######## block 1 ########
File: src/rtl/arith_pkg.sv
// Shared arithmetic-datapath definitions: multiplier FSM encoding and iteration bound.
package arith_pkg;

  typedef enum logic [1:0] {
    ST_IDLE = 2'd0,
    ST_CALC = 2'd1,
    ST_DONE = 2'd2
  } mult_state_t;

  localparam logic [2:0] ITER_LAST = 3'd7;

endpackage

File: src/rtl/RCA_8b.sv
// 8-bit ripple-carry adder; purely combinational.
module RCA_8b (
  input  logic [7:0] a,
  input  logic [7:0] b,
  input  logic       c_in,
  output logic [7:0] sum,
  output logic       c_out
);

  always_comb begin
    logic carry;
    carry = c_in;
    sum   = '0;
    for (int i = 0; i < 8; i++) begin
      sum[i] = a[i] ^ b[i] ^ carry;
      carry  = (a[i] & b[i]) | (carry & (a[i] ^ b[i]));
    end
    c_out = carry;
  end

endmodule

File: src/rtl/mult_8b_seq.sv
// Sequential 8x8 unsigned shift-add multiplier; one iteration per clock through a single RCA_8b.
module mult_8b_seq
  import arith_pkg::*;
(
  input  logic        clk,
  input  logic        rst,
  input  logic        start,
  input  logic [7:0]  a,
  input  logic [7:0]  b,
  output logic        busy,
  output logic        done,
  output logic [15:0] product
);

  mult_state_t state;
  logic [7:0]  m;
  logic [7:0]  acc;
  logic [7:0]  q;
  logic [2:0]  cnt;

  logic [7:0]  add_b;
  logic [7:0]  sum;
  logic        c_out;
  logic [7:0]  acc_next;
  logic [7:0]  q_next;

  RCA_8b u_rca (
    .a    (acc),
    .b    (add_b),
    .c_in (1'b0),
    .sum  (sum),
    .c_out(c_out)
  );

  // {C,Acc,Q} <= {c_out,sum,Q} >> 1. The carry slot always receives a zero after the shift,
  // so it needs no storage; the adder's c_out lands in Acc[7].
  always_comb begin
    add_b    = q[0] ? m : 8'h00;
    acc_next = {c_out, sum[7:1]};
    q_next   = {sum[0], q[7:1]};
  end

  always_ff @(posedge clk or posedge rst) begin
    if (rst) begin
      state   <= ST_IDLE;
      m       <= '0;
      acc     <= '0;
      q       <= '0;
      cnt     <= '0;
      busy    <= 1'b0;
      done    <= 1'b0;
      product <= '0;
    end else begin
      case (state)
        ST_IDLE: begin
          done <= 1'b0;
          if (start) begin
            m     <= a;
            q     <= b;
            acc   <= '0;
            cnt   <= '0;
            busy  <= 1'b1;
            state <= ST_CALC;
          end
        end
        ST_CALC: begin
          acc <= acc_next;
          q   <= q_next;
          cnt <= cnt + 3'd1;
          if (cnt == ITER_LAST) begin
            product <= {acc_next, q_next};
            busy    <= 1'b0;
            done    <= 1'b1;
            state   <= ST_DONE;
          end
        end
        ST_DONE: begin
          done  <= 1'b0;
          state <= ST_IDLE;
        end
        default: begin
          busy  <= 1'b0;
          done  <= 1'b0;
          state <= ST_IDLE;
        end
      endcase
    end
  end

endmodule

File: config.mk
export PLATFORM = sky130hd
export DESIGN_NAME = mult_8b_seq
export DESIGN_NICKNAME = d
export VERILOG_FILES = /design/src/rtl/arith_pkg.sv /design/src/rtl/RCA_8b.sv /design/src/rtl/mult_8b_seq.sv
export SDC_FILE = /design/constraint.sdc
export NUM_CORES = 1
export LEC_CHECK = 0
export ABC_CLOCK_PERIOD_IN_PS = 4400
export CORE_UTILIZATION = 35
export CTS_CLUSTER_SIZE = 14
export DETAILED_ROUTE_END_ITERATION = 10
export PLACE_DENSITY = 0.59
export SYNTH_ARGS = -nofsm -noshare
export SYNTH_HDL_FRONTEND = slang
export SYNTH_HIERARCHICAL = 1
export SYNTH_SLANG_ARGS = --single-unit
File: constraint.sdc
create_clock -name clk -period 4.4 [get_ports clk]
set_input_delay 0.88 -clock clk [delete_from_list [all_inputs] [get_ports clk]]
set_output_delay 0.88 -clock clk [all_outputs]
set_load 0.02 [all_outputs]
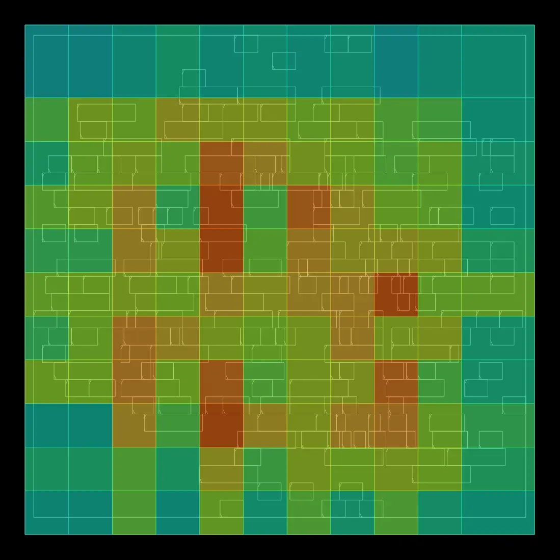
Figure 1: block 1, routing congestion map.
layer with the highest usage: met2
met3 usage in global routing: 0.0307
final core utilization: 0.448

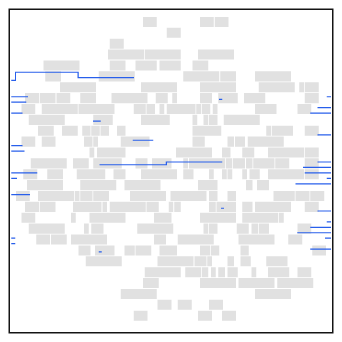
Figure 2: block 1, met3 routing.
Drawn at 4 px/micron.
The longest straight run is 16.6 microns. The layer holds 4.0% of the routed length. The wires run mostly horizontal. 27 nets have wire on it. The layer carries 161 microns of wire.
final routed wirelength across all metal layers: 3980 microns
number of vias after detailed routing: 1326

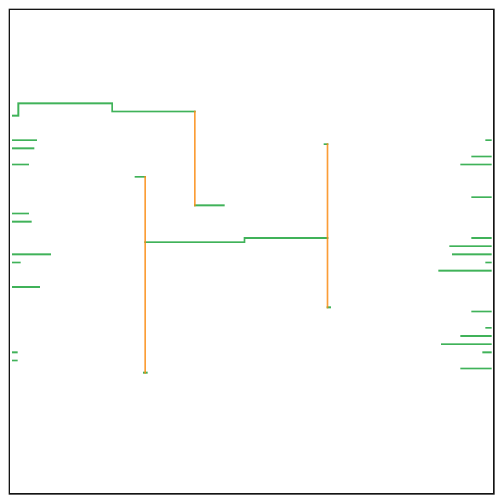
Figure 3: block 1, metal layers overlaid.
Drawn at 6 px/micron. Two of the layers only.
Key: orange = metal 4 [wire length 75.5 microns]; green = metal 3 [wire length 161 microns]
post-detailed-route wirelength per cell: 14.6 microns
GRT Util Overall: 0.142

==> run notes <==
fresh numbers from the pnr run: run status completed, pin count of the biggest net entering global routing 48, dpl cells ~270, worst path required time 4.64 ns, count of input and output buffers 36, count of fill cells added during filler insertion 562, initial standard-cell utilization of the core 0.364, maxcap violations 0, critical path buffer and inverter count 4, fraction of layout cells with a size suffix above 1 0.182, r2r endpoint product[14], via density per instance roughly 4.9, kind of cell adding the most delay to the critical path adder cells, Top Layout Cells sky130_fd_sc_hd__dfrtp_1 (47), sky130_fd_sc_hd__clkdlybuf4s50_1 (36), sky130_fd_sc_hd__inv_1 (16), Basic Gates by Area 0.0708, Setup crit end kind register, post-place setup slack 0.464 ns, netlist area before placement 2160 sq um
registers in the layout, indices dropped and copies added, names as in the netlist:
signal / flops
acc: 8
busy: 1
cnt: 3
done: 1
m: 8
product: 16
q: 8
state: 2
layout make-up:
type | instances | area share
timing repair buffer | 37 | 0.139
clock buffer | 6 | 0.0274
inverter | 18 | 0.0255
multi-input combinational | 90 | 0.330
tap | 75 | 0.0354
sequential | 47 | 0.443
power breakdown:
part           internal (W)  switching (W)
Combinational      0.000549       0.000454
Sequential         0.000644       0.000143
Clock              0.000106       0.000133

######## block 2 ########
## src/rtl/serial_subtractor.sv

```systemverilog
// Bit-serial a - b, LSB first, one full-subtractor step per clock; optional SERIAL_SUB_OVERFLOW_EN adds a signed overflow flag.
// Latency: out_valid rises WIDTH+1 edges after the accepting edge; holds result in DONE until out_ready, no queuing while busy.
module serial_subtractor #(
   parameter int WIDTH = 8
) (
   input  logic             clk,
   input  logic             reset,
   input  logic             in_valid,
   output logic             in_ready,
   input  logic [WIDTH-1:0] a,
   input  logic [WIDTH-1:0] b,
   output logic             out_valid,
   input  logic             out_ready,
   output logic [WIDTH-1:0] diff,
   output logic             borrow
`ifdef SERIAL_SUB_OVERFLOW_EN
   ,
   output logic             overflow
`endif
);

   localparam logic [1:0] IDLE = 2'd0;
   localparam logic [1:0] RUN  = 2'd1;
   localparam logic [1:0] DONE = 2'd2;

   localparam int CW = $clog2(WIDTH + 1);
   localparam logic [CW-1:0] LAST = CW'(WIDTH);

   logic [1:0]       state;
   logic [WIDTH-1:0] a_sr;
   logic [WIDTH-1:0] b_sr;
   logic [CW-1:0]    cnt;
   logic             br;
   logic             ai;
   logic             bi;
   logic             d;
   logic             br_nxt;

`ifdef SERIAL_SUB_OVERFLOW_EN
   logic a_msb;
   logic b_msb;
`endif

   assign ai     = a_sr[0];
   assign bi     = b_sr[0];
   assign d      = ai ^ bi ^ br;
   assign br_nxt = (~ai & bi) | (~(ai ^ bi) & br);

   assign in_ready  = (state == IDLE);
   assign out_valid = (state == DONE);

   always_ff @(posedge clk) begin
      if (reset) begin
         state  <= IDLE;
         a_sr   <= '0;
         b_sr   <= '0;
         cnt    <= '0;
         br     <= 1'b0;
         diff   <= '0;
         borrow <= 1'b0;
`ifdef SERIAL_SUB_OVERFLOW_EN
         overflow <= 1'b0;
         a_msb    <= 1'b0;
         b_msb    <= 1'b0;
`endif
      end else begin
         case (state)
            IDLE: begin
               if (in_valid) begin
                  a_sr  <= a;
                  b_sr  <= b;
                  br    <= 1'b0;
                  cnt   <= '0;
                  state <= RUN;
`ifdef SERIAL_SUB_OVERFLOW_EN
                  overflow <= 1'b0;
                  a_msb    <= a[WIDTH-1];
                  b_msb    <= b[WIDTH-1];
`endif
               end
            end
            RUN: begin
               // Counter stops at WIDTH; that last RUN cycle only publishes the flags.
               if (cnt != LAST) begin
                  diff <= {d, diff[WIDTH-1:1]};
                  a_sr <= a_sr >> 1;
                  b_sr <= b_sr >> 1;
                  br   <= br_nxt;
                  cnt  <= cnt + CW'(1);
               end else begin
                  borrow <= br;
`ifdef SERIAL_SUB_OVERFLOW_EN
                  overflow <= (a_msb != b_msb) & (diff[WIDTH-1] != a_msb);
`endif
                  state <= DONE;
               end
            end
            DONE: begin
               if (out_ready) begin
                  state <= IDLE;
               end
            end
            default: state <= IDLE;
         endcase
      end
   end

endmodule

```

## config.mk

```make
export PLATFORM = sky130hd
export DESIGN_NAME = serial_subtractor
export DESIGN_NICKNAME = d
export VERILOG_FILES = /design/src/rtl/serial_subtractor.sv
export SDC_FILE = /design/constraint.sdc
export NUM_CORES = 1
export LEC_CHECK = 0
export CAP_MARGIN = 10
export CORE_MARGIN = 2
export CORE_UTILIZATION = 50
export CTS_BUF_LIST = sky130_fd_sc_hd__clkbuf_8 sky130_fd_sc_hd__clkbuf_16
export DETAILED_ROUTE_END_ITERATION = 8
export DONT_BUFFER_PORTS = 1
export REMOVE_ABC_BUFFERS = 1
export SLEW_MARGIN = 20
export SYNTH_ARGS = -nofsm -noshare
export SYNTH_HDL_FRONTEND = slang
export SYNTH_SLANG_ARGS = --single-unit
export TNS_END_PERCENT = 100
```

## constraint.sdc

```tcl
create_clock -name clk -period 2.2 [get_ports clk]
set_input_delay 0.33 -clock clk [delete_from_list [all_inputs] [get_ports clk]]
set_output_delay 0.33 -clock clk [all_outputs]
set_load 0.02 [all_outputs]
```

==> run notes <==
fresh numbers from the pnr run: DRC violations left 0, die width ~60 microns, final cell area excluding filler cells 1630 sq um, area fraction in compound gates after synthesis 0.298, run status completed, Combinational Power 0.000120 W, synthesized area per cell approximately 9 sq um, Max Fclk around 0.6 GHz, via density per instance slightly above 6, Logic family by area AND-OR/OR-AND gates, endpoints failing setup 0, type of the tightest min-delay check in2reg, area delta synth->final 5.42%, final antenna-violating net count 0, cell taking the most area after synthesis sky130_fd_sc_hd__dfxtp_1, fin cells 201, Post CTS Setup Buffer Count 0, Post-DP HPWL 2020 microns, share of total power in the clock network 0.442, global routing met2 resource utilization 0.328, Post-synth ARST share 0, depth of the worst register-to-register path 5, number of buffers on the longest clock path 2, category of the critical setup timing path reg2reg, most instantiated cells after synthesis sky130_fd_sc_hd__dfxtp_1 (32), sky130_fd_sc_hd__a21oi_1 (28), sky130_fd_sc_hd__nand2_1 (28), die extent in y roughly 60 microns, initial standard-cell utilization of the core 0.515, Arrival @ worst endpoint between 1.5 and 2 ns, diode count 0, post-cts hold buffer count 0, dpl cells 193, slew at the pin closest to its max-slew limit 0.489 ns, post-cts resize count 0, power per cell area 830 nW/um^2
[final cells by class]
cell class / count / area, sq um / area share
Multi-Input combinational cell: 122 / 792 / 0.486
Inverter: 4 / 15.0 / 0.00921
Clock inverter: 1 / 30.0 / 0.0184
Timing Repair Buffer: 2 / 15.0 / 0.00921
Clock buffer: 7 / 96.3 / 0.0591
Tap cell: 33 / 41.3 / 0.0253
Sequential cell: 32 / 641 / 0.393
[state kept, by name, summed over array words and instances, names as in the netlist]
signal / flops
cnt: 4
diff: 8
a_sr: 8
br: 1
b_sr: 8
borrow: 1
state: 2
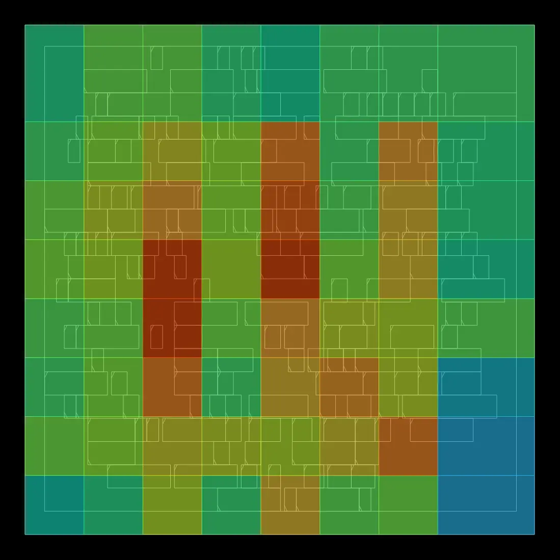
Figure 4: block 2, routing congestion map.
layer with the highest usage: met2
GRT Util Overall: 0.193

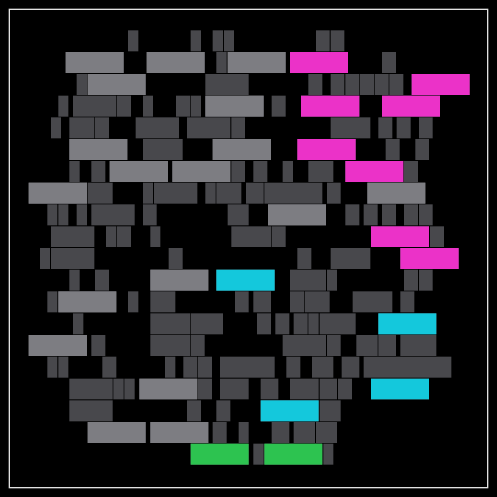
Figure 5: block 2, register map, names as in the netlist.
Drawn at 8 px/micron. Other sequential cells in the stronger gray, the rest of the logic in the fainter gray.
Key: magenta = `diff` [flops 8]; cyan = `cnt` [flops 4]; green = `state` [flops 2]
Another 18 sequential cells are not colored.

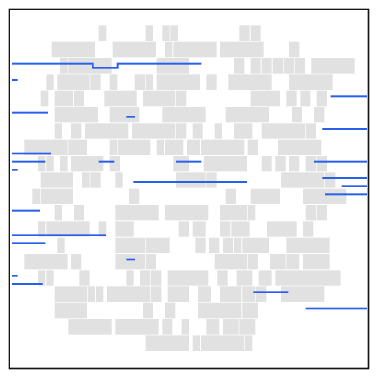
Figure 6: block 2, met3 routing.
Drawn at 6 px/micron.
The wires run mostly horizontal. The longest straight run is 18.6 microns. 21 nets have wire on it. The layer holds 5.3% of the routed length. The layer carries 164 microns of wire.
met3 usage in global routing: 0.0568
final routed wirelength across all metal layers: 3090 microns
number of vias after detailed routing: 1231


######## block 3 ########
[src/rtl/imem_program_encoder_pkg.sv]
// Shared definitions for the instruction-memory program encoder.
//   - enc_op_e    : symbolic op select codes accepted on in_op (11..15 are invalid)
//   - OPCODE_*/FUNC_* : MIPS opcode / function fields, the same values control_unit decodes
//   - HALT_WORD   : beq $0,$0,-1, appended after a program when IMEM_ENCODER_HALT_WORD_EN is defined
//   - enc_state_e : load FSM states
//   - r_type/i_type : field packing helpers
package imem_program_encoder_pkg;

    typedef enum logic [3:0] {
        ENC_OP_ADD  = 4'd0,
        ENC_OP_AND  = 4'd1,
        ENC_OP_SUB  = 4'd2,
        ENC_OP_XOR  = 4'd3,
        ENC_OP_JR   = 4'd4,
        ENC_OP_NOP  = 4'd5,
        ENC_OP_ADDI = 4'd6,
        ENC_OP_ANDI = 4'd7,
        ENC_OP_BEQ  = 4'd8,
        ENC_OP_SW   = 4'd9,
        ENC_OP_LW   = 4'd10
    } enc_op_e;

    localparam logic [5:0] OPCODE_RTYPE = 6'h00;
    localparam logic [5:0] OPCODE_ADDI  = 6'h08;
    localparam logic [5:0] OPCODE_ANDI  = 6'h0C;
    localparam logic [5:0] OPCODE_BEQ   = 6'h04;
    localparam logic [5:0] OPCODE_SW    = 6'h2B;
    localparam logic [5:0] OPCODE_LW    = 6'h23;

    localparam logic [5:0] FUNC_ADD = 6'h20;
    localparam logic [5:0] FUNC_AND = 6'h24;
    localparam logic [5:0] FUNC_SUB = 6'h22;
    localparam logic [5:0] FUNC_XOR = 6'h26;
    localparam logic [5:0] FUNC_JR  = 6'h08;

    localparam logic [31:0] HALT_WORD = 32'h1000_FFFF;

    // FLUSH: final word visible on the write port; HALT: halt word visible.
    typedef enum logic [2:0] {
        ST_IDLE  = 3'd0,
        ST_LOAD  = 3'd1,
        ST_FLUSH = 3'd2,
        ST_HALT  = 3'd3,
        ST_DONE  = 3'd4
    } enc_state_e;

    function automatic logic [31:0] r_type(input logic [4:0] rs, input logic [4:0] rt,
                                           input logic [4:0] rd, input logic [5:0] func);
        return {OPCODE_RTYPE, rs, rt, rd, 5'b0, func};
    endfunction

    function automatic logic [31:0] i_type(input logic [5:0] opcode, input logic [4:0] rs,
                                           input logic [4:0] rt, input logic [15:0] imm);
        return {opcode, rs, rt, imm};
    endfunction

endpackage

[src/rtl/imem_program_encoder_inst_word_encoder.sv]
// inst_word_encoder: combinational op + fields -> 32-bit MIPS word.
// Ports:
//   op       in  4   enc_op_e select
//   rs/rt/rd in  5   register fields (unused ones ignored)
//   imm      in  16  immediate / branch word offset
//   word     out 32  encoded instruction (0 when op is invalid)
//   valid_op out 1   op is one of the defined codes
module inst_word_encoder
    import imem_program_encoder_pkg::*;
(
    input  logic [3:0]  op,
    input  logic [4:0]  rs,
    input  logic [4:0]  rt,
    input  logic [4:0]  rd,
    input  logic [15:0] imm,
    output logic [31:0] word,
    output logic        valid_op
);

    always_comb begin
        word     = '0;
        valid_op = 1'b1;
        case (op)
            ENC_OP_ADD:  word = r_type(rs, rt, rd, FUNC_ADD);
            ENC_OP_AND:  word = r_type(rs, rt, rd, FUNC_AND);
            ENC_OP_SUB:  word = r_type(rs, rt, rd, FUNC_SUB);
            ENC_OP_XOR:  word = r_type(rs, rt, rd, FUNC_XOR);
            ENC_OP_JR:   word = r_type(rs, 5'd0, 5'd0, FUNC_JR);
            ENC_OP_NOP:  word = '0;
            ENC_OP_ADDI: word = i_type(OPCODE_ADDI, rs, rt, imm);
            ENC_OP_ANDI: word = i_type(OPCODE_ANDI, rs, rt, imm);
            ENC_OP_BEQ:  word = i_type(OPCODE_BEQ, rs, rt, imm);
            ENC_OP_SW:   word = i_type(OPCODE_SW, rs, rt, imm);
            ENC_OP_LW:   word = i_type(OPCODE_LW, rs, rt, imm);
            default:     valid_op = 1'b0;
        endcase
    end

endmodule

[src/rtl/imem_program_encoder.sv]
// imem_program_encoder: accepts symbolic instructions over valid/ready, encodes them
// and writes them sequentially into instruction memory starting at BASE_ADDR.
// Ports:
//   clk, reset (sync, active-high), start (begin a load)
//   in_valid/in_ready handshake; in_op, in_rs, in_rt, in_rd, in_imm, in_last instruction fields
//   im_write_enable/im_write_addr/im_write_data : registered memory write port
//   word_count : words written in the current/last load
//   done       : load complete, held until next start
//   err_invalid_op : sticky, an undefined in_op was received during this load
// Optional feature macro: IMEM_ENCODER_HALT_WORD_EN appends a halt word (beq $0,$0,-1)
// after the program when a slot is free.
module imem_program_encoder
    import imem_program_encoder_pkg::*;
#(
    parameter int ADDR_WIDTH = 8,
    parameter int BASE_ADDR  = 0,
    parameter int DEPTH      = 256
) (
    input  logic                  clk,
    input  logic                  reset,
    input  logic                  start,
    input  logic                  in_valid,
    output logic                  in_ready,
    input  logic [3:0]            in_op,
    input  logic [4:0]            in_rs,
    input  logic [4:0]            in_rt,
    input  logic [4:0]            in_rd,
    input  logic [15:0]           in_imm,
    input  logic                  in_last,
    output logic                  im_write_enable,
    output logic [ADDR_WIDTH-1:0] im_write_addr,
    output logic [31:0]           im_write_data,
    output logic [ADDR_WIDTH:0]   word_count,
    output logic                  done,
    output logic                  err_invalid_op
);

    localparam logic [ADDR_WIDTH-1:0] BASE_A   = ADDR_WIDTH'(BASE_ADDR);
    localparam logic [ADDR_WIDTH:0]   LAST_CNT = (ADDR_WIDTH+1)'(DEPTH - 1);
`ifdef IMEM_ENCODER_HALT_WORD_EN
    localparam logic [ADDR_WIDTH:0]   DEPTH_CNT = (ADDR_WIDTH+1)'(DEPTH);
`endif

    enc_state_e            state_q, state_d;
    logic                  we_q, we_d;
    logic [ADDR_WIDTH-1:0] addr_q, addr_d;
    logic [31:0]           data_q, data_d;
    logic [ADDR_WIDTH:0]   wc_q, wc_d;
    logic                  err_q, err_d;

    logic [31:0]           enc_word;
    logic                  enc_valid;
    logic [ADDR_WIDTH-1:0] slot_addr;

    inst_word_encoder u_enc (
        .op       (in_op),
        .rs       (in_rs),
        .rt       (in_rt),
        .rd       (in_rd),
        .imm      (in_imm),
        .word     (enc_word),
        .valid_op (enc_valid)
    );

    // wc_q counts words already issued to the write register, so it is also the slot index.
    assign slot_addr = BASE_A + wc_q[ADDR_WIDTH-1:0];

    always_comb begin
        state_d = state_q;
        we_d    = 1'b0;
        addr_d  = addr_q;
        data_d  = data_q;
        wc_d    = wc_q;
        err_d   = err_q;
        case (state_q)
            ST_IDLE, ST_DONE: begin
                if (start) begin
                    state_d = ST_LOAD;
                    wc_d    = '0;
                    err_d   = 1'b0;
                end
            end
            ST_LOAD: begin
                if (in_valid) begin
                    if (enc_valid) begin
                        we_d   = 1'b1;
                        addr_d = slot_addr;
                        data_d = enc_word;
                        wc_d   = wc_q + 1'b1;
                        // last slot filled ends the load even without in_last
                        if (in_last || wc_q == LAST_CNT) begin
                            state_d = ST_FLUSH;
                        end
                    end else begin
                        err_d = 1'b1;
                        if (in_last) begin
`ifdef IMEM_ENCODER_HALT_WORD_EN
                            // still in LOAD, so a slot is always free here
                            we_d    = 1'b1;
                            addr_d  = slot_addr;
                            data_d  = HALT_WORD;
                            wc_d    = wc_q + 1'b1;
                            state_d = ST_HALT;
`else
                            state_d = ST_DONE;
`endif
                        end
                    end
                end
            end
            ST_FLUSH: begin
`ifdef IMEM_ENCODER_HALT_WORD_EN
                if (wc_q < DEPTH_CNT) begin
                    we_d    = 1'b1;
                    addr_d  = slot_addr;
                    data_d  = HALT_WORD;
                    wc_d    = wc_q + 1'b1;
                    state_d = ST_HALT;
                end else begin
                    state_d = ST_DONE;
                end
`else
                state_d = ST_DONE;
`endif
            end
            ST_HALT: state_d = ST_DONE;
            default: state_d = ST_IDLE;
        endcase
    end

    always_ff @(posedge clk) begin
        if (reset) begin
            state_q <= ST_IDLE;
            we_q    <= 1'b0;
            addr_q  <= BASE_A;
            data_q  <= '0;
            wc_q    <= '0;
            err_q   <= 1'b0;
        end else begin
            state_q <= state_d;
            we_q    <= we_d;
            addr_q  <= addr_d;
            data_q  <= data_d;
            wc_q    <= wc_d;
            err_q   <= err_d;
        end
    end

    assign in_ready        = (state_q == ST_LOAD);
    assign done            = (state_q == ST_DONE);
    assign im_write_enable = we_q;
    assign im_write_addr   = addr_q;
    assign im_write_data   = data_q;
    assign word_count      = wc_q;
    assign err_invalid_op  = err_q;

endmodule

[config.mk]
export PLATFORM = sky130hd
export DESIGN_NAME = imem_program_encoder
export DESIGN_NICKNAME = d
export VERILOG_FILES = /design/src/rtl/imem_program_encoder_pkg.sv /design/src/rtl/imem_program_encoder_inst_word_encoder.sv /design/src/rtl/imem_program_encoder.sv
export SDC_FILE = /design/constraint.sdc
export NUM_CORES = 1
export LEC_CHECK = 0
export CAP_MARGIN = 0
export CORE_UTILIZATION = 32
export CTS_CLUSTER_DIAMETER = 40
export CTS_CLUSTER_SIZE = 20
export DETAILED_ROUTE_END_ITERATION = 6
export HOLD_SLACK_MARGIN = 0.12
export SLEW_MARGIN = 20
export SYNTH_ARGS = -nofsm -noshare
export SYNTH_HDL_FRONTEND = slang
export SYNTH_SLANG_ARGS = --single-unit
[constraint.sdc]
create_clock -name clk -period 3.62 [get_ports clk]
set_input_delay 1.086 -clock clk [delete_from_list [all_inputs] [get_ports clk]]
set_output_delay 1.086 -clock clk [all_outputs]
set_load 0.05 [all_outputs]
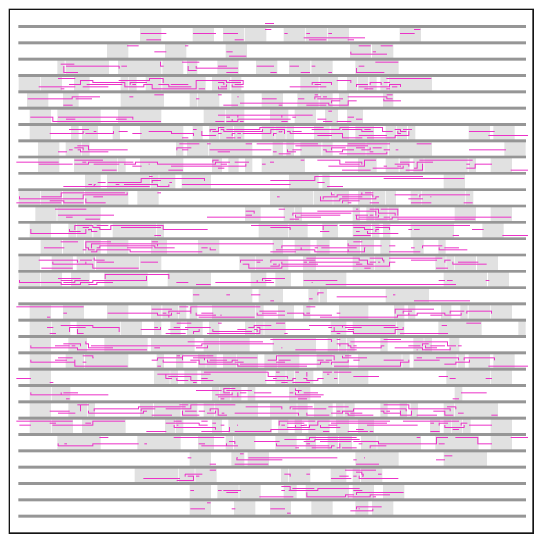
Figure 7: block 3, metal 1.
Drawn at 6 px/micron. Supply wires on this layer in gray.
337 nets have wire on it. The wires run mostly horizontal. The layer holds 47% of the routed length. The longest straight run is 30.4 microns.
final routed wirelength across all metal layers: 5980 microns
GR Layer Usage met1: 0.207
number of vias after detailed routing: 2215

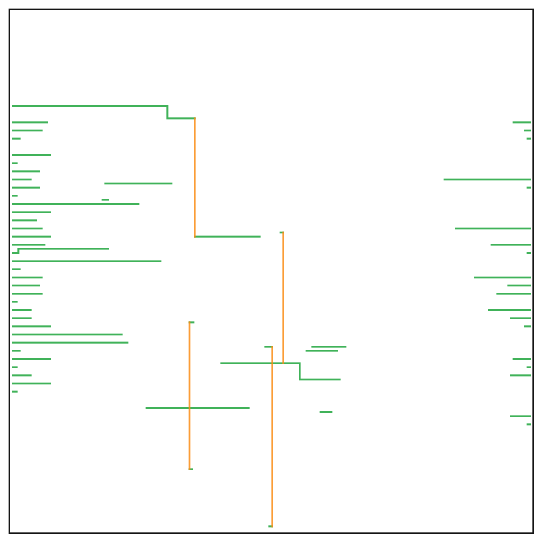
Figure 8: block 3, metal layers overlaid.
Drawn at 6 px/micron. Two of the layers only.
Key: orange = metal 4 [wire length 95.9 microns]; green = metal 3 [wire length 390 microns]

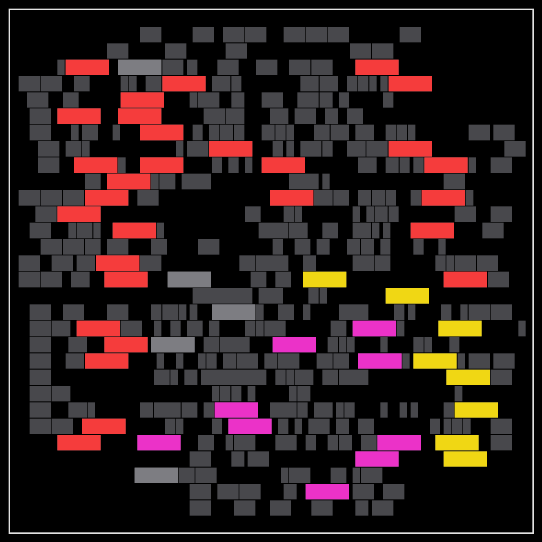
Figure 9: block 3, register map, names as in the netlist.
Drawn at 6 px/micron. Other sequential cells in the stronger gray, the rest of the logic in the fainter gray.
Key: yellow = `im_write_addr` [flops 8]; magenta = `word_count` [flops 9]; red = `im_write_data` [flops 29]
Another 5 sequential cells are not colored.

[cells by family (layout without fill, tap and decap cells)]
kind of cell               after synthesis  in the layout  synth area share
other                                    1              1           0.00162
buffers and inverters                   25            111            0.0502
adders and majority gates                2              2            0.0108
xor gates and xnor gates                 1              1           0.00378
DFF                                     51             51             0.441
and+or+nand+nor                        111            111             0.252
muxes                                    6              6            0.0259
AOI/OAI and AO/OA                       77             77             0.215
[worst min-delay path, cell delays in order (launching register included)]
cell	delay (ns)
sky130_fd_sc_hd__dfxtp_1	0.32
sky130_fd_sc_hd__nand2_1	0.05
sky130_fd_sc_hd__a21oi_1	0.05
==> run notes <==
fresh numbers from the pnr run: cells after synthesis 274, violation count after the first detailed-route iteration about 58, unrepaired setup endpoints after global routing false, synthesized area per cell between 8 and 9 sq um, number of warnings the tools reported 26, Max Fanout on Critical Path 6, kind of cell adding the most delay to the critical path buffers and inverters, run status completed, post-cts hold buffer count 0, switching power of the nets 0.000324 W, post-cts resize count 0, global-route wire length before repair 9600 microns, number of flops mapped to enable cells by yosys 0, number of global-route vias before repair around 2100, instance count along the most critical hold path 2, dpl cells 448, logic gate share of total power 0.178, FF-to-FF Start word_count[0], first-pass iteration count of the detailed router 4, startpoint class of the critical path register, static power due to leakage about 1.2 nW, number of max-slew violations in the final report 0, Die Area 7580 sq um, number of levels the H-tree was split into 2, critical path buffer and inverter count 1, master of the slowest instance on the critical path sky130_fd_sc_hd__clkdlybuf4s50_1, worst slack on hold paths 0.454 ns, number of buffers on the longest clock path 2, hold wc startpoint im_write_data[14], Clock Skews 0.00464 ns, Post-DP HPWL 4420 microns

######## block 4 ########
==> src/rtl/monitoring_scheduler.sv <==
// rtl/monitoring_scheduler.sv - one-at-a-time sensor sequencer with continuous re-issue and response timeout
// Optional build macro MONITOR_SKIP_DUPLICATE_EN: suppress repeated identical readings within a session.
module monitoring_scheduler #(
    parameter int          PERIOD_CYCLES  = 100000000,
    parameter int          TIMEOUT_CYCLES = 2500000,
    parameter logic [7:0]  CMD_CONT_TEMP  = 8'h05,
    parameter logic [7:0]  CMD_CONT_HUM   = 8'h06,
    parameter logic [7:0]  CMD_STOP       = 8'h07,
    parameter logic [7:0]  RSP_STOP_ACK   = 8'h0A,
    parameter logic [7:0]  RSP_TIMEOUT    = 8'h1F
) (
    input  logic       clock,
    input  logic       reset_n,
    input  logic       rx_valid,
    input  logic [7:0] rx_command,
    input  logic [7:0] rx_address,
    input  logic       cancel_monitoring,
    output logic       sensor_start,
    output logic [7:0] sensor_command,
    output logic [7:0] sensor_address,
    input  logic       sensor_done,
    input  logic [7:0] sensor_rsp_command,
    input  logic [7:0] sensor_rsp_value,
    output logic       tx_start,
    output logic [7:0] tx_command,
    output logic [7:0] tx_value,
    input  logic       tx_done,
    output logic       monitoring_active,
    output logic       busy
);

    localparam int TO_W  = $clog2(TIMEOUT_CYCLES + 1);
    localparam int PER_W = $clog2(PERIOD_CYCLES + 1);
    localparam logic [TO_W-1:0]  TO_LAST  = TO_W'(TIMEOUT_CYCLES - 1);
    localparam logic [TO_W-1:0]  TO_MAX   = '1;
    localparam logic [PER_W-1:0] PER_LAST = PER_W'(PERIOD_CYCLES - 1);
    localparam logic [PER_W-1:0] PER_MAX  = '1;

    typedef enum logic [2:0] {
        S_IDLE,
        S_ISSUE,
        S_WAIT_SENSOR,
        S_SEND,
        S_WAIT_TX,
        S_HOLD
    } state_t;

    state_t           state_q;
    logic             pend_valid_q;
    logic [7:0]       pend_cmd_q;
    logic [7:0]       pend_addr_q;
    logic             cont_q;
    logic [7:0]       sess_cmd_q;
    logic [7:0]       sess_addr_q;
    logic [TO_W-1:0]  to_cnt_q;
    logic [PER_W-1:0] per_cnt_q;
    logic             cancel_meta_q;
    logic             cancel_sync_q;
    logic             cancel_prev_q;
    logic             sensor_start_q;
    logic [7:0]       sensor_command_q;
    logic [7:0]       sensor_address_q;
    logic             tx_start_q;
    logic [7:0]       tx_command_q;
    logic [7:0]       tx_value_q;
`ifdef MONITOR_SKIP_DUPLICATE_EN
    logic             have_sent_q;
    logic [7:0]       last_value_q;
`endif

    logic cancel_rise;
    logic stop_now;
    logic end_cont;
    logic pend_consume;
    logic is_cont_cmd;

    assign cancel_rise  = cancel_sync_q & ~cancel_prev_q;
    assign stop_now     = rx_valid && (rx_command == CMD_STOP);
    assign end_cont     = cancel_rise | stop_now;
    assign pend_consume = (state_q == S_IDLE) && pend_valid_q;
    assign is_cont_cmd  = (pend_cmd_q == CMD_CONT_TEMP) || (pend_cmd_q == CMD_CONT_HUM);

    always_ff @(posedge clock or negedge reset_n) begin
        if (!reset_n) begin
            cancel_meta_q <= 1'b0;
            cancel_sync_q <= 1'b0;
            cancel_prev_q <= 1'b0;
        end else begin
            cancel_meta_q <= cancel_monitoring;
            cancel_sync_q <= cancel_meta_q;
            cancel_prev_q <= cancel_sync_q;
        end
    end

    // A fresh request always wins over clearing, so nothing arriving during consumption is lost.
    always_ff @(posedge clock or negedge reset_n) begin
        if (!reset_n) begin
            pend_valid_q <= 1'b0;
            pend_cmd_q   <= 8'h00;
            pend_addr_q  <= 8'h00;
        end else if (rx_valid) begin
            pend_valid_q <= 1'b1;
            pend_cmd_q   <= rx_command;
            pend_addr_q  <= rx_address;
        end else if (pend_consume) begin
            pend_valid_q <= 1'b0;
        end
    end

    always_ff @(posedge clock or negedge reset_n) begin
        if (!reset_n) begin
            state_q          <= S_IDLE;
            cont_q           <= 1'b0;
            sess_cmd_q       <= 8'h00;
            sess_addr_q      <= 8'h00;
            to_cnt_q         <= '0;
            per_cnt_q        <= '0;
            sensor_start_q   <= 1'b0;
            sensor_command_q <= 8'h00;
            sensor_address_q <= 8'h00;
            tx_start_q       <= 1'b0;
            tx_command_q     <= 8'h00;
            tx_value_q       <= 8'h00;
`ifdef MONITOR_SKIP_DUPLICATE_EN
            have_sent_q      <= 1'b0;
            last_value_q     <= 8'h00;
`endif
        end else begin
            sensor_start_q <= 1'b0;
            tx_start_q     <= 1'b0;
            case (state_q)
                S_IDLE: begin
                    if (pend_valid_q) begin
                        if (pend_cmd_q == CMD_STOP) begin
                            tx_command_q <= RSP_STOP_ACK;
                            tx_value_q   <= 8'h00;
                            tx_start_q   <= 1'b1;
                            state_q      <= S_SEND;
                        end else begin
                            sensor_command_q <= pend_cmd_q;
                            sensor_address_q <= pend_addr_q;
                            sensor_start_q   <= 1'b1;
                            state_q          <= S_ISSUE;
                            if (is_cont_cmd) begin
                                cont_q      <= 1'b1;
                                sess_cmd_q  <= pend_cmd_q;
                                sess_addr_q <= pend_addr_q;
`ifdef MONITOR_SKIP_DUPLICATE_EN
                                have_sent_q <= 1'b0;
`endif
                            end
                        end
                    end
                end
                S_ISSUE: begin
                    to_cnt_q <= '0;
                    state_q  <= S_WAIT_SENSOR;
                end
                S_WAIT_SENSOR: begin
                    if (sensor_done) begin
`ifdef MONITOR_SKIP_DUPLICATE_EN
                        if (cont_q && !end_cont && have_sent_q && (sensor_rsp_value == last_value_q)) begin
                            per_cnt_q <= '0;
                            state_q   <= S_HOLD;
                        end else begin
                            have_sent_q  <= 1'b1;
                            last_value_q <= sensor_rsp_value;
                            tx_command_q <= sensor_rsp_command;
                            tx_value_q   <= sensor_rsp_value;
                            tx_start_q   <= 1'b1;
                            state_q      <= S_SEND;
                        end
`else
                        tx_command_q <= sensor_rsp_command;
                        tx_value_q   <= sensor_rsp_value;
                        tx_start_q   <= 1'b1;
                        state_q      <= S_SEND;
`endif
                    end else if (to_cnt_q == TO_LAST) begin
                        tx_command_q <= RSP_TIMEOUT;
                        tx_value_q   <= sensor_address_q;
                        tx_start_q   <= 1'b1;
                        cont_q       <= 1'b0;
                        state_q      <= S_SEND;
                    end else if (to_cnt_q != TO_MAX) begin
                        to_cnt_q <= to_cnt_q + TO_W'(1);
                    end
                end
                S_SEND: begin
                    state_q <= S_WAIT_TX;
                end
                S_WAIT_TX: begin
                    if (tx_done) begin
                        if (cont_q && !end_cont) begin
                            per_cnt_q <= '0;
                            state_q   <= S_HOLD;
                        end else begin
                            state_q <= S_IDLE;
                        end
                    end
                end
                S_HOLD: begin
                    // Any new request ends the session; IDLE restarts it if that request is continuous.
                    if (end_cont || pend_valid_q) begin
                        cont_q  <= 1'b0;
                        state_q <= S_IDLE;
                    end else if (per_cnt_q == PER_LAST) begin
                        sensor_command_q <= sess_cmd_q;
                        sensor_address_q <= sess_addr_q;
                        sensor_start_q   <= 1'b1;
                        state_q          <= S_ISSUE;
                    end else if (per_cnt_q != PER_MAX) begin
                        per_cnt_q <= per_cnt_q + PER_W'(1);
                    end
                end
                default: state_q <= S_IDLE;
            endcase
            if (end_cont) begin
                cont_q <= 1'b0;
            end
        end
    end

    assign sensor_start      = sensor_start_q;
    assign sensor_command    = sensor_command_q;
    assign sensor_address    = sensor_address_q;
    assign tx_start          = tx_start_q;
    assign tx_command        = tx_command_q;
    assign tx_value          = tx_value_q;
    assign monitoring_active = cont_q;
    assign busy              = (state_q != S_IDLE);

endmodule

==> config.mk <==
export PLATFORM = sky130hd
export DESIGN_NAME = monitoring_scheduler
export DESIGN_NICKNAME = d
export VERILOG_FILES = /design/src/rtl/monitoring_scheduler.sv
export SDC_FILE = /design/constraint.sdc
export NUM_CORES = 1
export LEC_CHECK = 0
export ABC_AREA = 1
export CORE_MARGIN = 5
export CORE_UTILIZATION = 40
export DETAILED_ROUTE_END_ITERATION = 10
export GPL_ROUTABILITY_DRIVEN = 0
export PLACE_DENSITY = 0.7
export SYNTH_ARGS = -nofsm -noshare
export SYNTH_HDL_FRONTEND = slang
export SYNTH_SLANG_ARGS = --single-unit
==> constraint.sdc <==
create_clock -name clock -period 2.6 [get_ports clock]
set_clock_uncertainty 0.05 [all_clocks]
set_input_delay 0.52 -clock clock [delete_from_list [all_inputs] [get_ports clock]]
set_output_delay 0.52 -clock clock [all_outputs]
set_load 0.02 [all_outputs]
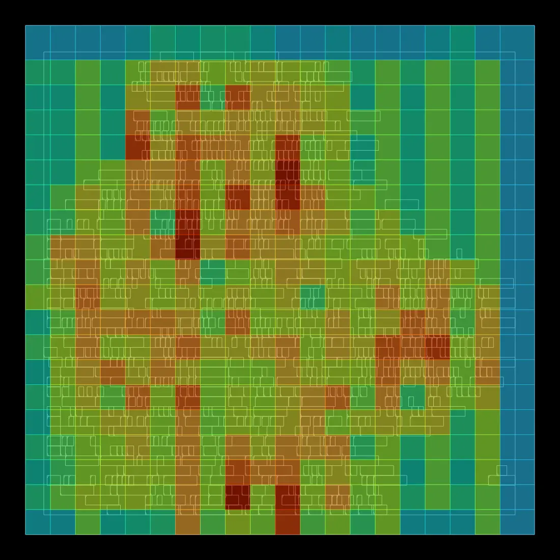
Figure 10: block 4, routing congestion map.
post-detailed-route wirelength per cell: 13.0 microns
final core utilization: 0.505
GR Layer Usage met1: 0.240
GRT Util Overall: 0.173

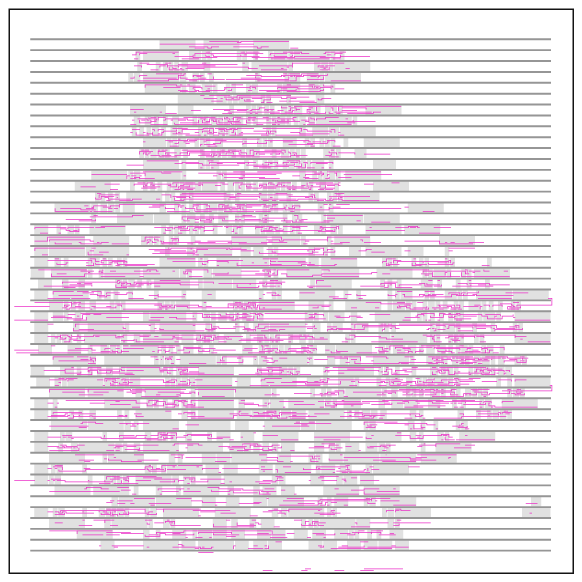
Figure 11: block 4, metal 1.
Drawn at 4 px/micron. Supply wires on this layer in gray.
The wires run mostly horizontal. The layer carries 7730 microns of wire. The longest straight run is 34.0 microns.

[metrics by stage]
step | area, sq um | instances | worst slack (ns) | hold slack [ns]
after CTS | 8400 | 1250 | 0.115 | 0.174
after global routing | 8400 | 1250 | 0.0449 | 0.178
after floorplan | 6820 | 942 | 0.821 | 0.174
after global placement | 7800 | 1218 | 0.319 | 0.286
final | 8400 | 1250 | 0.143 | 0.0797
after detailed placement | 7800 | 1218 | 0.275 | 0.295
==> run notes <==
fresh numbers from the pnr run: MUX area fraction 0.0117, switching power of the nets 0.00269 W, global-route wire length before repair 28200 microns, share of total power in the clock network 0.330, initial standard-cell utilization of the core 0.410, Top Consumer registers, most common cell in the synthesized netlist sky130_fd_sc_hd__nand2_1, cells after synthesis 942, Post-synth seq share 0.451, Logic family by area simple AND/OR/NAND/NOR gates, post-route fraction of the period consumed by the critical path 0.945, r2r endpoint to_cnt_q[12], register ranked first by flip-flop count per_cnt_q, number of max-slew violations in the final report 0, DRC violations left 0, commonest non-fill, non-tap cell in the layout sky130_fd_sc_hd__nand2_1, number of warnings issued by yosys 0, multi-input gate area in the final layout approximately 3300 sq um, run status completed, clk latency late pin 0.42 ns, Netlist cell types 40, number of vias after detailed routing 6162, netlist area before placement 6820 sq um

######## block 5 ########
**config.mk**
```make
export PLATFORM = sky130hd
export DESIGN_NAME = clock_div_scheduler
export DESIGN_NICKNAME = d
export VERILOG_FILES = /design/src/rtl/clock_div_pkg.sv /design/src/rtl/clock_div_core.sv /design/src/rtl/clock_div_scheduler.sv
export SDC_FILE = /design/constraint.sdc
export NUM_CORES = 1
export LEC_CHECK = 0
export CAP_MARGIN = 20
export CORE_ASPECT_RATIO = 1.2
export CORE_UTILIZATION = 57
export DETAILED_ROUTE_END_ITERATION = 10
export PLACE_DENSITY = 0.9
export SETUP_SLACK_MARGIN = 0.02
export SLEW_MARGIN = 10
export SYNTH_ARGS = -nofsm -noshare
export SYNTH_HDL_FRONTEND = slang
export SYNTH_SLANG_ARGS = --single-unit
```
**constraint.sdc**
```tcl
create_clock -name clock -period 4.8 [get_ports clock]
set_input_delay 0.96 -clock clock [delete_from_list [all_inputs] [get_ports clock]]
set_output_delay 0.96 -clock clock [all_outputs]
set_load 0.005 [all_outputs]
```
**src/rtl/clock_div_pkg.sv**
```systemverilog
// Shared types and defaults for the programmable clock divider scheduler.
package clock_div_pkg;

    typedef enum logic [1:0] {
        ST_IDLE,
        ST_RUN,
        ST_DRAIN
    } state_e;

    localparam int CNT_W_DEF    = 16;
    localparam int DEF_HALF_DEF = 10;

endpackage

```
**src/rtl/clock_div_core.sv**
```systemverilog
// Half-period counter, registered divided clock and single-cycle edge ticks.
module clock_div_core #(
    parameter int CNT_W = 16
) (
    input  logic             clock,
    input  logic             reset_n,
    input  logic             enable,
    input  logic             restart,
    input  logic [CNT_W-1:0] half,
    output logic             clocko,
    output logic             tick_rise,
    output logic             tick_fall,
    output logic             fall_next
);

    logic [CNT_W-1:0] cnt;
    logic             at_edge;

    assign at_edge   = (cnt == half);
    // Tells the scheduler that the coming edge is a falling one (period boundary).
    assign fall_next = enable && !restart && at_edge && clocko;

    always_ff @(posedge clock) begin
        if (!reset_n) begin
            cnt       <= '0;
            clocko    <= 1'b0;
            tick_rise <= 1'b0;
            tick_fall <= 1'b0;
        end else begin
            tick_rise <= 1'b0;
            tick_fall <= 1'b0;
            if (restart) begin
                cnt    <= CNT_W'(1);
                clocko <= 1'b0;
            end else if (enable) begin
                if (at_edge) begin
                    cnt       <= CNT_W'(1);
                    clocko    <= ~clocko;
                    tick_rise <= ~clocko;
                    tick_fall <= clocko;
                end else begin
                    cnt <= cnt + CNT_W'(1);
                end
            end else begin
                cnt    <= '0;
                clocko <= 1'b0;
            end
        end
    end

endmodule

```
**src/rtl/clock_div_scheduler.sv**
```systemverilog
// Run-time controller for the clock divider: start/stop/drain FSM and glitch-free ratio updates.
// Optional feature: define CLKDIV_PERIOD_CNT_EN to add the period_cnt output.
module clock_div_scheduler
    import clock_div_pkg::*;
#(
    parameter int CNT_W    = CNT_W_DEF,
    parameter int DEF_HALF = DEF_HALF_DEF
) (
    input  logic             clock,
    input  logic             reset_n,
    input  logic             start,
    input  logic             stop,
    input  logic             cfg_valid,
    input  logic [CNT_W-1:0] cfg_half,
    output logic             cfg_ready,
    output logic             cfg_err,
    output logic             clocko,
    output logic             tick_rise,
    output logic             tick_fall,
    output logic             running,
`ifdef CLKDIV_PERIOD_CNT_EN
    output logic [31:0]      period_cnt,
`endif
    output logic [CNT_W-1:0] cur_half
);

    state_e           state;
    logic             pend_vld;
    logic [CNT_W-1:0] pend_half;
    logic             cfg_xfer;
    logic             cfg_ok;
    logic             restart;
    logic             enable;
    logic             fall_next;

    assign cfg_ready = !pend_vld;
    assign cfg_xfer  = cfg_valid && cfg_ready;
    assign cfg_ok    = cfg_xfer && (cfg_half != '0);
    assign restart   = (state == ST_IDLE) && start;
    assign enable    = (state != ST_IDLE);
    assign running   = enable;

    clock_div_core #(
        .CNT_W(CNT_W)
    ) u_core (
        .clock     (clock),
        .reset_n   (reset_n),
        .enable    (enable),
        .restart   (restart),
        .half      (cur_half),
        .clocko    (clocko),
        .tick_rise (tick_rise),
        .tick_fall (tick_fall),
        .fall_next (fall_next)
    );

    always_ff @(posedge clock) begin
        if (!reset_n) begin
            state     <= ST_IDLE;
            cur_half  <= CNT_W'(DEF_HALF);
            pend_vld  <= 1'b0;
            pend_half <= '0;
            cfg_err   <= 1'b0;
        end else begin
            cfg_err <= cfg_xfer && (cfg_half == '0);
            case (state)
                ST_IDLE: begin
                    if (cfg_ok) cur_half <= cfg_half;
                    if (start)  state    <= ST_RUN;
                end
                ST_RUN, ST_DRAIN: begin
                    if (fall_next && pend_vld) begin
                        cur_half <= pend_half;
                        pend_vld <= 1'b0;
                    end else if (cfg_ok) begin
                        // A value accepted on the final drain edge goes straight in,
                        // since no further boundary will come to apply it.
                        if (state == ST_DRAIN && fall_next) begin
                            cur_half <= cfg_half;
                        end else begin
                            pend_half <= cfg_half;
                            pend_vld  <= 1'b1;
                        end
                    end
                    if (state == ST_RUN && stop)
                        state <= ST_DRAIN;
                    else if (state == ST_DRAIN && fall_next)
                        state <= ST_IDLE;
                end
                default: state <= ST_IDLE;
            endcase
        end
    end

`ifdef CLKDIV_PERIOD_CNT_EN
    always_ff @(posedge clock) begin
        if (!reset_n || restart)
            period_cnt <= '0;
        else if (fall_next && period_cnt != '1)
            period_cnt <= period_cnt + 32'd1;
    end
`endif

endmodule

```
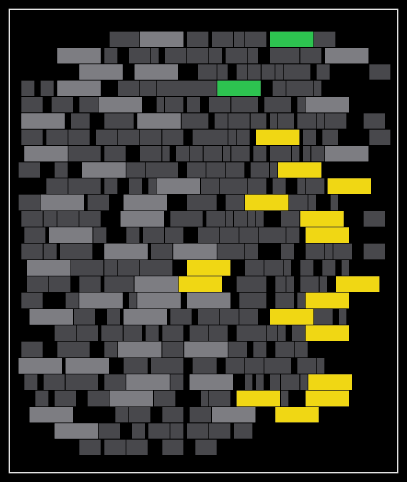
Figure 12: block 5, register map, names as in the netlist.
Drawn at 6 px/micron. Other sequential cells in the stronger gray, the rest of the logic in the fainter gray.
Key: yellow = `u_core.cnt` [flops 16]; green = `state` [flops 2]

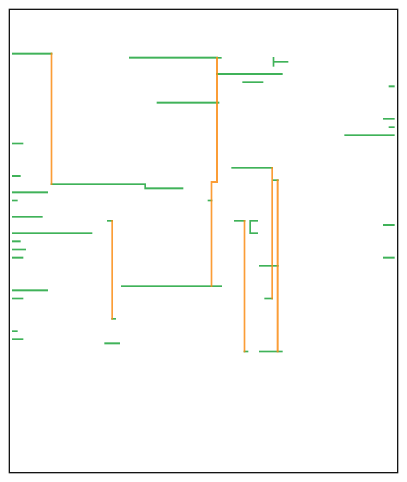
Figure 13: block 5, metal layers overlaid.
Drawn at 6 px/micron. Two of the layers only.
Key: green = metal 3 [wire length 169 microns]; orange = metal 4 [wire length 149 microns]
number of vias after detailed routing: 1949
post-detailed-route wirelength per cell: 15.6 microns

==> run notes <==
fresh numbers from the pnr run: run status completed, worst path required time approximately 5 ns, worst slack on hold paths 0.466 ns, weighted congestion reported at the end of routability-driven placement 0.809, cells after synthesis 252, non-clock buffer contribution to total cell area 0.141, Final Hold Fails 0, final core utilization 0.724, headroom to the max-slew limit 0.414, clk latency late pin 0.31 ns, Seq Cell Count around 55, Netlist cell types approximately 41, pin count of the biggest net entering global routing 26, minimum clock period 2.88 ns, final routed wirelength across all metal layers 5430 microns, hold wc startpoint pend_half[9], area fraction in full adders, half adders and majority gates 0.0234, startpoint class of the critical path input pin, Setup crit end kind register, slew at the pin closest to its max-slew limit 0.879 ns, total internal power around 0.00071 W, fraction of layout cells with a size suffix above 1 0.0893, Max-area cell share 0.412, TritonCTS clock tree yes, CTS sink cnt 55, sequential cell fraction of total power 0.525, DRC violations left 0, Final nets 316, CTS buffer count 5, global-route wire length before repair 9090 microns
==> worst max path at each step <==
stage,start,to,cells past startpoint,slack (ns)
floorplan,cfg_valid,cur_half[0],7,2.52
global placement,cfg_half[11],cur_half[3],7,1.59
detailed placement,cfg_valid,cur_half[3],7,1.60
CTS,cfg_valid,cur_half[3],7,1.95
global route,cfg_valid,cur_half[1],7,1.81
finish,cfg_half[11],cur_half[3],7,1.92

######## block 6 ########
File: src/rtl/pc_fetch_ctrl_if.sv
// Instruction-memory fetch port: request/address from the fetch controller,
// ready/instruction word back from memory.
interface pc_fetch_ctrl_if #(
    parameter int unsigned ADDRESS_WIDTH = 32
);
    localparam int unsigned DATA_WIDTH = 32;

    logic                     imem_req_o;
    logic [ADDRESS_WIDTH-1:0] imem_addr_o;
    logic                     imem_ready_i;
    logic [DATA_WIDTH-1:0]    imem_rdata_i;

    modport master (
        output imem_req_o,
        output imem_addr_o,
        input  imem_ready_i,
        input  imem_rdata_i
    );

    modport slave (
        input  imem_req_o,
        input  imem_addr_o,
        output imem_ready_i,
        output imem_rdata_i
    );
endinterface

File: src/rtl/pc_fetch_ctrl.sv
// Fetch sequencer: drives PC_next for the external pc_counter, runs the
// imem req/ready handshake and delivers PC-tagged instructions to decode.
module pc_fetch_ctrl #(
    parameter int unsigned              ADDRESS_WIDTH = 32,
    parameter logic [ADDRESS_WIDTH-1:0] RESET_VECTOR  = '0,
    parameter int unsigned              INSTR_BYTES   = 4
) (
    input  logic                     clk,
    input  logic                     rst,
    input  logic [ADDRESS_WIDTH-1:0] pc_i,
    output logic [ADDRESS_WIDTH-1:0] PC_next,
    input  logic                     stall_i,
    input  logic                     redirect_valid_i,
    input  logic [ADDRESS_WIDTH-1:0] redirect_addr_i,
    pc_fetch_ctrl_if.master          imem,
    output logic                     instr_valid_o,
    output logic [31:0]              instr_o,
    output logic [ADDRESS_WIDTH-1:0] instr_pc_o
);
    localparam int unsigned              DATA_WIDTH = 32;
    localparam logic [ADDRESS_WIDTH-1:0] ALIGN_MASK = ADDRESS_WIDTH'(INSTR_BYTES - 1);
    localparam logic [ADDRESS_WIDTH-1:0] PC_STEP    = ADDRESS_WIDTH'(INSTR_BYTES);

    typedef enum logic [1:0] {
        ST_BOOT = 2'd0,
        ST_REQ  = 2'd1,
        ST_WAIT = 2'd2
    } state_e;

    state_e                   state_q;
    state_e                   state_d;
    logic                     pending_q;
    logic [ADDRESS_WIDTH-1:0] target_q;

    logic                     req_c;
    logic                     accept_c;
    logic                     deliver_c;
    logic [ADDRESS_WIDTH-1:0] redirect_aligned_c;
    logic [ADDRESS_WIDTH-1:0] accept_pc_c;

    assign redirect_aligned_c = redirect_addr_i & ~ALIGN_MASK;

    // Where the PC goes once the current fetch is accepted: live redirect,
    // then a redirect remembered during the wait, then the next sequential word.
    assign accept_pc_c = redirect_valid_i ? redirect_aligned_c :
                         pending_q        ? target_q           :
                                            pc_i + PC_STEP;

    assign accept_c  = req_c & imem.imem_ready_i;
    assign deliver_c = accept_c & ~redirect_valid_i & ~pending_q;

    assign imem.imem_req_o  = req_c;
    assign imem.imem_addr_o = pc_i;

    always_ff @(posedge clk or negedge rst) begin
        if (!rst) begin
            state_q <= ST_BOOT;
        end else begin
            state_q <= state_d;
        end
    end

    always_comb begin
        state_d = state_q;
        case (state_q)
            ST_BOOT: state_d = ST_REQ;
            ST_REQ:  if (req_c && !imem.imem_ready_i) state_d = ST_WAIT;
            ST_WAIT: if (imem.imem_ready_i) state_d = ST_REQ;
            default: state_d = ST_BOOT;
        endcase
    end

    // Outstanding fetches in WAIT ignore stall so the memory transaction completes.
    always_comb begin
        req_c   = 1'b0;
        PC_next = RESET_VECTOR;
        case (state_q)
            ST_BOOT: begin
                req_c   = 1'b0;
                PC_next = RESET_VECTOR;
            end
            ST_REQ: begin
                if (redirect_valid_i) begin
                    PC_next = redirect_aligned_c;
                end else if (stall_i) begin
                    PC_next = pc_i;
                end else begin
                    req_c   = 1'b1;
                    PC_next = imem.imem_ready_i ? accept_pc_c : pc_i;
                end
            end
            ST_WAIT: begin
                req_c   = 1'b1;
                PC_next = imem.imem_ready_i ? accept_pc_c : pc_i;
            end
            default: begin
                req_c   = 1'b0;
                PC_next = RESET_VECTOR;
            end
        endcase
    end

    // A redirect arriving while waiting is held until the fetch is accepted.
    always_ff @(posedge clk or negedge rst) begin
        if (!rst) begin
            pending_q <= 1'b0;
            target_q  <= '0;
        end else if (accept_c) begin
            pending_q <= 1'b0;
        end else if (state_q == ST_WAIT && redirect_valid_i) begin
            pending_q <= 1'b1;
            target_q  <= redirect_aligned_c;
        end
    end

    always_ff @(posedge clk or negedge rst) begin
        if (!rst) begin
            instr_valid_o <= 1'b0;
            instr_o       <= '0;
            instr_pc_o    <= '0;
        end else begin
            instr_valid_o <= deliver_c;
            if (deliver_c) begin
                instr_o    <= DATA_WIDTH'(imem.imem_rdata_i);
                instr_pc_o <= pc_i;
            end
        end
    end
endmodule

File: src/flat_wrapper.sv
// flat-port wrapper written by rule: the top's interface ports become plain ports
module pc_fetch_ctrl_flat 
#(
    parameter int unsigned              ADDRESS_WIDTH = 32,
    parameter logic [ADDRESS_WIDTH-1:0] RESET_VECTOR  = '0,
    parameter int unsigned              INSTR_BYTES   = 4
)
  (clk, rst, pc_i, PC_next, stall_i, redirect_valid_i, redirect_addr_i, instr_valid_o, instr_o, instr_pc_o, imem_imem_req_o, imem_imem_addr_o, imem_imem_ready_i, imem_imem_rdata_i);
  pc_fetch_ctrl_if #(.ADDRESS_WIDTH(ADDRESS_WIDTH)) imem_i ();
  input  logic clk;
  input  logic rst;
  input  logic [ADDRESS_WIDTH-1:0] pc_i;
  output logic [ADDRESS_WIDTH-1:0] PC_next;
  input  logic stall_i;
  input  logic redirect_valid_i;
  input  logic [ADDRESS_WIDTH-1:0] redirect_addr_i;
  output logic instr_valid_o;
  output logic [31:0] instr_o;
  output logic [ADDRESS_WIDTH-1:0] instr_pc_o;
  output wire logic [$bits(imem_i.imem_req_o)-1:0] imem_imem_req_o;
  output wire logic [$bits(imem_i.imem_addr_o)-1:0] imem_imem_addr_o;
  input wire logic [$bits(imem_i.imem_ready_i)-1:0] imem_imem_ready_i;
  input wire logic [$bits(imem_i.imem_rdata_i)-1:0] imem_imem_rdata_i;
  assign imem_imem_req_o = imem_i.imem_req_o;
  assign imem_imem_addr_o = imem_i.imem_addr_o;
  assign imem_i.imem_ready_i = imem_imem_ready_i;
  assign imem_i.imem_rdata_i = imem_imem_rdata_i;
  pc_fetch_ctrl #(.ADDRESS_WIDTH(ADDRESS_WIDTH), .RESET_VECTOR(RESET_VECTOR), .INSTR_BYTES(INSTR_BYTES)) u_core (.clk(clk), .rst(rst), .pc_i(pc_i), .PC_next(PC_next), .stall_i(stall_i), .redirect_valid_i(redirect_valid_i), .redirect_addr_i(redirect_addr_i), .imem(imem_i), .instr_valid_o(instr_valid_o), .instr_o(instr_o), .instr_pc_o(instr_pc_o));
endmodule
File: config.mk
export PLATFORM = sky130hd
export DESIGN_NAME = pc_fetch_ctrl_flat
export DESIGN_NICKNAME = d
export VERILOG_FILES = /design/src/rtl/pc_fetch_ctrl_if.sv /design/src/rtl/pc_fetch_ctrl.sv /design/src/flat_wrapper.sv
export SDC_FILE = /design/constraint.sdc
export NUM_CORES = 1
export LEC_CHECK = 0
export CAP_MARGIN = 20
export CORE_ASPECT_RATIO = 1.75
export CORE_MARGIN = 4
export CORE_UTILIZATION = 51
export DETAILED_ROUTE_END_ITERATION = 16
export GPL_TIMING_DRIVEN = 0
export PLACE_DENSITY = 0.89
export SYNTH_ARGS = -nofsm -noshare
export SYNTH_HDL_FRONTEND = slang
export SYNTH_SLANG_ARGS = --single-unit
File: constraint.sdc
create_clock -name clk -period 4.6 [get_ports clk]
set_input_delay 0.92 -clock clk [delete_from_list [all_inputs] [get_ports clk]]
set_output_delay 0.92 -clock clk [all_outputs]
set_load 0.1 [all_outputs]
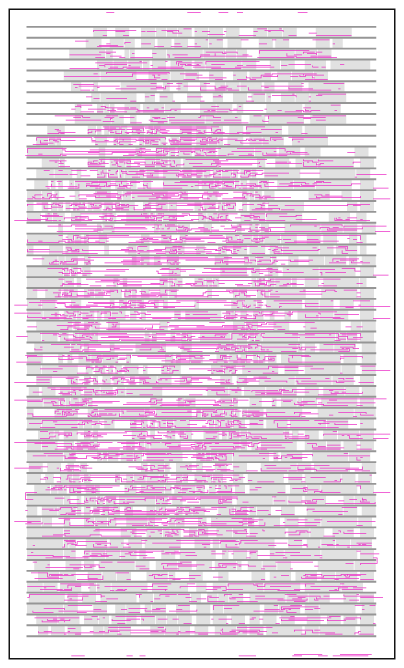
Figure 14: block 6, metal 1.
Drawn at 4 px/micron. Supply wires on this layer in gray.
The wires run mostly horizontal. The layer holds 33% of the routed length. The layer carries 9470 microns of wire.

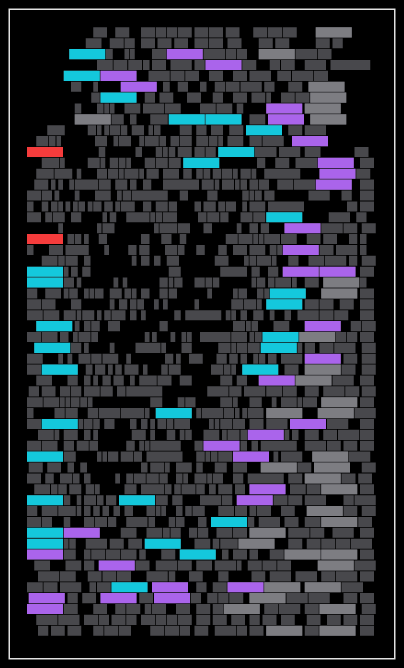
Figure 15: block 6, register map, names as in the netlist.
Drawn at 4 px/micron. Other sequential cells in the stronger gray, the rest of the logic in the fainter gray.
Key: cyan = `u_core.target_q` [flops 30, where spread over the die]; purple = `u_core.instr_pc_o` [flops 32, where spread over the die]; red = `u_core.state_q` [flops 2]
Another 34 sequential cells are not colored.
share of cell area taken by flip-flops and latches: 0.254
final core utilization: 0.725
power drawn by the sequential cells: 0.00147 W

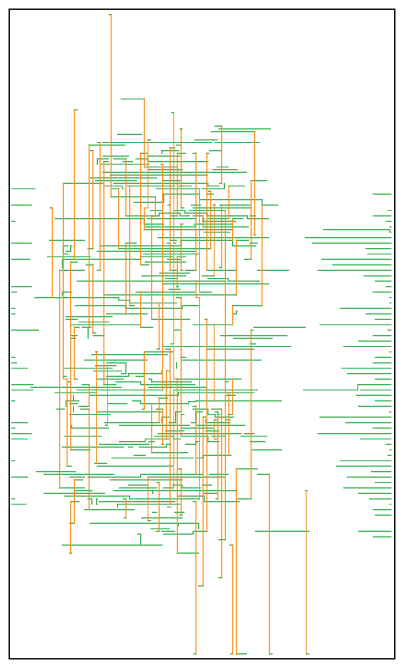
Figure 16: block 6, metal layers overlaid.
Drawn at 4 px/micron. Two of the layers only.
Key: green = metal 3 [wire length 2940 microns]; orange = metal 4 [wire length 2060 microns]

==> run notes <==
fresh numbers from the pnr run: run status complete, but fails checks, failing checks setup timing, XOR Share, Synth 0.0114, Max Fclk 0.217 GHz, final routed wirelength across all metal layers 28800 microns, share of cell area taken by multi-input logic gates 0.408, MUX area fraction 0.188, GRT Util Overall 0.367, DRC violations left 0, register area 2450 sq um, cells after synthesis 702, post-cts hold buffer count 0, fin cells 1111, endpoints failing setup 3, via density per instance about 6.6, unrepaired setup endpoints after global routing true, kind of cell adding the most delay to the critical path buffers and inverters, DRT met1 WL 9470 microns, number of buffers on the longest clock path 2, final worst-path setup slack -0.0133 ns, global-route congestion overflow total 0, FF-to-FF Start u_core.state_q[0], diode count 0, GR Layer Usage met1 0.412, total cell area at the placement stage 9400 sq um, final-layout clock buffer total 9, Post-synth ARST share 1.00, violation count after the first detailed-route iteration 933, number of ports placed on the die boundary 231, number of levels the H-tree was split into 3, post-detailed-route wirelength per cell 25.9 microns, most common cell in the synthesized netlist sky130_fd_sc_hd__dfrtp_1, highest ir drop seen on vdd 0.577 mV, routed wire length on met2 14300 microns, internal reg-to-reg setup slack 1.78 ns, Die Area between 15000 and 20000 sq um, Post-synth seq share 0.355
[tightest hold or removal path, delay by kind of cell, from the launching register on]
kind / cells / cell delay (ns)
AND-OR/OR-AND: 1 / 0.06
flip-flops: 1 / 0.34
AND/OR/NAND/NOR: 1 / 0.05
[power by group]
group	switching (W)	total [W]	leakage, nW	internal (W)
logic	0.00352	0.00477	2.81	0.00125
clock network	0.000409	0.000797	0.146	0.000388
registers	0.000227	0.00147	1.30	0.00125
total	0.00416	0.00703	4.26	0.00288

######## block 7 ########
Figure 17. Metal layers overlaid (block 7).
Drawn at 8 px/micron. Two of the layers only.
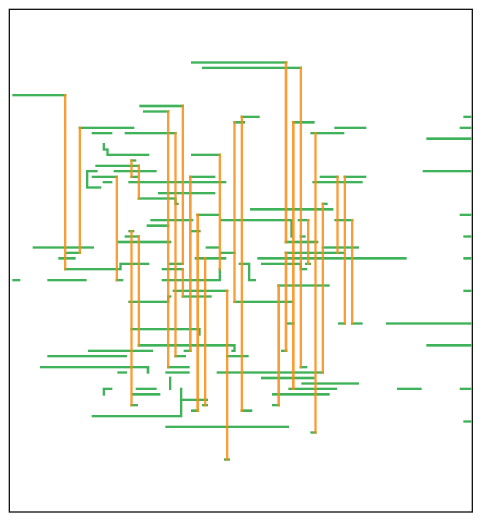
===== src/rtl/jogo_pkg.sv =====
// Shared definitions for the ultimate tic-tac-toe game controller:
// state encoding, player codes and the control-strobe bundle.
package jogo_pkg;

  localparam logic [3:0] ST_INICIAL        = 4'h0;
  localparam logic [3:0] ST_PREPARA        = 4'h1;
  localparam logic [3:0] ST_ESPERA_MACRO   = 4'h2;
  localparam logic [3:0] ST_REGISTRA_MACRO = 4'h3;
  localparam logic [3:0] ST_ESPERA_MICRO   = 4'h4;
  localparam logic [3:0] ST_REGISTRA_MICRO = 4'h5;
  localparam logic [3:0] ST_ESPERA_RAM     = 4'h6;
  localparam logic [3:0] ST_VERIFICA       = 4'h7;
  localparam logic [3:0] ST_PROX_MACRO     = 4'h8;
  localparam logic [3:0] ST_TROCA_JOGADOR  = 4'h9;
  localparam logic [3:0] ST_FIM            = 4'hE;
  localparam logic [3:0] ST_FIM_TIMEOUT    = 4'hF;

  localparam logic JOGADOR_X = 1'b0;
  localparam logic JOGADOR_O = 1'b1;

  typedef struct packed {
    logic zera_edge;
    logic zera_micro;
    logic zera_macro;
    logic registra_micro;
    logic registra_macro;
    logic sinal_macro;
    logic pronto;
    logic timeout;
  } ctrl_t;

  // States in which a player move is awaited and the timeout counter runs
  function automatic logic em_espera(input logic [3:0] st);
    return (st == ST_ESPERA_MACRO) || (st == ST_ESPERA_MICRO);
  endfunction

endpackage


===== src/rtl/unidade_controle_jogo_if.sv =====
// Control/status bundle between the game controller and the datapath.
interface unidade_controle_jogo_if;

  logic       iniciar;
  logic       tem_jogada;
  logic       escolhe_macro;
  logic       fim_jogo;
  logic       zeraEdge;
  logic       zeraR_micro;
  logic       zeraR_macro;
  logic       registraR_micro;
  logic       registraR_macro;
  logic       sinal_macro;
  logic       jogador;
  logic       pronto;
  logic       timeout;
  logic [3:0] db_estado;

  // Datapath / top-level side
  modport master (
    output iniciar, tem_jogada, escolhe_macro, fim_jogo,
    input  zeraEdge, zeraR_micro, zeraR_macro, registraR_micro, registraR_macro,
    input  sinal_macro, jogador, pronto, timeout, db_estado
  );

  // Controller side
  modport slave (
    input  iniciar, tem_jogada, escolhe_macro, fim_jogo,
    output zeraEdge, zeraR_micro, zeraR_macro, registraR_micro, registraR_macro,
    output sinal_macro, jogador, pronto, timeout, db_estado
  );

endinterface


===== src/rtl/contador_timeout.sv =====
// Per-move wait counter; fim flags the last allowed cycle of a wait.
module contador_timeout #(
  parameter int unsigned TIMEOUT_CICLOS = 5000
) (
  input  logic clock,
  input  logic reset,
  input  logic enable,
  input  logic clear,
  output logic fim
);

  localparam int unsigned CONT_W = $clog2(TIMEOUT_CICLOS);
  localparam logic [CONT_W-1:0] ULTIMO = CONT_W'(TIMEOUT_CICLOS - 1);

  logic [CONT_W-1:0] contagem;

  always_ff @(posedge clock or negedge reset) begin
    if (!reset) begin
      contagem <= '0;
    end else if (clear) begin
      contagem <= '0;
    end else if (enable) begin
      contagem <= contagem + CONT_W'(1);
    end
  end

  assign fim = (contagem == ULTIMO);

endmodule


===== src/rtl/unidade_controle_jogo.sv =====
// Moore controller sequencing the ultimate tic-tac-toe datapath:
// register strobes, macro mux select, player tracking and move timeout.
module unidade_controle_jogo
  import jogo_pkg::*;
#(
  parameter int unsigned TIMEOUT_CICLOS = 5000
) (
  input  logic                    clock,
  input  logic                    reset,
  unidade_controle_jogo_if.slave  bus
);

  logic [3:0] estado;
  logic [3:0] estado_prox;
  logic       jogador_q;
  logic       livre;
  logic       espera;
  logic       fim_contagem;
  ctrl_t      ctrl;

  assign espera = em_espera(estado);

  contador_timeout #(
    .TIMEOUT_CICLOS(TIMEOUT_CICLOS)
  ) u_contador (
    .clock  (clock),
    .reset  (reset),
    .enable (espera & ~bus.tem_jogada),
    .clear  (~espera),
    .fim    (fim_contagem)
  );

  // State register
  always_ff @(posedge clock or negedge reset) begin
    if (!reset) begin
      estado <= ST_INICIAL;
    end else begin
      estado <= estado_prox;
    end
  end

  // Player and free-macro flag; player cleared on entry to PREPARA so it reads X there
  always_ff @(posedge clock or negedge reset) begin
    if (!reset) begin
      jogador_q <= JOGADOR_X;
      livre     <= 1'b0;
    end else begin
      if (estado_prox == ST_PREPARA) begin
        jogador_q <= JOGADOR_X;
      end else if (estado == ST_TROCA_JOGADOR) begin
        jogador_q <= ~jogador_q;
      end
      if ((estado == ST_VERIFICA) && !bus.fim_jogo) begin
        livre <= bus.escolhe_macro;
      end
    end
  end

  // Next-state logic; a move beats an expiring counter in the same cycle
  always_comb begin
    estado_prox = estado;
    case (estado)
      ST_INICIAL:        if (bus.iniciar) estado_prox = ST_PREPARA;
      ST_PREPARA:        estado_prox = ST_ESPERA_MACRO;
      ST_ESPERA_MACRO: begin
        if (bus.tem_jogada)     estado_prox = ST_REGISTRA_MACRO;
        else if (fim_contagem)  estado_prox = ST_FIM_TIMEOUT;
      end
      ST_REGISTRA_MACRO: estado_prox = ST_ESPERA_MICRO;
      ST_ESPERA_MICRO: begin
        if (bus.tem_jogada)     estado_prox = ST_REGISTRA_MICRO;
        else if (fim_contagem)  estado_prox = ST_FIM_TIMEOUT;
      end
      ST_REGISTRA_MICRO: estado_prox = ST_ESPERA_RAM;
      ST_ESPERA_RAM:     estado_prox = ST_VERIFICA;
      ST_VERIFICA: begin
        if (bus.fim_jogo)           estado_prox = ST_FIM;
        else if (bus.escolhe_macro) estado_prox = ST_TROCA_JOGADOR;
        else                        estado_prox = ST_PROX_MACRO;
      end
      ST_PROX_MACRO:     estado_prox = ST_TROCA_JOGADOR;
      ST_TROCA_JOGADOR:  estado_prox = livre ? ST_ESPERA_MACRO : ST_ESPERA_MICRO;
      ST_FIM,
      ST_FIM_TIMEOUT:    if (bus.iniciar) estado_prox = ST_PREPARA;
      default:           estado_prox = ST_INICIAL;
    endcase
  end

  // Moore output decode
  always_comb begin
    ctrl = '0;
    case (estado)
      ST_PREPARA: begin
        ctrl.zera_edge  = 1'b1;
        ctrl.zera_micro = 1'b1;
        ctrl.zera_macro = 1'b1;
      end
      ST_ESPERA_MACRO:   ctrl.sinal_macro = 1'b1;
      ST_REGISTRA_MACRO: begin
        ctrl.sinal_macro    = 1'b1;
        ctrl.registra_macro = 1'b1;
      end
      ST_REGISTRA_MICRO: ctrl.registra_micro = 1'b1;
      ST_PROX_MACRO:     ctrl.registra_macro = 1'b1;
      ST_FIM:            ctrl.pronto  = 1'b1;
      ST_FIM_TIMEOUT:    ctrl.timeout = 1'b1;
      default:           ctrl = '0;
    endcase
  end

  assign bus.zeraEdge        = ctrl.zera_edge;
  assign bus.zeraR_micro     = ctrl.zera_micro;
  assign bus.zeraR_macro     = ctrl.zera_macro;
  assign bus.registraR_micro = ctrl.registra_micro;
  assign bus.registraR_macro = ctrl.registra_macro;
  assign bus.sinal_macro     = ctrl.sinal_macro;
  assign bus.pronto          = ctrl.pronto;
  assign bus.timeout         = ctrl.timeout;
  assign bus.jogador         = jogador_q;
  assign bus.db_estado       = estado;

endmodule


===== src/flat_wrapper.sv =====
// flat-port wrapper written by rule: the top's interface ports become plain ports
module unidade_controle_jogo_flat import jogo_pkg::*;
#(
  parameter int unsigned TIMEOUT_CICLOS = 5000
)
  (clock, reset, bus_iniciar, bus_tem_jogada, bus_escolhe_macro, bus_fim_jogo, bus_zeraEdge, bus_zeraR_micro, bus_zeraR_macro, bus_registraR_micro, bus_registraR_macro, bus_sinal_macro, bus_jogador, bus_pronto, bus_timeout, bus_db_estado);
  unidade_controle_jogo_if bus_i ();
  input  logic clock;
  input  logic reset;
  input wire logic [$bits(bus_i.iniciar)-1:0] bus_iniciar;
  input wire logic [$bits(bus_i.tem_jogada)-1:0] bus_tem_jogada;
  input wire logic [$bits(bus_i.escolhe_macro)-1:0] bus_escolhe_macro;
  input wire logic [$bits(bus_i.fim_jogo)-1:0] bus_fim_jogo;
  output wire logic [$bits(bus_i.zeraEdge)-1:0] bus_zeraEdge;
  output wire logic [$bits(bus_i.zeraR_micro)-1:0] bus_zeraR_micro;
  output wire logic [$bits(bus_i.zeraR_macro)-1:0] bus_zeraR_macro;
  output wire logic [$bits(bus_i.registraR_micro)-1:0] bus_registraR_micro;
  output wire logic [$bits(bus_i.registraR_macro)-1:0] bus_registraR_macro;
  output wire logic [$bits(bus_i.sinal_macro)-1:0] bus_sinal_macro;
  output wire logic [$bits(bus_i.jogador)-1:0] bus_jogador;
  output wire logic [$bits(bus_i.pronto)-1:0] bus_pronto;
  output wire logic [$bits(bus_i.timeout)-1:0] bus_timeout;
  output wire logic [$bits(bus_i.db_estado)-1:0] bus_db_estado;
  assign bus_i.iniciar = bus_iniciar;
  assign bus_i.tem_jogada = bus_tem_jogada;
  assign bus_i.escolhe_macro = bus_escolhe_macro;
  assign bus_i.fim_jogo = bus_fim_jogo;
  assign bus_zeraEdge = bus_i.zeraEdge;
  assign bus_zeraR_micro = bus_i.zeraR_micro;
  assign bus_zeraR_macro = bus_i.zeraR_macro;
  assign bus_registraR_micro = bus_i.registraR_micro;
  assign bus_registraR_macro = bus_i.registraR_macro;
  assign bus_sinal_macro = bus_i.sinal_macro;
  assign bus_jogador = bus_i.jogador;
  assign bus_pronto = bus_i.pronto;
  assign bus_timeout = bus_i.timeout;
  assign bus_db_estado = bus_i.db_estado;
  unidade_controle_jogo #(.TIMEOUT_CICLOS(TIMEOUT_CICLOS)) u_core (.clock(clock), .reset(reset), .bus(bus_i));
endmodule

===== config.mk =====
export PLATFORM = sky130hd
export DESIGN_NAME = unidade_controle_jogo_flat
export DESIGN_NICKNAME = d
export VERILOG_FILES = /design/src/rtl/jogo_pkg.sv /design/src/rtl/unidade_controle_jogo_if.sv /design/src/rtl/contador_timeout.sv /design/src/rtl/unidade_controle_jogo.sv /design/src/flat_wrapper.sv
export SDC_FILE = /design/constraint.sdc
export NUM_CORES = 1
export LEC_CHECK = 0
export ABC_AREA = 1
export CAP_MARGIN = 10
export CORE_ASPECT_RATIO = 1.1
export CORE_MARGIN = 4
export CORE_UTILIZATION = 48
export DETAILED_ROUTE_END_ITERATION = 8
export PLACE_DENSITY_LB_ADDON = 0.12
export SYNTH_ARGS = -nofsm -noshare
export SYNTH_HDL_FRONTEND = slang
export SYNTH_SLANG_ARGS = --single-unit

===== constraint.sdc =====
create_clock -name clock -period 1.4 [get_ports clock]
set_input_delay 0.28 -clock clock [delete_from_list [all_inputs] [get_ports clock]]
set_output_delay 0.28 -clock clock [all_outputs]
set_load 0.1 [all_outputs]

==> run notes <==
fresh numbers from the pnr run: run status complete, but fails checks, FF-to-FF Start u_core.bus.db_estado[2], Final Hold Fails 0, clock network share of area 0.0112, Final Power 0.00666 W, number of ordinary and repair buffers in the finished layout 78, endpoints failing setup 31, failing checks setup timing, slew at the pin closest to its max-slew limit approximately 0.25 ns, highest ir drop seen on vdd 2.84 mV, final worst-path setup slack -0.492 ns, Post-DP HPWL 2890 microns, violation count after the first detailed-route iteration 140, flip-flop count of the largest register, all copies and words added 13, non-clock buffer contribution to total cell area 0.344, unrepaired setup endpoints after global routing true
## Picture notes: Figure 17
Key: orange = metal 4 [wire length 559 microns]; green = metal 3 [wire length 488 microns]
GRT Util Overall: 0.305
final routed wirelength across all metal layers: 6620 microns
post-detailed-route wirelength per cell: 22.5 microns
number of vias after detailed routing: 1816

-- kinds of logic (layout without fill, tap and decap cells) --
group	count (synthesis)	in the layout	synth area share
AND/OR/NAND/NOR	110	110	0.396
buffers and inverters	35	112	0.123
AND-OR/OR-AND	20	20	0.0931
flip-flops	19	19	0.365
XOR/XNOR	2	2	0.0134
adder cells (fa/ha/maj)	1	1	0.00960
-- power by group through the flow --
stage	clock [W]	sequential, W	combinational, W
global placement	0	0.000881	0.00372
floorplan	0	0.00133	0.00198
finish	0.000291	0.000927	0.00544
detailed placement	0	0.000885	0.00380
global route	0.000317	0.000928	0.00561
CTS	0.000285	0.000866	0.00444

######## block 8 ########
--- src/rtl/adder_8bit_sync.sv ---
// Single-stage registered adder for the ALU datapath: ripple-carry sum of A+B+Cin
// with carry, signed-overflow and zero flags, qualified by out_valid.
module adder_8bit_sync #(
  parameter int WIDTH    = 8,
  parameter bit SATURATE = 1'b0
) (
  input  logic             clk,
  input  logic             rst_n,
  input  logic             in_valid,
  input  logic [WIDTH-1:0] A,
  input  logic [WIDTH-1:0] B,
  input  logic             Cin,
  output logic [WIDTH-1:0] Sum,
  output logic             Cout,
  output logic             Overflow,
  output logic             Zero,
  output logic             out_valid
);

  logic [WIDTH-1:0] raw_sum;
  logic             carry_out;
  logic             overflow_next;
  logic [WIDTH-1:0] final_sum;

  // Carry is walked through a single block variable so the chain has no
  // self-referencing vector between bits.
  always_comb begin
    logic c;
    c       = Cin;
    raw_sum = '0;
    for (int i = 0; i < WIDTH; i++) begin
      raw_sum[i] = A[i] ^ B[i] ^ c;
      c          = (A[i] & B[i]) | (c & (A[i] ^ B[i]));
    end
    carry_out = c;
  end

  // Overflow is judged on the unsaturated result.
  assign overflow_next = (A[WIDTH-1] == B[WIDTH-1]) && (raw_sum[WIDTH-1] != A[WIDTH-1]);
  assign final_sum     = (SATURATE && carry_out) ? {WIDTH{1'b1}} : raw_sum;

  always_ff @(posedge clk) begin
    if (!rst_n) begin
      Sum       <= '0;
      Cout      <= 1'b0;
      Overflow  <= 1'b0;
      Zero      <= 1'b0;
      out_valid <= 1'b0;
    end else begin
      out_valid <= in_valid;
      if (in_valid) begin
        Sum      <= final_sum;
        Cout     <= carry_out;
        Overflow <= overflow_next;
        Zero     <= (final_sum == '0);
      end
    end
  end

endmodule

--- config.mk ---
export PLATFORM = sky130hd
export DESIGN_NAME = adder_8bit_sync
export DESIGN_NICKNAME = d
export VERILOG_FILES = /design/src/rtl/adder_8bit_sync.sv
export SDC_FILE = /design/constraint.sdc
export NUM_CORES = 1
export LEC_CHECK = 0
export ABC_AREA = 0
export CAP_MARGIN = 5
export CORE_MARGIN = 3
export CORE_UTILIZATION = 41
export CTS_CLUSTER_SIZE = 40
export DETAILED_ROUTE_END_ITERATION = 8
export GPL_ROUTABILITY_DRIVEN = 1
export GPL_TIMING_DRIVEN = 0
export PLACE_DENSITY = 0.76
export SETUP_SLACK_MARGIN = 0.4
export SLEW_MARGIN = 20
export SYNTH_ARGS = -nofsm -noshare
export SYNTH_HDL_FRONTEND = slang
export SYNTH_SLANG_ARGS = --single-unit
--- constraint.sdc ---
create_clock -name clk -period 8.3 [get_ports clk]
set_input_delay 1.245 -clock clk [delete_from_list [all_inputs] [get_ports clk]]
set_output_delay 1.245 -clock clk [all_outputs]
set_load 0.005 [all_outputs]
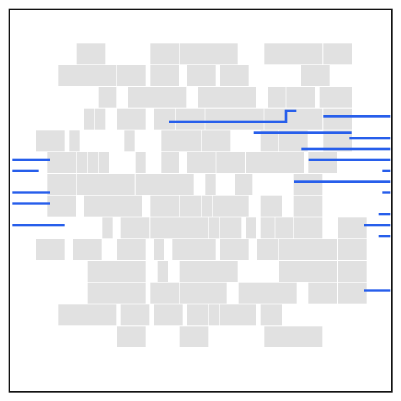
Figure 18: block 8, met3 routing.
Drawn at 8 px/micron.
The longest straight run is 14.5 microns. The layer holds 7.1% of the routed length. The layer carries 106 microns of wire. 18 nets have wire on it.
final routed wirelength across all metal layers: 1490 microns
number of vias after detailed routing: 545

==> run notes <==
fresh numbers from the pnr run: fraction of layout cells with a size suffix above 1 0.113, type of the tightest min-delay check reg2reg, number of warnings the tools reported 27, clock group power 0.0000465 W, Die Area 2270 sq um, CTS buffer count 3, number of warnings issued by yosys 0, total cell area at the placement stage between 1000 and 1500 sq um, netlist area before placement 711 sq um, Combinational Power 0.0000498 W, GR Layer Usage met1 0.171, Post-synth seq share 0.338, register area 240 sq um, number of levels the H-tree was split into 1, area delta synth->final 50.2%, Top Layout Cells sky130_fd_sc_hd__clkdlybuf4s50_1 (30), sky130_fd_sc_hd__dfxtp_1 (12), sky130_fd_sc_hd__inv_1 (11), master of the slowest instance on the critical path sky130_fd_sc_hd__fa_1, CTS Root Buffer Type sky130_fd_sc_hd__clkbuf_4, Netlist cell types 20, power drawn by the sequential cells 0.0000651 W, run status completed, violation count after the first detailed-route iteration 7, category of the critical setup timing path in2reg, post-route fraction of the period consumed by the critical path 0.602, ys flop type sky130_fd_sc_hd__dfxtp_1, commonest non-fill, non-tap cell in the layout sky130_fd_sc_hd__clkdlybuf4s50_1, unrepaired setup endpoints after global routing false, die width 47.6 microns, kind of cell adding the most delay to the critical path adder cells, weighted congestion reported at the end of routability-driven placement 0.725, Main area contributors sky130_fd_sc_hd__dfxtp_1 (34%), sky130_fd_sc_hd__fa_1 (23%), sky130_fd_sc_hd__mux2i_1 (7.0%), die extent in y 47.6 microns, CTS clk-pin slew, worst paths around 0.070 ns, area fraction in compound gates after synthesis 0.0669, Max-area cell share 0.338, timing endpoint of the critical path Overflow, highest ir drop seen on vdd 0.0900 mV, number of cells in Yosys stat roughly 63, TritonCTS clock tree yes, GRT Util Overall 0.153
==> worst min path at each step <==
| stage | slack (ns) | endpoint | start | depth (start not counted) |
|---|---|---|---|---|
| after global placement | 0.46 | Sum[7] | Sum[7] | 1 |
| after detailed placement | 0.47 | Sum[7] | Sum[7] | 1 |
| after CTS | 0.48 | Sum[7] | Sum[7] | 1 |
| final | 0.49 | Sum[7] | Sum[7] | 1 |
| after floorplan | 0.47 | Zero | Zero | 2 |
| after global routing | 0.50 | Sum[7] | Sum[7] | 1 |

######## block 9 ########
$ cat config.mk
export PLATFORM = sky130hd
export DESIGN_NAME = ofmap_writer_flat
export DESIGN_NICKNAME = d
export VERILOG_FILES = /design/src/rtl/ofmap_pkg.sv /design/src/rtl/ofmap_writer_if.sv /design/src/rtl/ofmap_pingpong.sv /design/src/rtl/ofmap_writer.sv /design/src/flat_wrapper.sv
export SDC_FILE = /design/constraint.sdc
export NUM_CORES = 2
export LEC_CHECK = 0
export CAP_MARGIN = 5
export CORE_AREA = 2 2 301 601
export DETAILED_ROUTE_END_ITERATION = 10
export DIE_AREA = 0 0 303 603
export DONT_BUFFER_PORTS = 1
export MAX_ROUTING_LAYER = met4
export PLACE_DENSITY = 0.68
export SETUP_SLACK_MARGIN = 0.05
export SYNTH_ARGS = -nofsm -noshare
export SYNTH_HDL_FRONTEND = slang
export SYNTH_SLANG_ARGS = --single-unit
$ cat constraint.sdc
create_clock -name clk -period 3.8 [get_ports clk]
set_input_delay 0.76 -clock clk [delete_from_list [all_inputs] [get_ports clk]]
set_output_delay 0.76 -clock clk [all_outputs]
set_load 0.02 [all_outputs]
$ cat src/rtl/ofmap_pkg.sv
// rtl/ofmap_pkg.sv - shared sizing, state encoding and ReLU helper for the ofmap writer
`timescale 1ns/1ps
package ofmap_pkg;
    localparam int FILTER_NUM = 32;
    localparam int PEA_NUM    = 4;
    localparam int OUT_W      = 32;
    localparam int NUM_VEC    = 256;
    localparam int VEC_W      = FILTER_NUM * PEA_NUM * 8;
    localparam int WPV        = VEC_W / OUT_W;
    localparam int IDX_W      = (WPV > 1) ? $clog2(WPV) : 1;
    localparam int VCNT_W     = $clog2(NUM_VEC + 1);

    typedef enum logic [1:0] {
        ST_IDLE = 2'd0,
        ST_RUN  = 2'd1,
        ST_DONE = 2'd2
    } state_e;

    function automatic logic [7:0] relu8(input logic [7:0] b);
        return b[7] ? 8'h00 : b;
    endfunction
endpackage

$ cat src/rtl/ofmap_writer_if.sv
// rtl/ofmap_writer_if.sv - vector input and word output streams of the ofmap writer
`timescale 1ns/1ps
interface ofmap_writer_if #(
    parameter int VW = ofmap_pkg::VEC_W,
    parameter int OW = ofmap_pkg::OUT_W
);
    logic          sum_valid;
    logic [VW-1:0] sum;
    logic          out_valid;
    logic          out_ready;
    logic [OW-1:0] out_data;

    modport master (
        input  sum_valid, sum, out_ready,
        output out_valid, out_data
    );

    modport slave (
        output sum_valid, sum, out_ready,
        input  out_valid, out_data
    );
endinterface

$ cat src/rtl/ofmap_pingpong.sv
// rtl/ofmap_pingpong.sv - two-entry vector buffer serialised into registered output words
`timescale 1ns/1ps
module ofmap_pingpong
    import ofmap_pkg::*;
#(
    parameter int VW = VEC_W,
    parameter int OW = OUT_W
) (
    input  logic          clk,
    input  logic          rst_n,
    input  logic          clear_i,
    input  logic          wr_en_i,
    input  logic [VW-1:0] wr_data_i,
    input  logic          rd_ready_i,
    output logic          wr_accept_o,
    output logic          rd_valid_o,
    output logic [OW-1:0] rd_data_o,
    output logic          empty_next_o
);
    localparam int NW = VW / OW;
    localparam int IW = (NW > 1) ? $clog2(NW) : 1;
    localparam logic [IW-1:0] LAST_IDX = IW'(NW - 1);

    logic [VW-1:0] buf_q [2];
    logic [1:0]    occ_q, occ_d;
    logic          rd_ptr_q, rd_ptr_d;
    logic          wr_ptr_q, wr_ptr_d;
    logic [IW-1:0] idx_q, idx_d;
    logic          valid_q, valid_d;
    logic [OW-1:0] data_q, data_d;
    logic          hs, last_hs, accept;
    logic [VW-1:0] head_src;

    always_comb begin
        hs       = valid_q & rd_ready_i;
        last_hs  = hs & (idx_q == LAST_IDX);
        // A full buffer pair still takes a vector when the head frees this cycle.
        accept   = wr_en_i & ((occ_q != 2'd2) | last_hs);
        occ_d    = occ_q + 2'(accept) - 2'(last_hs);
        rd_ptr_d = rd_ptr_q ^ last_hs;
        wr_ptr_d = wr_ptr_q ^ accept;
        idx_d    = idx_q;
        if (last_hs) begin
            idx_d = '0;
        end else if (hs) begin
            idx_d = idx_q + IW'(1);
        end
        // Next head may be the vector being written now; forward it so there is no bubble.
        head_src = (accept && (wr_ptr_q == rd_ptr_d)) ? wr_data_i : buf_q[rd_ptr_d];
        valid_d  = (occ_d != 2'd0);
        data_d   = valid_d ? head_src[idx_d*OW +: OW] : '0;
    end

    always_ff @(posedge clk or negedge rst_n) begin
        if (!rst_n) begin
            buf_q[0] <= '0;
            buf_q[1] <= '0;
            occ_q    <= '0;
            rd_ptr_q <= 1'b0;
            wr_ptr_q <= 1'b0;
            idx_q    <= '0;
            valid_q  <= 1'b0;
            data_q   <= '0;
        end else if (clear_i) begin
            occ_q    <= '0;
            rd_ptr_q <= 1'b0;
            wr_ptr_q <= 1'b0;
            idx_q    <= '0;
            valid_q  <= 1'b0;
            data_q   <= '0;
        end else begin
            if (accept) begin
                buf_q[wr_ptr_q] <= wr_data_i;
            end
            occ_q    <= occ_d;
            rd_ptr_q <= rd_ptr_d;
            wr_ptr_q <= wr_ptr_d;
            idx_q    <= idx_d;
            valid_q  <= valid_d;
            data_q   <= data_d;
        end
    end

    assign wr_accept_o  = accept;
    assign rd_valid_o   = valid_q;
    assign rd_data_o    = data_q;
    assign empty_next_o = (occ_d == 2'd0);
endmodule

$ cat src/rtl/ofmap_writer.sv
// rtl/ofmap_writer.sv - ReLU, layer FSM and overflow tracking around the ping-pong serialiser
`timescale 1ns/1ps
module ofmap_writer
    import ofmap_pkg::*;
#(
    parameter int FILTER_NUM = ofmap_pkg::FILTER_NUM,
    parameter int PEA_NUM    = ofmap_pkg::PEA_NUM,
    parameter int OUT_W      = ofmap_pkg::OUT_W,
    parameter int NUM_VEC    = ofmap_pkg::NUM_VEC
) (
    input  logic           clk,
    input  logic           rst_n,
    input  logic           start_i,
    ofmap_writer_if.master bus,
    output logic           busy_o,
    output logic           done_o,
    output logic           overflow_o
);
    localparam int VW = FILTER_NUM * PEA_NUM * 8;
    localparam int CW = $clog2(NUM_VEC + 1);
    localparam logic [CW-1:0] VEC_END = CW'(NUM_VEC);
    localparam logic [1:0] S_IDLE = ST_IDLE;
    localparam logic [1:0] S_RUN  = ST_RUN;
    localparam logic [1:0] S_DONE = ST_DONE;

    logic [1:0]    state_q, state_d;
    logic [CW-1:0] vcnt_q, vcnt_d;
    logic          ovf_q, ovf_d;
    logic          done_q, done_d;
    logic [VW-1:0] relu_vec;
    logic          wr_en, clear, accept, empty_next;
    logic          pp_valid;
    logic [OUT_W-1:0] pp_data;

    always_comb begin
        for (int i = 0; i < VW / 8; i++) begin
            relu_vec[8*i +: 8] = relu8(bus.sum[8*i +: 8]);
        end
    end

    // Vectors past the layer length are ignored while the last ones drain.
    assign wr_en = (state_q == S_RUN) & bus.sum_valid & (vcnt_q != VEC_END);
    assign clear = (state_q == S_IDLE) & start_i;

    ofmap_pingpong #(.VW(VW), .OW(OUT_W)) u_pingpong (
        .clk          (clk),
        .rst_n        (rst_n),
        .clear_i      (clear),
        .wr_en_i      (wr_en),
        .wr_data_i    (relu_vec),
        .rd_ready_i   (bus.out_ready),
        .wr_accept_o  (accept),
        .rd_valid_o   (pp_valid),
        .rd_data_o    (pp_data),
        .empty_next_o (empty_next)
    );

    always_comb begin
        state_d = state_q;
        vcnt_d  = vcnt_q;
        ovf_d   = ovf_q;
        done_d  = 1'b0;
        case (state_q)
            S_IDLE: begin
                if (start_i) begin
                    state_d = S_RUN;
                    vcnt_d  = '0;
                    ovf_d   = 1'b0;
                end
            end
            S_RUN: begin
                if (wr_en) begin
                    vcnt_d = vcnt_q + CW'(1);
                    if (!accept) begin
                        ovf_d = 1'b1;
                    end
                end
                if ((vcnt_q == VEC_END) && empty_next) begin
                    state_d = S_DONE;
                    done_d  = 1'b1;
                end
            end
            S_DONE:  state_d = S_IDLE;
            default: state_d = S_IDLE;
        endcase
    end

    always_ff @(posedge clk or negedge rst_n) begin
        if (!rst_n) begin
            state_q <= S_IDLE;
            vcnt_q  <= '0;
            ovf_q   <= 1'b0;
            done_q  <= 1'b0;
        end else begin
            state_q <= state_d;
            vcnt_q  <= vcnt_d;
            ovf_q   <= ovf_d;
            done_q  <= done_d;
        end
    end

    assign bus.out_valid = pp_valid;
    assign bus.out_data  = pp_data;
    assign busy_o        = (state_q == S_RUN);
    assign done_o        = done_q;
    assign overflow_o    = ovf_q;
endmodule

$ cat src/flat_wrapper.sv
// flat-port wrapper written by rule: the top's interface ports become plain ports
module ofmap_writer_flat import ofmap_pkg::*;
#(
    parameter int FILTER_NUM = ofmap_pkg::FILTER_NUM,
    parameter int PEA_NUM    = ofmap_pkg::PEA_NUM,
    parameter int OUT_W      = ofmap_pkg::OUT_W,
    parameter int NUM_VEC    = ofmap_pkg::NUM_VEC
)
  (clk, rst_n, start_i, busy_o, done_o, overflow_o, bus_sum_valid, bus_sum, bus_out_ready, bus_out_valid, bus_out_data);
  ofmap_writer_if #(.VW(1024), .OW(32)) bus_i ();
  input  logic clk;
  input  logic rst_n;
  input  logic start_i;
  output logic busy_o;
  output logic done_o;
  output logic overflow_o;
  input wire logic [$bits(bus_i.sum_valid)-1:0] bus_sum_valid;
  input wire logic [$bits(bus_i.sum)-1:0] bus_sum;
  input wire logic [$bits(bus_i.out_ready)-1:0] bus_out_ready;
  output wire logic [$bits(bus_i.out_valid)-1:0] bus_out_valid;
  output wire logic [$bits(bus_i.out_data)-1:0] bus_out_data;
  assign bus_i.sum_valid = bus_sum_valid;
  assign bus_i.sum = bus_sum;
  assign bus_i.out_ready = bus_out_ready;
  assign bus_out_valid = bus_i.out_valid;
  assign bus_out_data = bus_i.out_data;
  ofmap_writer #(.FILTER_NUM(FILTER_NUM), .PEA_NUM(PEA_NUM), .OUT_W(OUT_W), .NUM_VEC(NUM_VEC)) u_core (.clk(clk), .rst_n(rst_n), .start_i(start_i), .bus(bus_i), .busy_o(busy_o), .done_o(done_o), .overflow_o(overflow_o));
endmodule
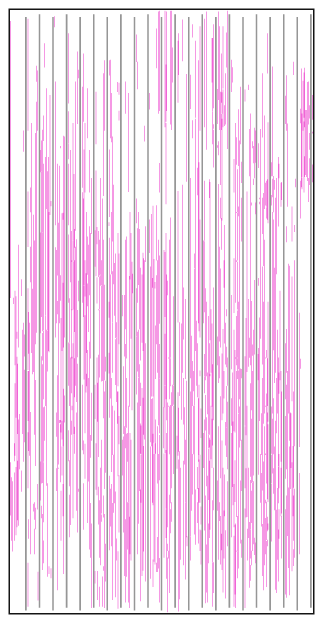
Figure 19: block 9, the metal 4 layer.
Drawn at 1 px/micron. Supply wires on this layer in gray.
571 nets have wire on it. The wires run mostly vertical. The longest straight run is 277 microns.
number of vias after detailed routing: 87600
final routed wirelength across all metal layers: 439000 microns

==> run notes <==
fresh numbers from the pnr run: run status complete, but fails checks, failing checks DRC, hold timing, setup timing, final worst-path setup slack -0.115 ns, slew at the pin closest to its max-slew limit 1.24 ns, GR Layer Usage met1 0.512, Basic Gates by Area 0.240, global-route congestion overflow total 0, DRC violations left roughly 230, clock group power 0.0189 W, worst slack on hold paths -0.0763 ns, area fraction in full adders, half adders and majority gates 0.000798, number of buffers on the longest clock path 4, number of max-slew violations in the final report 0, instance count on the critical path 16, clk latency late pin 0.88 ns, most common cell in the synthesized netlist sky130_fd_sc_hd__nand2_1, total internal power roughly 0.064 W, sequential cell fraction of total power 0.255, area fraction in compound gates after synthesis 0.163, maxcap violations 0, endpoints failing setup 18, post-detailed-route wirelength per cell between 30 and 40 microns, Die Area around 180000 sq um, power per cell area 1060 nW/um^2, synthesized area per cell 8.65 sq um, Max-area cell share 0.490, Main area contributors sky130_fd_sc_hd__dfrtp_1 (49%), sky130_fd_sc_hd__nand2_1 (11%), sky130_fd_sc_hd__o21ai_0 (9.9%), minimum clock period just under 4 ns, Top Consumer combinational logic, met3 usage in global routing 0.103, type of the tightest min-delay check in2async, die width 303 microns, Post-synth seq share 0.490, Post-synth ARST share 1.00, Netlist cell types 63, global routing met2 resource utilization 0.721, cell repeated most along the worst path sky130_fd_sc_hd__buf_4, Final Hold Fails 48, category of the critical setup timing path reg2reg
[sequential cells by signal, indices dropped and copies added, names as in the netlist, 2 cells and up]
register,cells
u_core.state_q,2
u_core.u_pingpong.idx_q,5
u_core.u_pingpong.rd_data_o,28
u_core.u_pingpong.buf_q,1792
u_core.u_pingpong.occ_q,2
u_core.vcnt_q,9
[layout make-up]
type	count	area [sq um]
Antenna cell	78	195
Clock buffer	261	5220
Clock inverter	54	748
Fill cell	15000	64600
Inverter	8	37.5
Multi-Input combinational cell	8189	47300
Sequential cell	1843	46100
Tap cell	2320	2900
Timing Repair Buffer	933	10700

######## block 10 ########
Figure 20. Routing congestion map (block 10).
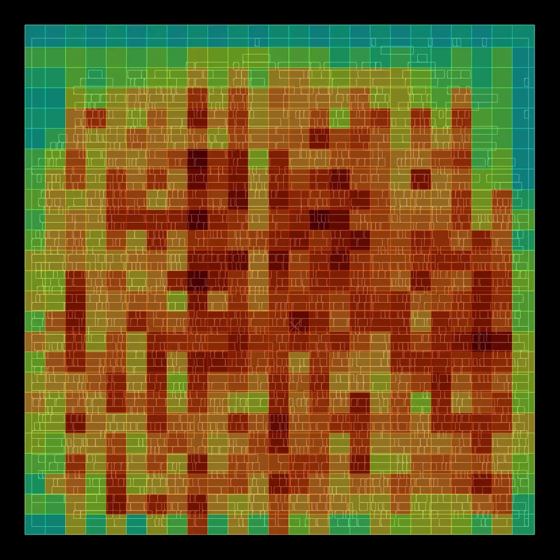
Figure 21. Register map, names as in the netlist (block 10).
Drawn at 3 px/micron. Other sequential cells in the stronger gray, the rest of the logic in the fainter gray.
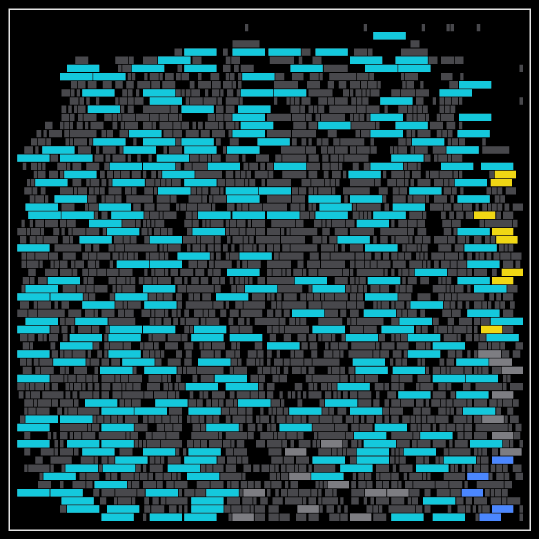
**config.mk**
```make
export PLATFORM = sky130hd
export DESIGN_NAME = ternary_matvec_stream
export DESIGN_NICKNAME = d
export VERILOG_FILES = /design/src/rtl/tmv_pkg.sv /design/src/rtl/ternary_mac_slice.sv /design/src/rtl/ternary_matvec_stream.sv
export SDC_FILE = /design/constraint.sdc
export NUM_CORES = 1
export LEC_CHECK = 0
export CORE_MARGIN = 2
export CORE_UTILIZATION = 69
export CTS_CLUSTER_DIAMETER = 120
export DETAILED_ROUTE_END_ITERATION = 8
export HOLD_SLACK_MARGIN = 0.15
export PLACE_DENSITY = 0.92
export SYNTH_ARGS = -nofsm -noshare
export SYNTH_HDL_FRONTEND = slang
export SYNTH_SLANG_ARGS = --single-unit
```
**constraint.sdc**
```tcl
create_clock -name clk -period 12.7 [get_ports clk]
set_clock_uncertainty 0.1 [all_clocks]
set_input_delay 2.54 -clock clk [delete_from_list [all_inputs] [get_ports clk]]
set_output_delay 2.54 -clock clk [all_outputs]
set_load 0.005 [all_outputs]
```
**src/rtl/tmv_pkg.sv**
```systemverilog
// Shared definitions for the ternary matrix-vector streaming core:
// weight encodings, FSM state encoding and sizing/saturation helpers.
package tmv_pkg;

  // Two-bit ternary weight codes; 2'b10 is reserved and decodes as zero.
  localparam logic [1:0] W_ZERO = 2'b00;
  localparam logic [1:0] W_POS  = 2'b01;
  localparam logic [1:0] W_NEG  = 2'b11;

  typedef enum logic {
    ST_LOAD  = 1'b0,
    ST_DRAIN = 1'b1
  } state_e;

  // |sum| <= 128*K, so 9 bits for one product plus clog2(K) growth bits.
  function automatic int unsigned acc_width(input int unsigned vlen);
    return 9 + $clog2(vlen);
  endfunction

  // Clamp a signed value into the signed byte range.
  function automatic logic signed [7:0] sat8(input logic signed [31:0] v);
    logic signed [7:0] r;
    if (v > 32'sd127) begin
      r = 8'h7F;
    end else if (v < -32'sd128) begin
      r = 8'h80;
    end else begin
      r = v[7:0];
    end
    return r;
  endfunction

endpackage

```
**src/rtl/ternary_mac_slice.sv**
```systemverilog
// One 4-row slice of ternary multiply-accumulate.
// Ports:
//   clk, rst_n : clock, synchronous active-low reset
//   w_i        : packed weights, bits [2j+1:2j] for row j of this slice
//   act_i      : signed activation for this beat
//   en_i       : accumulate this beat
//   clr_i      : clear all four accumulators (wins over en_i)
//   sel_i      : row selected for read-out
//   acc_o      : selected accumulator value
module ternary_mac_slice
  import tmv_pkg::*;
#(
  parameter int unsigned ACC_W = 14
) (
  input  logic                    clk,
  input  logic                    rst_n,
  input  logic [7:0]              w_i,
  input  logic signed [7:0]       act_i,
  input  logic                    en_i,
  input  logic                    clr_i,
  input  logic [1:0]              sel_i,
  output logic signed [ACC_W-1:0] acc_o
);

  logic signed [ACC_W-1:0] acc_q  [4];
  logic signed [ACC_W-1:0] term_c [4];

  // Decode each weight into +act, -act or 0.
  always_comb begin
    for (int j = 0; j < 4; j++) begin
      term_c[j] = '0;
      case (w_i[2*j +: 2])
        W_POS:   term_c[j] = ACC_W'(act_i);
        W_NEG:   term_c[j] = -ACC_W'(act_i);
        W_ZERO:  term_c[j] = '0;
        default: term_c[j] = '0;
      endcase
    end
  end

  always_ff @(posedge clk) begin
    if (!rst_n || clr_i) begin
      for (int j = 0; j < 4; j++) acc_q[j] <= '0;
    end else if (en_i) begin
      for (int j = 0; j < 4; j++) acc_q[j] <= acc_q[j] + term_c[j];
    end
  end

  assign acc_o = acc_q[sel_i];

endmodule

```
**src/rtl/ternary_matvec_stream.sv**
```systemverilog
// Streaming ternary-weight matrix-vector core behind an 8-bit pin interface.
// Loads a (4*COMPUTE_SLICES) x VECTOR_LEN tile one slice per beat, then
// drains one rescaled, saturated signed byte per row.
// Ports:
//   clk, rst_n : clock, synchronous active-low reset
//   ena        : advance enable, 0 freezes all state
//   ui_in      : packed ternary weights for the current slice
//   uio_in     : signed activation (sampled only on slice-0 beats)
//   uo_out     : registered signed result byte
//   uio_out    : tied to zero
//   uio_oe     : tied to zero, all uio pins are inputs
module ternary_matvec_stream
  import tmv_pkg::*;
#(
  parameter int unsigned COMPUTE_SLICES = 4,
  parameter int unsigned VECTOR_LEN     = 32,
  parameter int unsigned OUT_SHIFT      = 5
) (
  input  logic       clk,
  input  logic       rst_n,
  input  logic       ena,
  input  logic [7:0] ui_in,
  input  logic [7:0] uio_in,
  output logic [7:0] uo_out,
  output logic [7:0] uio_out,
  output logic [7:0] uio_oe
);

  localparam int unsigned ROWS  = 4 * COMPUTE_SLICES;
  localparam int unsigned ACC_W = acc_width(VECTOR_LEN);
  localparam int unsigned S_W   = (COMPUTE_SLICES > 1) ? $clog2(COMPUTE_SLICES) : 1;
  localparam int unsigned K_W   = (VECTOR_LEN > 1) ? $clog2(VECTOR_LEN) : 1;
  localparam int unsigned IDX_W = $clog2(ROWS);

  state_e state_q, state_d;

  logic [S_W-1:0]   s_q, s_d;
  logic [K_W-1:0]   k_q, k_d;
  logic [IDX_W-1:0] idx_q, idx_d;
  logic [7:0]       x_q, x_d;
  logic [7:0]       uo_q, uo_d;

  logic load_beat_c, drain_beat_c, drain_last_c, tile_last_c;
  logic signed [7:0] act_c;
  logic [COMPUTE_SLICES-1:0] slice_en_c;

  logic signed [ACC_W-1:0] slice_acc [COMPUTE_SLICES];
  logic signed [ACC_W-1:0] drain_acc_c;
  logic signed [ACC_W-1:0] shifted_c;
  logic signed [31:0]      wide_c;

  assign tile_last_c = (k_q == K_W'(VECTOR_LEN - 1)) &&
                       (s_q == S_W'(COMPUTE_SLICES - 1));

  // State register.
  always_ff @(posedge clk) begin
    if (!rst_n) state_q <= ST_LOAD;
    else        state_q <= state_d;
  end

  // Next-state logic.
  always_comb begin
    state_d = state_q;
    case (state_q)
      ST_LOAD:  if (ena && tile_last_c) state_d = ST_DRAIN;
      ST_DRAIN: if (ena && (idx_q == IDX_W'(ROWS - 1))) state_d = ST_LOAD;
      default:  state_d = ST_LOAD;
    endcase
  end

  // FSM strobes.
  always_comb begin
    load_beat_c  = 1'b0;
    drain_beat_c = 1'b0;
    drain_last_c = 1'b0;
    case (state_q)
      ST_LOAD:  load_beat_c = ena;
      ST_DRAIN: begin
        drain_beat_c = ena;
        drain_last_c = ena && (idx_q == IDX_W'(ROWS - 1));
      end
      default: ;
    endcase
  end

  // The activation is broadcast from the pins on slice 0 and replayed from x_q after.
  assign act_c = (s_q == '0) ? uio_in : x_q;

  for (genvar g = 0; g < COMPUTE_SLICES; g++) begin : g_slice
    assign slice_en_c[g] = load_beat_c && (s_q == S_W'(g));

    ternary_mac_slice #(
      .ACC_W (ACC_W)
    ) u_slice (
      .clk   (clk),
      .rst_n (rst_n),
      .w_i   (ui_in),
      .act_i (act_c),
      .en_i  (slice_en_c[g]),
      .clr_i (drain_last_c),
      .sel_i (idx_q[1:0]),
      .acc_o (slice_acc[g])
    );
  end

  // Drain mux: upper index bits pick the slice, low two bits the row inside it.
  always_comb begin
    drain_acc_c = '0;
    for (int i = 0; i < COMPUTE_SLICES; i++) begin
      if ((idx_q >> 2) == IDX_W'(i)) drain_acc_c = slice_acc[i];
    end
    shifted_c = drain_acc_c >>> OUT_SHIFT;
    wide_c    = 32'(shifted_c);
  end

  // Counter, activation latch and result register next values.
  always_comb begin
    s_d   = s_q;
    k_d   = k_q;
    idx_d = idx_q;
    x_d   = x_q;
    uo_d  = uo_q;
    if (load_beat_c) begin
      if (s_q == '0) x_d = uio_in;
      if (s_q == S_W'(COMPUTE_SLICES - 1)) begin
        s_d = '0;
        k_d = (k_q == K_W'(VECTOR_LEN - 1)) ? '0 : k_q + K_W'(1);
      end else begin
        s_d = s_q + S_W'(1);
      end
    end
    if (drain_beat_c) begin
      uo_d  = sat8(wide_c);
      idx_d = drain_last_c ? '0 : idx_q + IDX_W'(1);
    end
  end

  always_ff @(posedge clk) begin
    if (!rst_n) begin
      s_q   <= '0;
      k_q   <= '0;
      idx_q <= '0;
      x_q   <= '0;
      uo_q  <= '0;
    end else begin
      s_q   <= s_d;
      k_q   <= k_d;
      idx_q <= idx_d;
      x_q   <= x_d;
      uo_q  <= uo_d;
    end
  end

  assign uo_out  = uo_q;
  assign uio_out = 8'h00;
  assign uio_oe  = 8'h00;

endmodule

```
==> run notes <==
fresh numbers from the pnr run: run status complete, but fails checks, failing checks DRC, area delta synth->final 8.02%, CTS Root Buffer Type sky130_fd_sc_hd__clkbuf_16, Max Fanout on Critical Path 9, final routed wirelength across all metal layers 56700 microns, number of warnings the tools reported 29, DRT met1 WL 20000 microns, depth of the worst register-to-register path 19, critical path buffer and inverter count 3, startpoint class of the critical path input pin, most common cell in the synthesized netlist sky130_fd_sc_hd__nor2_1, fin cells 2409, initial standard-cell utilization of the core 0.705, Final Hold Fails 0, area fraction in full adders, half adders and majority gates 0.153, number of buffers on the longest clock path 3, clock network share of area 0.0470, most instantiated cells after synthesis sky130_fd_sc_hd__nor2_1 (263), sky130_fd_sc_hd__edfxtp_1 (224), sky130_fd_sc_hd__ha_1 (216), DRC violations left 1, internal reg-to-reg setup slack 7.03 ns, violation count after the first detailed-route iteration 2220, number of global-route vias before repair 16600
## Picture notes: Figure 20
final core utilization: 0.761
layer with the highest usage: met2
GR Layer Usage met1: 0.461
post-detailed-route wirelength per cell: 23.5 microns
GRT Util Overall: 0.374

## Picture notes: Figure 21
Key: yellow = `uo_out` [flops 8, where middle right]; cyan = `g_slice.u_slice.acc_q` [flops 224, where spread over the die]; blue = `k_q` [flops 5, where lower right]
Another 17 sequential cells are not colored.

## worst min-delay path: cells and delay by family, from the launching register on
kind	cells	cell delay, ns
flip-flops	1	0.31
AND-OR/OR-AND	1	0.07
AND/OR/NAND/NOR	1	0.05
## sequential cells by signal (all words and copies together) (netlist names), named ones only
name / count
state_q: 1
uo_out: 8
x_q: 8
g_slice.u_slice.acc_q: 224
idx_q: 4
s_q: 2
k_q: 5
## kinds of logic after synthesis
logic type / after synthesis
DFF: 254
muxes: 51
AOI/OAI and AO/OA: 479
adders and majority gates: 232
xor gates and xnor gates: 162
buffers and inverters: 154
other: 1
and+or+nand+nor: 658

######## block 11 ########
Figure 22. Metal 1 (block 11).
Drawn at 4 px/micron. Supply wires on this layer in gray.
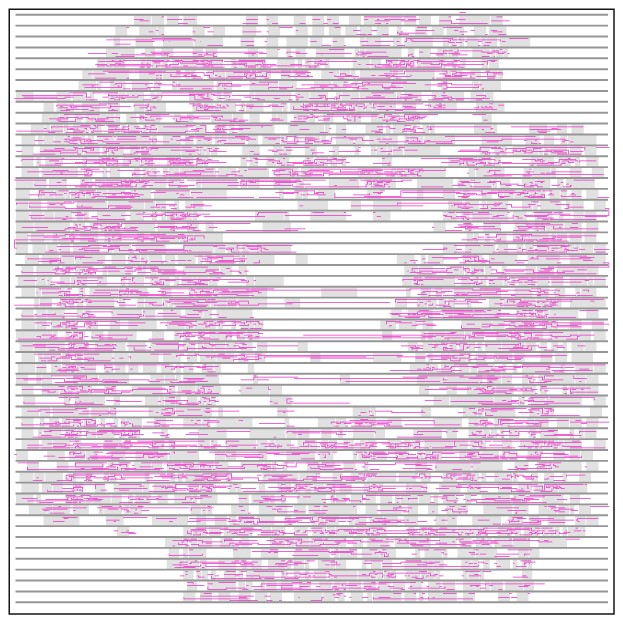
Figure 23. Met3 routing (block 11).
Drawn at 2 px/micron.
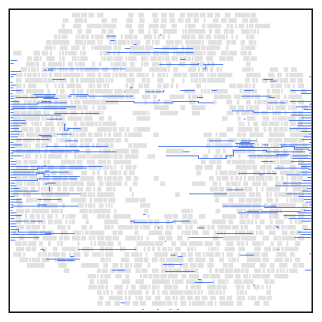
### config.mk
export PLATFORM = sky130hd
export DESIGN_NAME = logic_unit
export DESIGN_NICKNAME = d
export VERILOG_FILES = /design/src/rtl/logic_unit_pkg.sv /design/src/rtl/logic_unit_popcnt.sv /design/src/rtl/logic_unit.sv
export SDC_FILE = /design/constraint.sdc
export NUM_CORES = 1
export LEC_CHECK = 0
export CORE_UTILIZATION = 40
export CTS_BUF_LIST = sky130_fd_sc_hd__clkbuf_16
export CTS_CLUSTER_SIZE = 14
export DETAILED_ROUTE_END_ITERATION = 8
export PLACE_DENSITY = 0.73
export SLEW_MARGIN = 25
export SYNTH_ARGS = -nofsm -noshare
export SYNTH_HDL_FRONTEND = slang
export SYNTH_SLANG_ARGS = --single-unit
### constraint.sdc
create_clock -name clk -period 1.2 [get_ports clk]
set_input_delay 0.12 -clock clk [delete_from_list [all_inputs] [get_ports clk]]
set_output_delay 0.12 -clock clk [all_outputs]
set_load 0.005 [all_outputs]
### src/rtl/logic_unit_pkg.sv
// logic_unit_pkg
//   Shared types and constants for the 64-bit bitwise logic unit.
//   - DATA_W / POPCNT_W : datapath and population-count widths
//   - op_e              : 3-bit operation select (OP_AND..OP_ANDN)
//   - lu_req_t          : one sampled input beat (valid, op, operands)
//   - lu_op()           : the combinational bitwise operation mux
package logic_unit_pkg;

  localparam int DATA_W   = 64;
  localparam int POPCNT_W = 7;   // 0..64 needs 7 bits

  typedef enum logic [2:0] {
    OP_AND  = 3'd0,
    OP_OR   = 3'd1,
    OP_XOR  = 3'd2,
    OP_NAND = 3'd3,
    OP_NOR  = 3'd4,
    OP_XNOR = 3'd5,
    OP_NOT  = 3'd6,   // ~a, b ignored
    OP_ANDN = 3'd7    // a & ~b
  } op_e;

  typedef struct packed {
    logic              vld;
    op_e               op;
    logic [DATA_W-1:0] a;
    logic [DATA_W-1:0] b;
  } lu_req_t;

  // All eight encodings are covered; the default arm only exists so that an
  // X on sel resolves to a defined value instead of propagating.
  function automatic logic [DATA_W-1:0] lu_op(input op_e op,
                                              input logic [DATA_W-1:0] a,
                                              input logic [DATA_W-1:0] b);
    logic [DATA_W-1:0] r;
    case (op)
      OP_AND:  r = a & b;
      OP_OR:   r = a | b;
      OP_XOR:  r = a ^ b;
      OP_NAND: r = ~(a & b);
      OP_NOR:  r = ~(a | b);
      OP_XNOR: r = ~(a ^ b);
      OP_NOT:  r = ~a;
      OP_ANDN: r = a & ~b;
      default: r = '0;
    endcase
    return r;
  endfunction

endpackage

### src/rtl/logic_unit_popcnt.sv
// logic_unit_popcnt
//   Combinational population count of a DATA_W-bit vector.
//   The vector is split into NUM_LANES lanes of VEC_W bits; each lane counts
//   locally and the lane counts are summed.
// Ports:
//   vec  in   DATA_W    vector to count
//   cnt  out  POPCNT_W  number of set bits, 0..DATA_W
module logic_unit_popcnt
  import logic_unit_pkg::*;
#(
  parameter int NUM_LANES = 8,
  parameter int VEC_W     = DATA_W / NUM_LANES
) (
  input  logic [DATA_W-1:0]   vec,
  output logic [POPCNT_W-1:0] cnt
);

  localparam int LANE_CW = $clog2(VEC_W + 1);

  logic [NUM_LANES-1:0][VEC_W-1:0]   lane_vec;
  logic [NUM_LANES-1:0][LANE_CW-1:0] lane_cnt;

  assign lane_vec = vec;

  for (genvar l = 0; l < NUM_LANES; l++) begin : g_lane
    always_comb begin
      lane_cnt[l] = '0;
      for (int i = 0; i < VEC_W; i++)
        lane_cnt[l] = lane_cnt[l] + LANE_CW'(lane_vec[l][i]);
    end
  end

  always_comb begin
    cnt = '0;
    for (int l = 0; l < NUM_LANES; l++)
      cnt = cnt + POPCNT_W'(lane_cnt[l]);
  end

endmodule

### src/rtl/logic_unit.sv
// logic_unit
//   64-bit bitwise logic unit: combinational op mux, one output register
//   stage, throughput one result per cycle, no backpressure.
//   Optional status flags are built when LOGIC_UNIT_FLAGS_EN is defined.
// Ports:
//   clk        in   1   rising-edge clock
//   rst        in   1   synchronous active-high reset (wins over in_valid)
//   in_valid   in   1   qualifies in_0/in_1/sel this cycle
//   in_0       in   64  operand A
//   in_1       in   64  operand B
//   sel        in   3   op select (see op_e)
//   out        out  64  registered result, holds when no new input
//   out_valid  out  1   one-cycle pulse per new result
//   LOGIC_UNIT_FLAGS_EN only (registered alongside out):
//   zero/ones/parity out 1, popcnt out 7
module logic_unit
  import logic_unit_pkg::*;
(
  input  logic                clk,
  input  logic                rst,
  input  logic                in_valid,
  input  logic [DATA_W-1:0]   in_0,
  input  logic [DATA_W-1:0]   in_1,
  input  logic [2:0]          sel,
  output logic [DATA_W-1:0]   out,
  output logic                out_valid
`ifdef LOGIC_UNIT_FLAGS_EN
  ,
  output logic                zero,
  output logic                ones,
  output logic                parity,
  output logic [POPCNT_W-1:0] popcnt
`endif
);

  localparam int STAGES = 1;

  lu_req_t           req;
  logic [DATA_W-1:0] res;
  logic [STAGES:0]   vld_pipe;

  assign req = '{vld: in_valid, op: op_e'(sel), a: in_0, b: in_1};
  assign res = lu_op(req.op, req.a, req.b);

  // Valid shift register; bit 0 is the live input, bit STAGES is out_valid.
  assign vld_pipe[0] = req.vld;
  for (genvar s = 0; s < STAGES; s++) begin : g_vld
    always_ff @(posedge clk) begin
      if (rst) vld_pipe[s+1] <= 1'b0;
      else     vld_pipe[s+1] <= vld_pipe[s];
    end
  end
  assign out_valid = vld_pipe[STAGES];

  // Data only loads on a valid beat so out holds between results.
  always_ff @(posedge clk) begin
    if (rst)          out <= '0;
    else if (req.vld) out <= res;
  end

`ifdef LOGIC_UNIT_FLAGS_EN
  logic [POPCNT_W-1:0] res_cnt;

  logic_unit_popcnt u_popcnt (
    .vec (res),
    .cnt (res_cnt)
  );

  // Reset values describe out == 0.
  always_ff @(posedge clk) begin
    if (rst) begin
      zero   <= 1'b1;
      ones   <= 1'b0;
      parity <= 1'b0;
      popcnt <= '0;
    end else if (req.vld) begin
      zero   <= ~|res;
      ones   <= &res;
      parity <= ^res;
      popcnt <= res_cnt;
    end
  end
`endif

endmodule

==> run notes <==
fresh numbers from the pnr run: run status completed, XOR Share, Synth 0, die width around 150 microns, flip-flop count of the largest register, all copies and words added 64, headroom to the max-slew limit 0.579, number of warnings the tools reported around 160, final sum of negative setup slack 0 ns, number of ordinary and repair buffers in the finished layout 403, clock network share of area 0.0213, met3 usage in global routing 0.0569, most instantiated cells after synthesis sky130_fd_sc_hd__ha_1 (192), sky130_fd_sc_hd__inv_1 (131), sky130_fd_sc_hd__nand2_1 (102), Max Fanout on Critical Path 2, register area 1330 sq um, Max-area cell share 0.271, final worst-path setup slack 0.0117 ns, post-cts hold buffer count 0, FF-to-FF Start out[41], netlist area before placement 8860 sq um, Final Hold Fails 0, Clock Skews 0 ns, Seq Cell Count 65, number of warnings issued by yosys 0
Notes on Figure 22 above:
The longest straight run is 48.8 microns. The layer holds 43% of the routed length. The wires run mostly horizontal.
final routed wirelength across all metal layers: 29100 microns
number of vias after detailed routing: 9684
GR Layer Usage met1: 0.309

Notes on Figure 23 above:
The layer holds 7.3% of the routed length. The longest straight run is 45.8 microns. 176 nets have wire on it.

[worst max path at each step]
stage / startpoint / end / slack (ns)
6_report: in_0[32] / out[32] / 0.01
5_1_grt: in_0[32] / out[32] / -0.09
4_1_cts: in_0[28] / out[28] / 0.001
3_3_place_gp: in_0[36] / out[36] / -0.49
2_1_floorplan: sel[0] / out[33] / 0.02
3_5_place_dp: in_1[25] / out[25] / -0.52
[power by group]
group	total, W	internal (W)	switching, W
Sequential	0.00247	0.00236	0.000111
Clock	0.00267	0.00158	0.00110
Combinational	0.00381	0.00197	0.00184
Total	0.00896	0.00591	0.00305


==> screenshots <==
Routing congestion map.
image #1
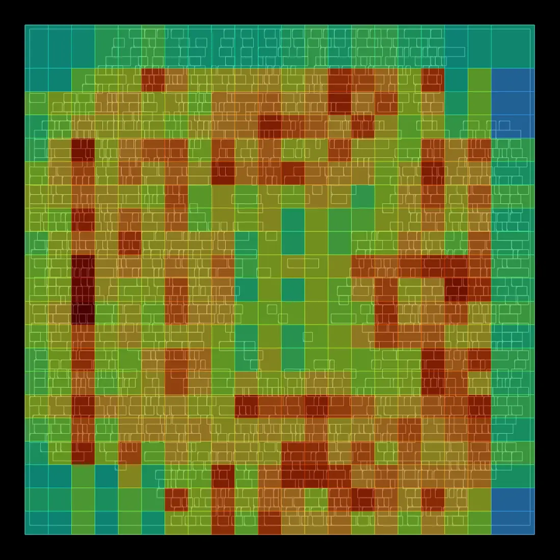
image #2
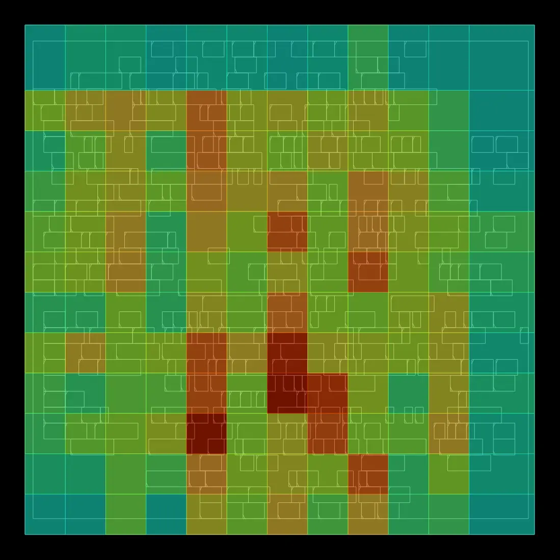
image #3
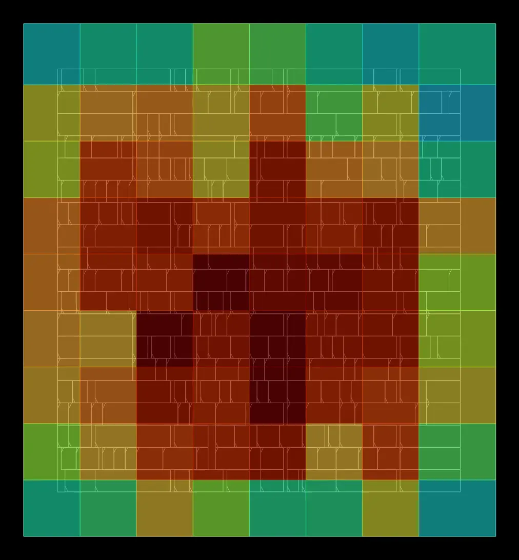
image #4
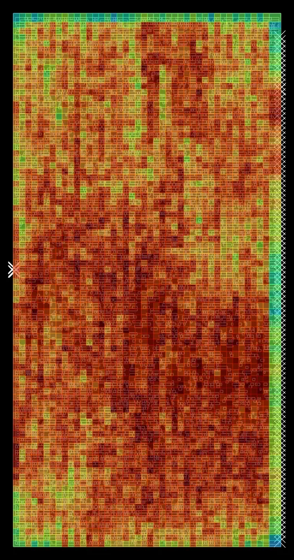
image #5
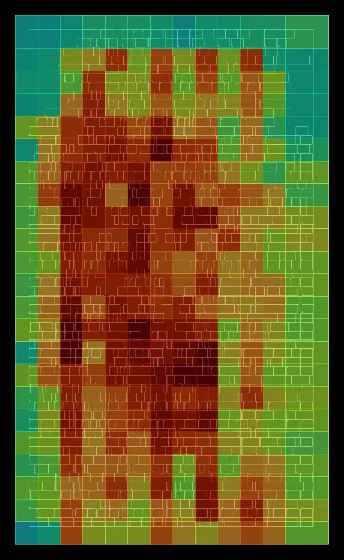
image #6
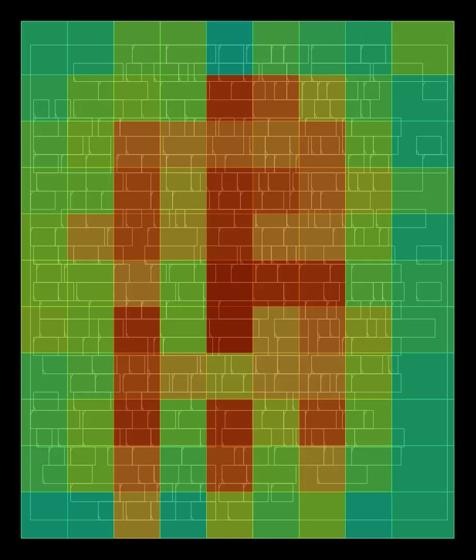
| picture | from |
|---|---|
| image #5 | block 6 |
| image #4 | block 9 |
| image #1 | block 11 |
| image #3 | block 7 |
| image #2 | block 3 |
| image #6 | block 5 |
- lowest utilization: image #2
- highest utilization: image #3


==> notes/layouts.md <==
Pictures saved along the way, in no particular order.

The metal 4 layer.
panel A
Drawn at 6 px/micron. Supply wires on this layer in gray.
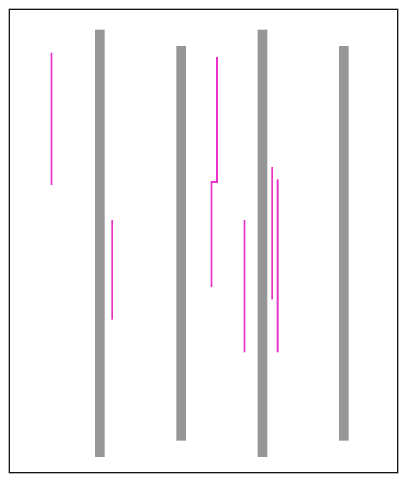
panel B
Drawn at 8 px/micron. Supply wires on this layer in gray.
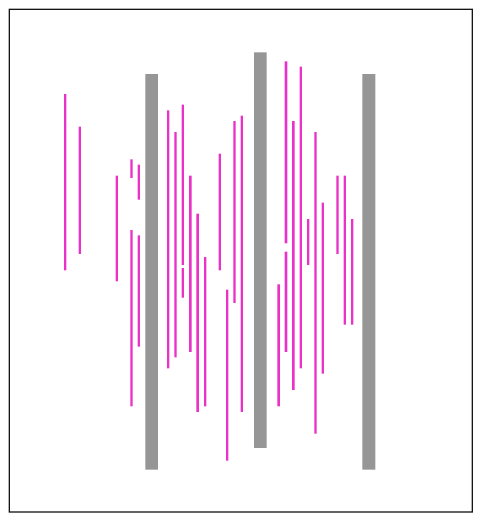
panel C
Drawn at 3 px/micron. Supply wires on this layer in gray.
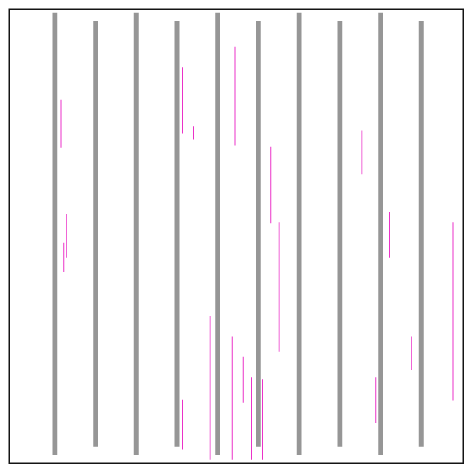
panel D
Drawn at 3 px/micron. Supply wires on this layer in gray.
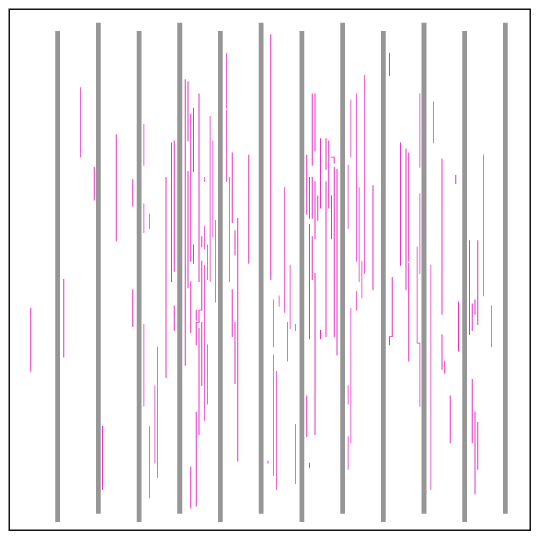
panel E
Drawn at 4 px/micron. Supply wires on this layer in gray.
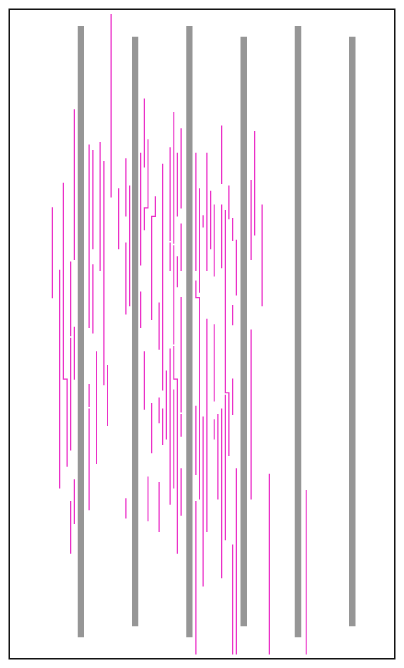
panel F
Drawn at 3 px/micron. Supply wires on this layer in gray.
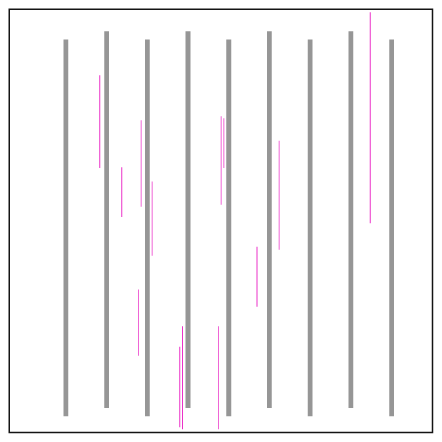
- largest die: panel D
panel F: block 4
panel C: block 11
panel A: block 5
panel D: block 10
panel B: block 7
panel E: block 6

No activity file was given, so power comes from the tool's default toggle rates.
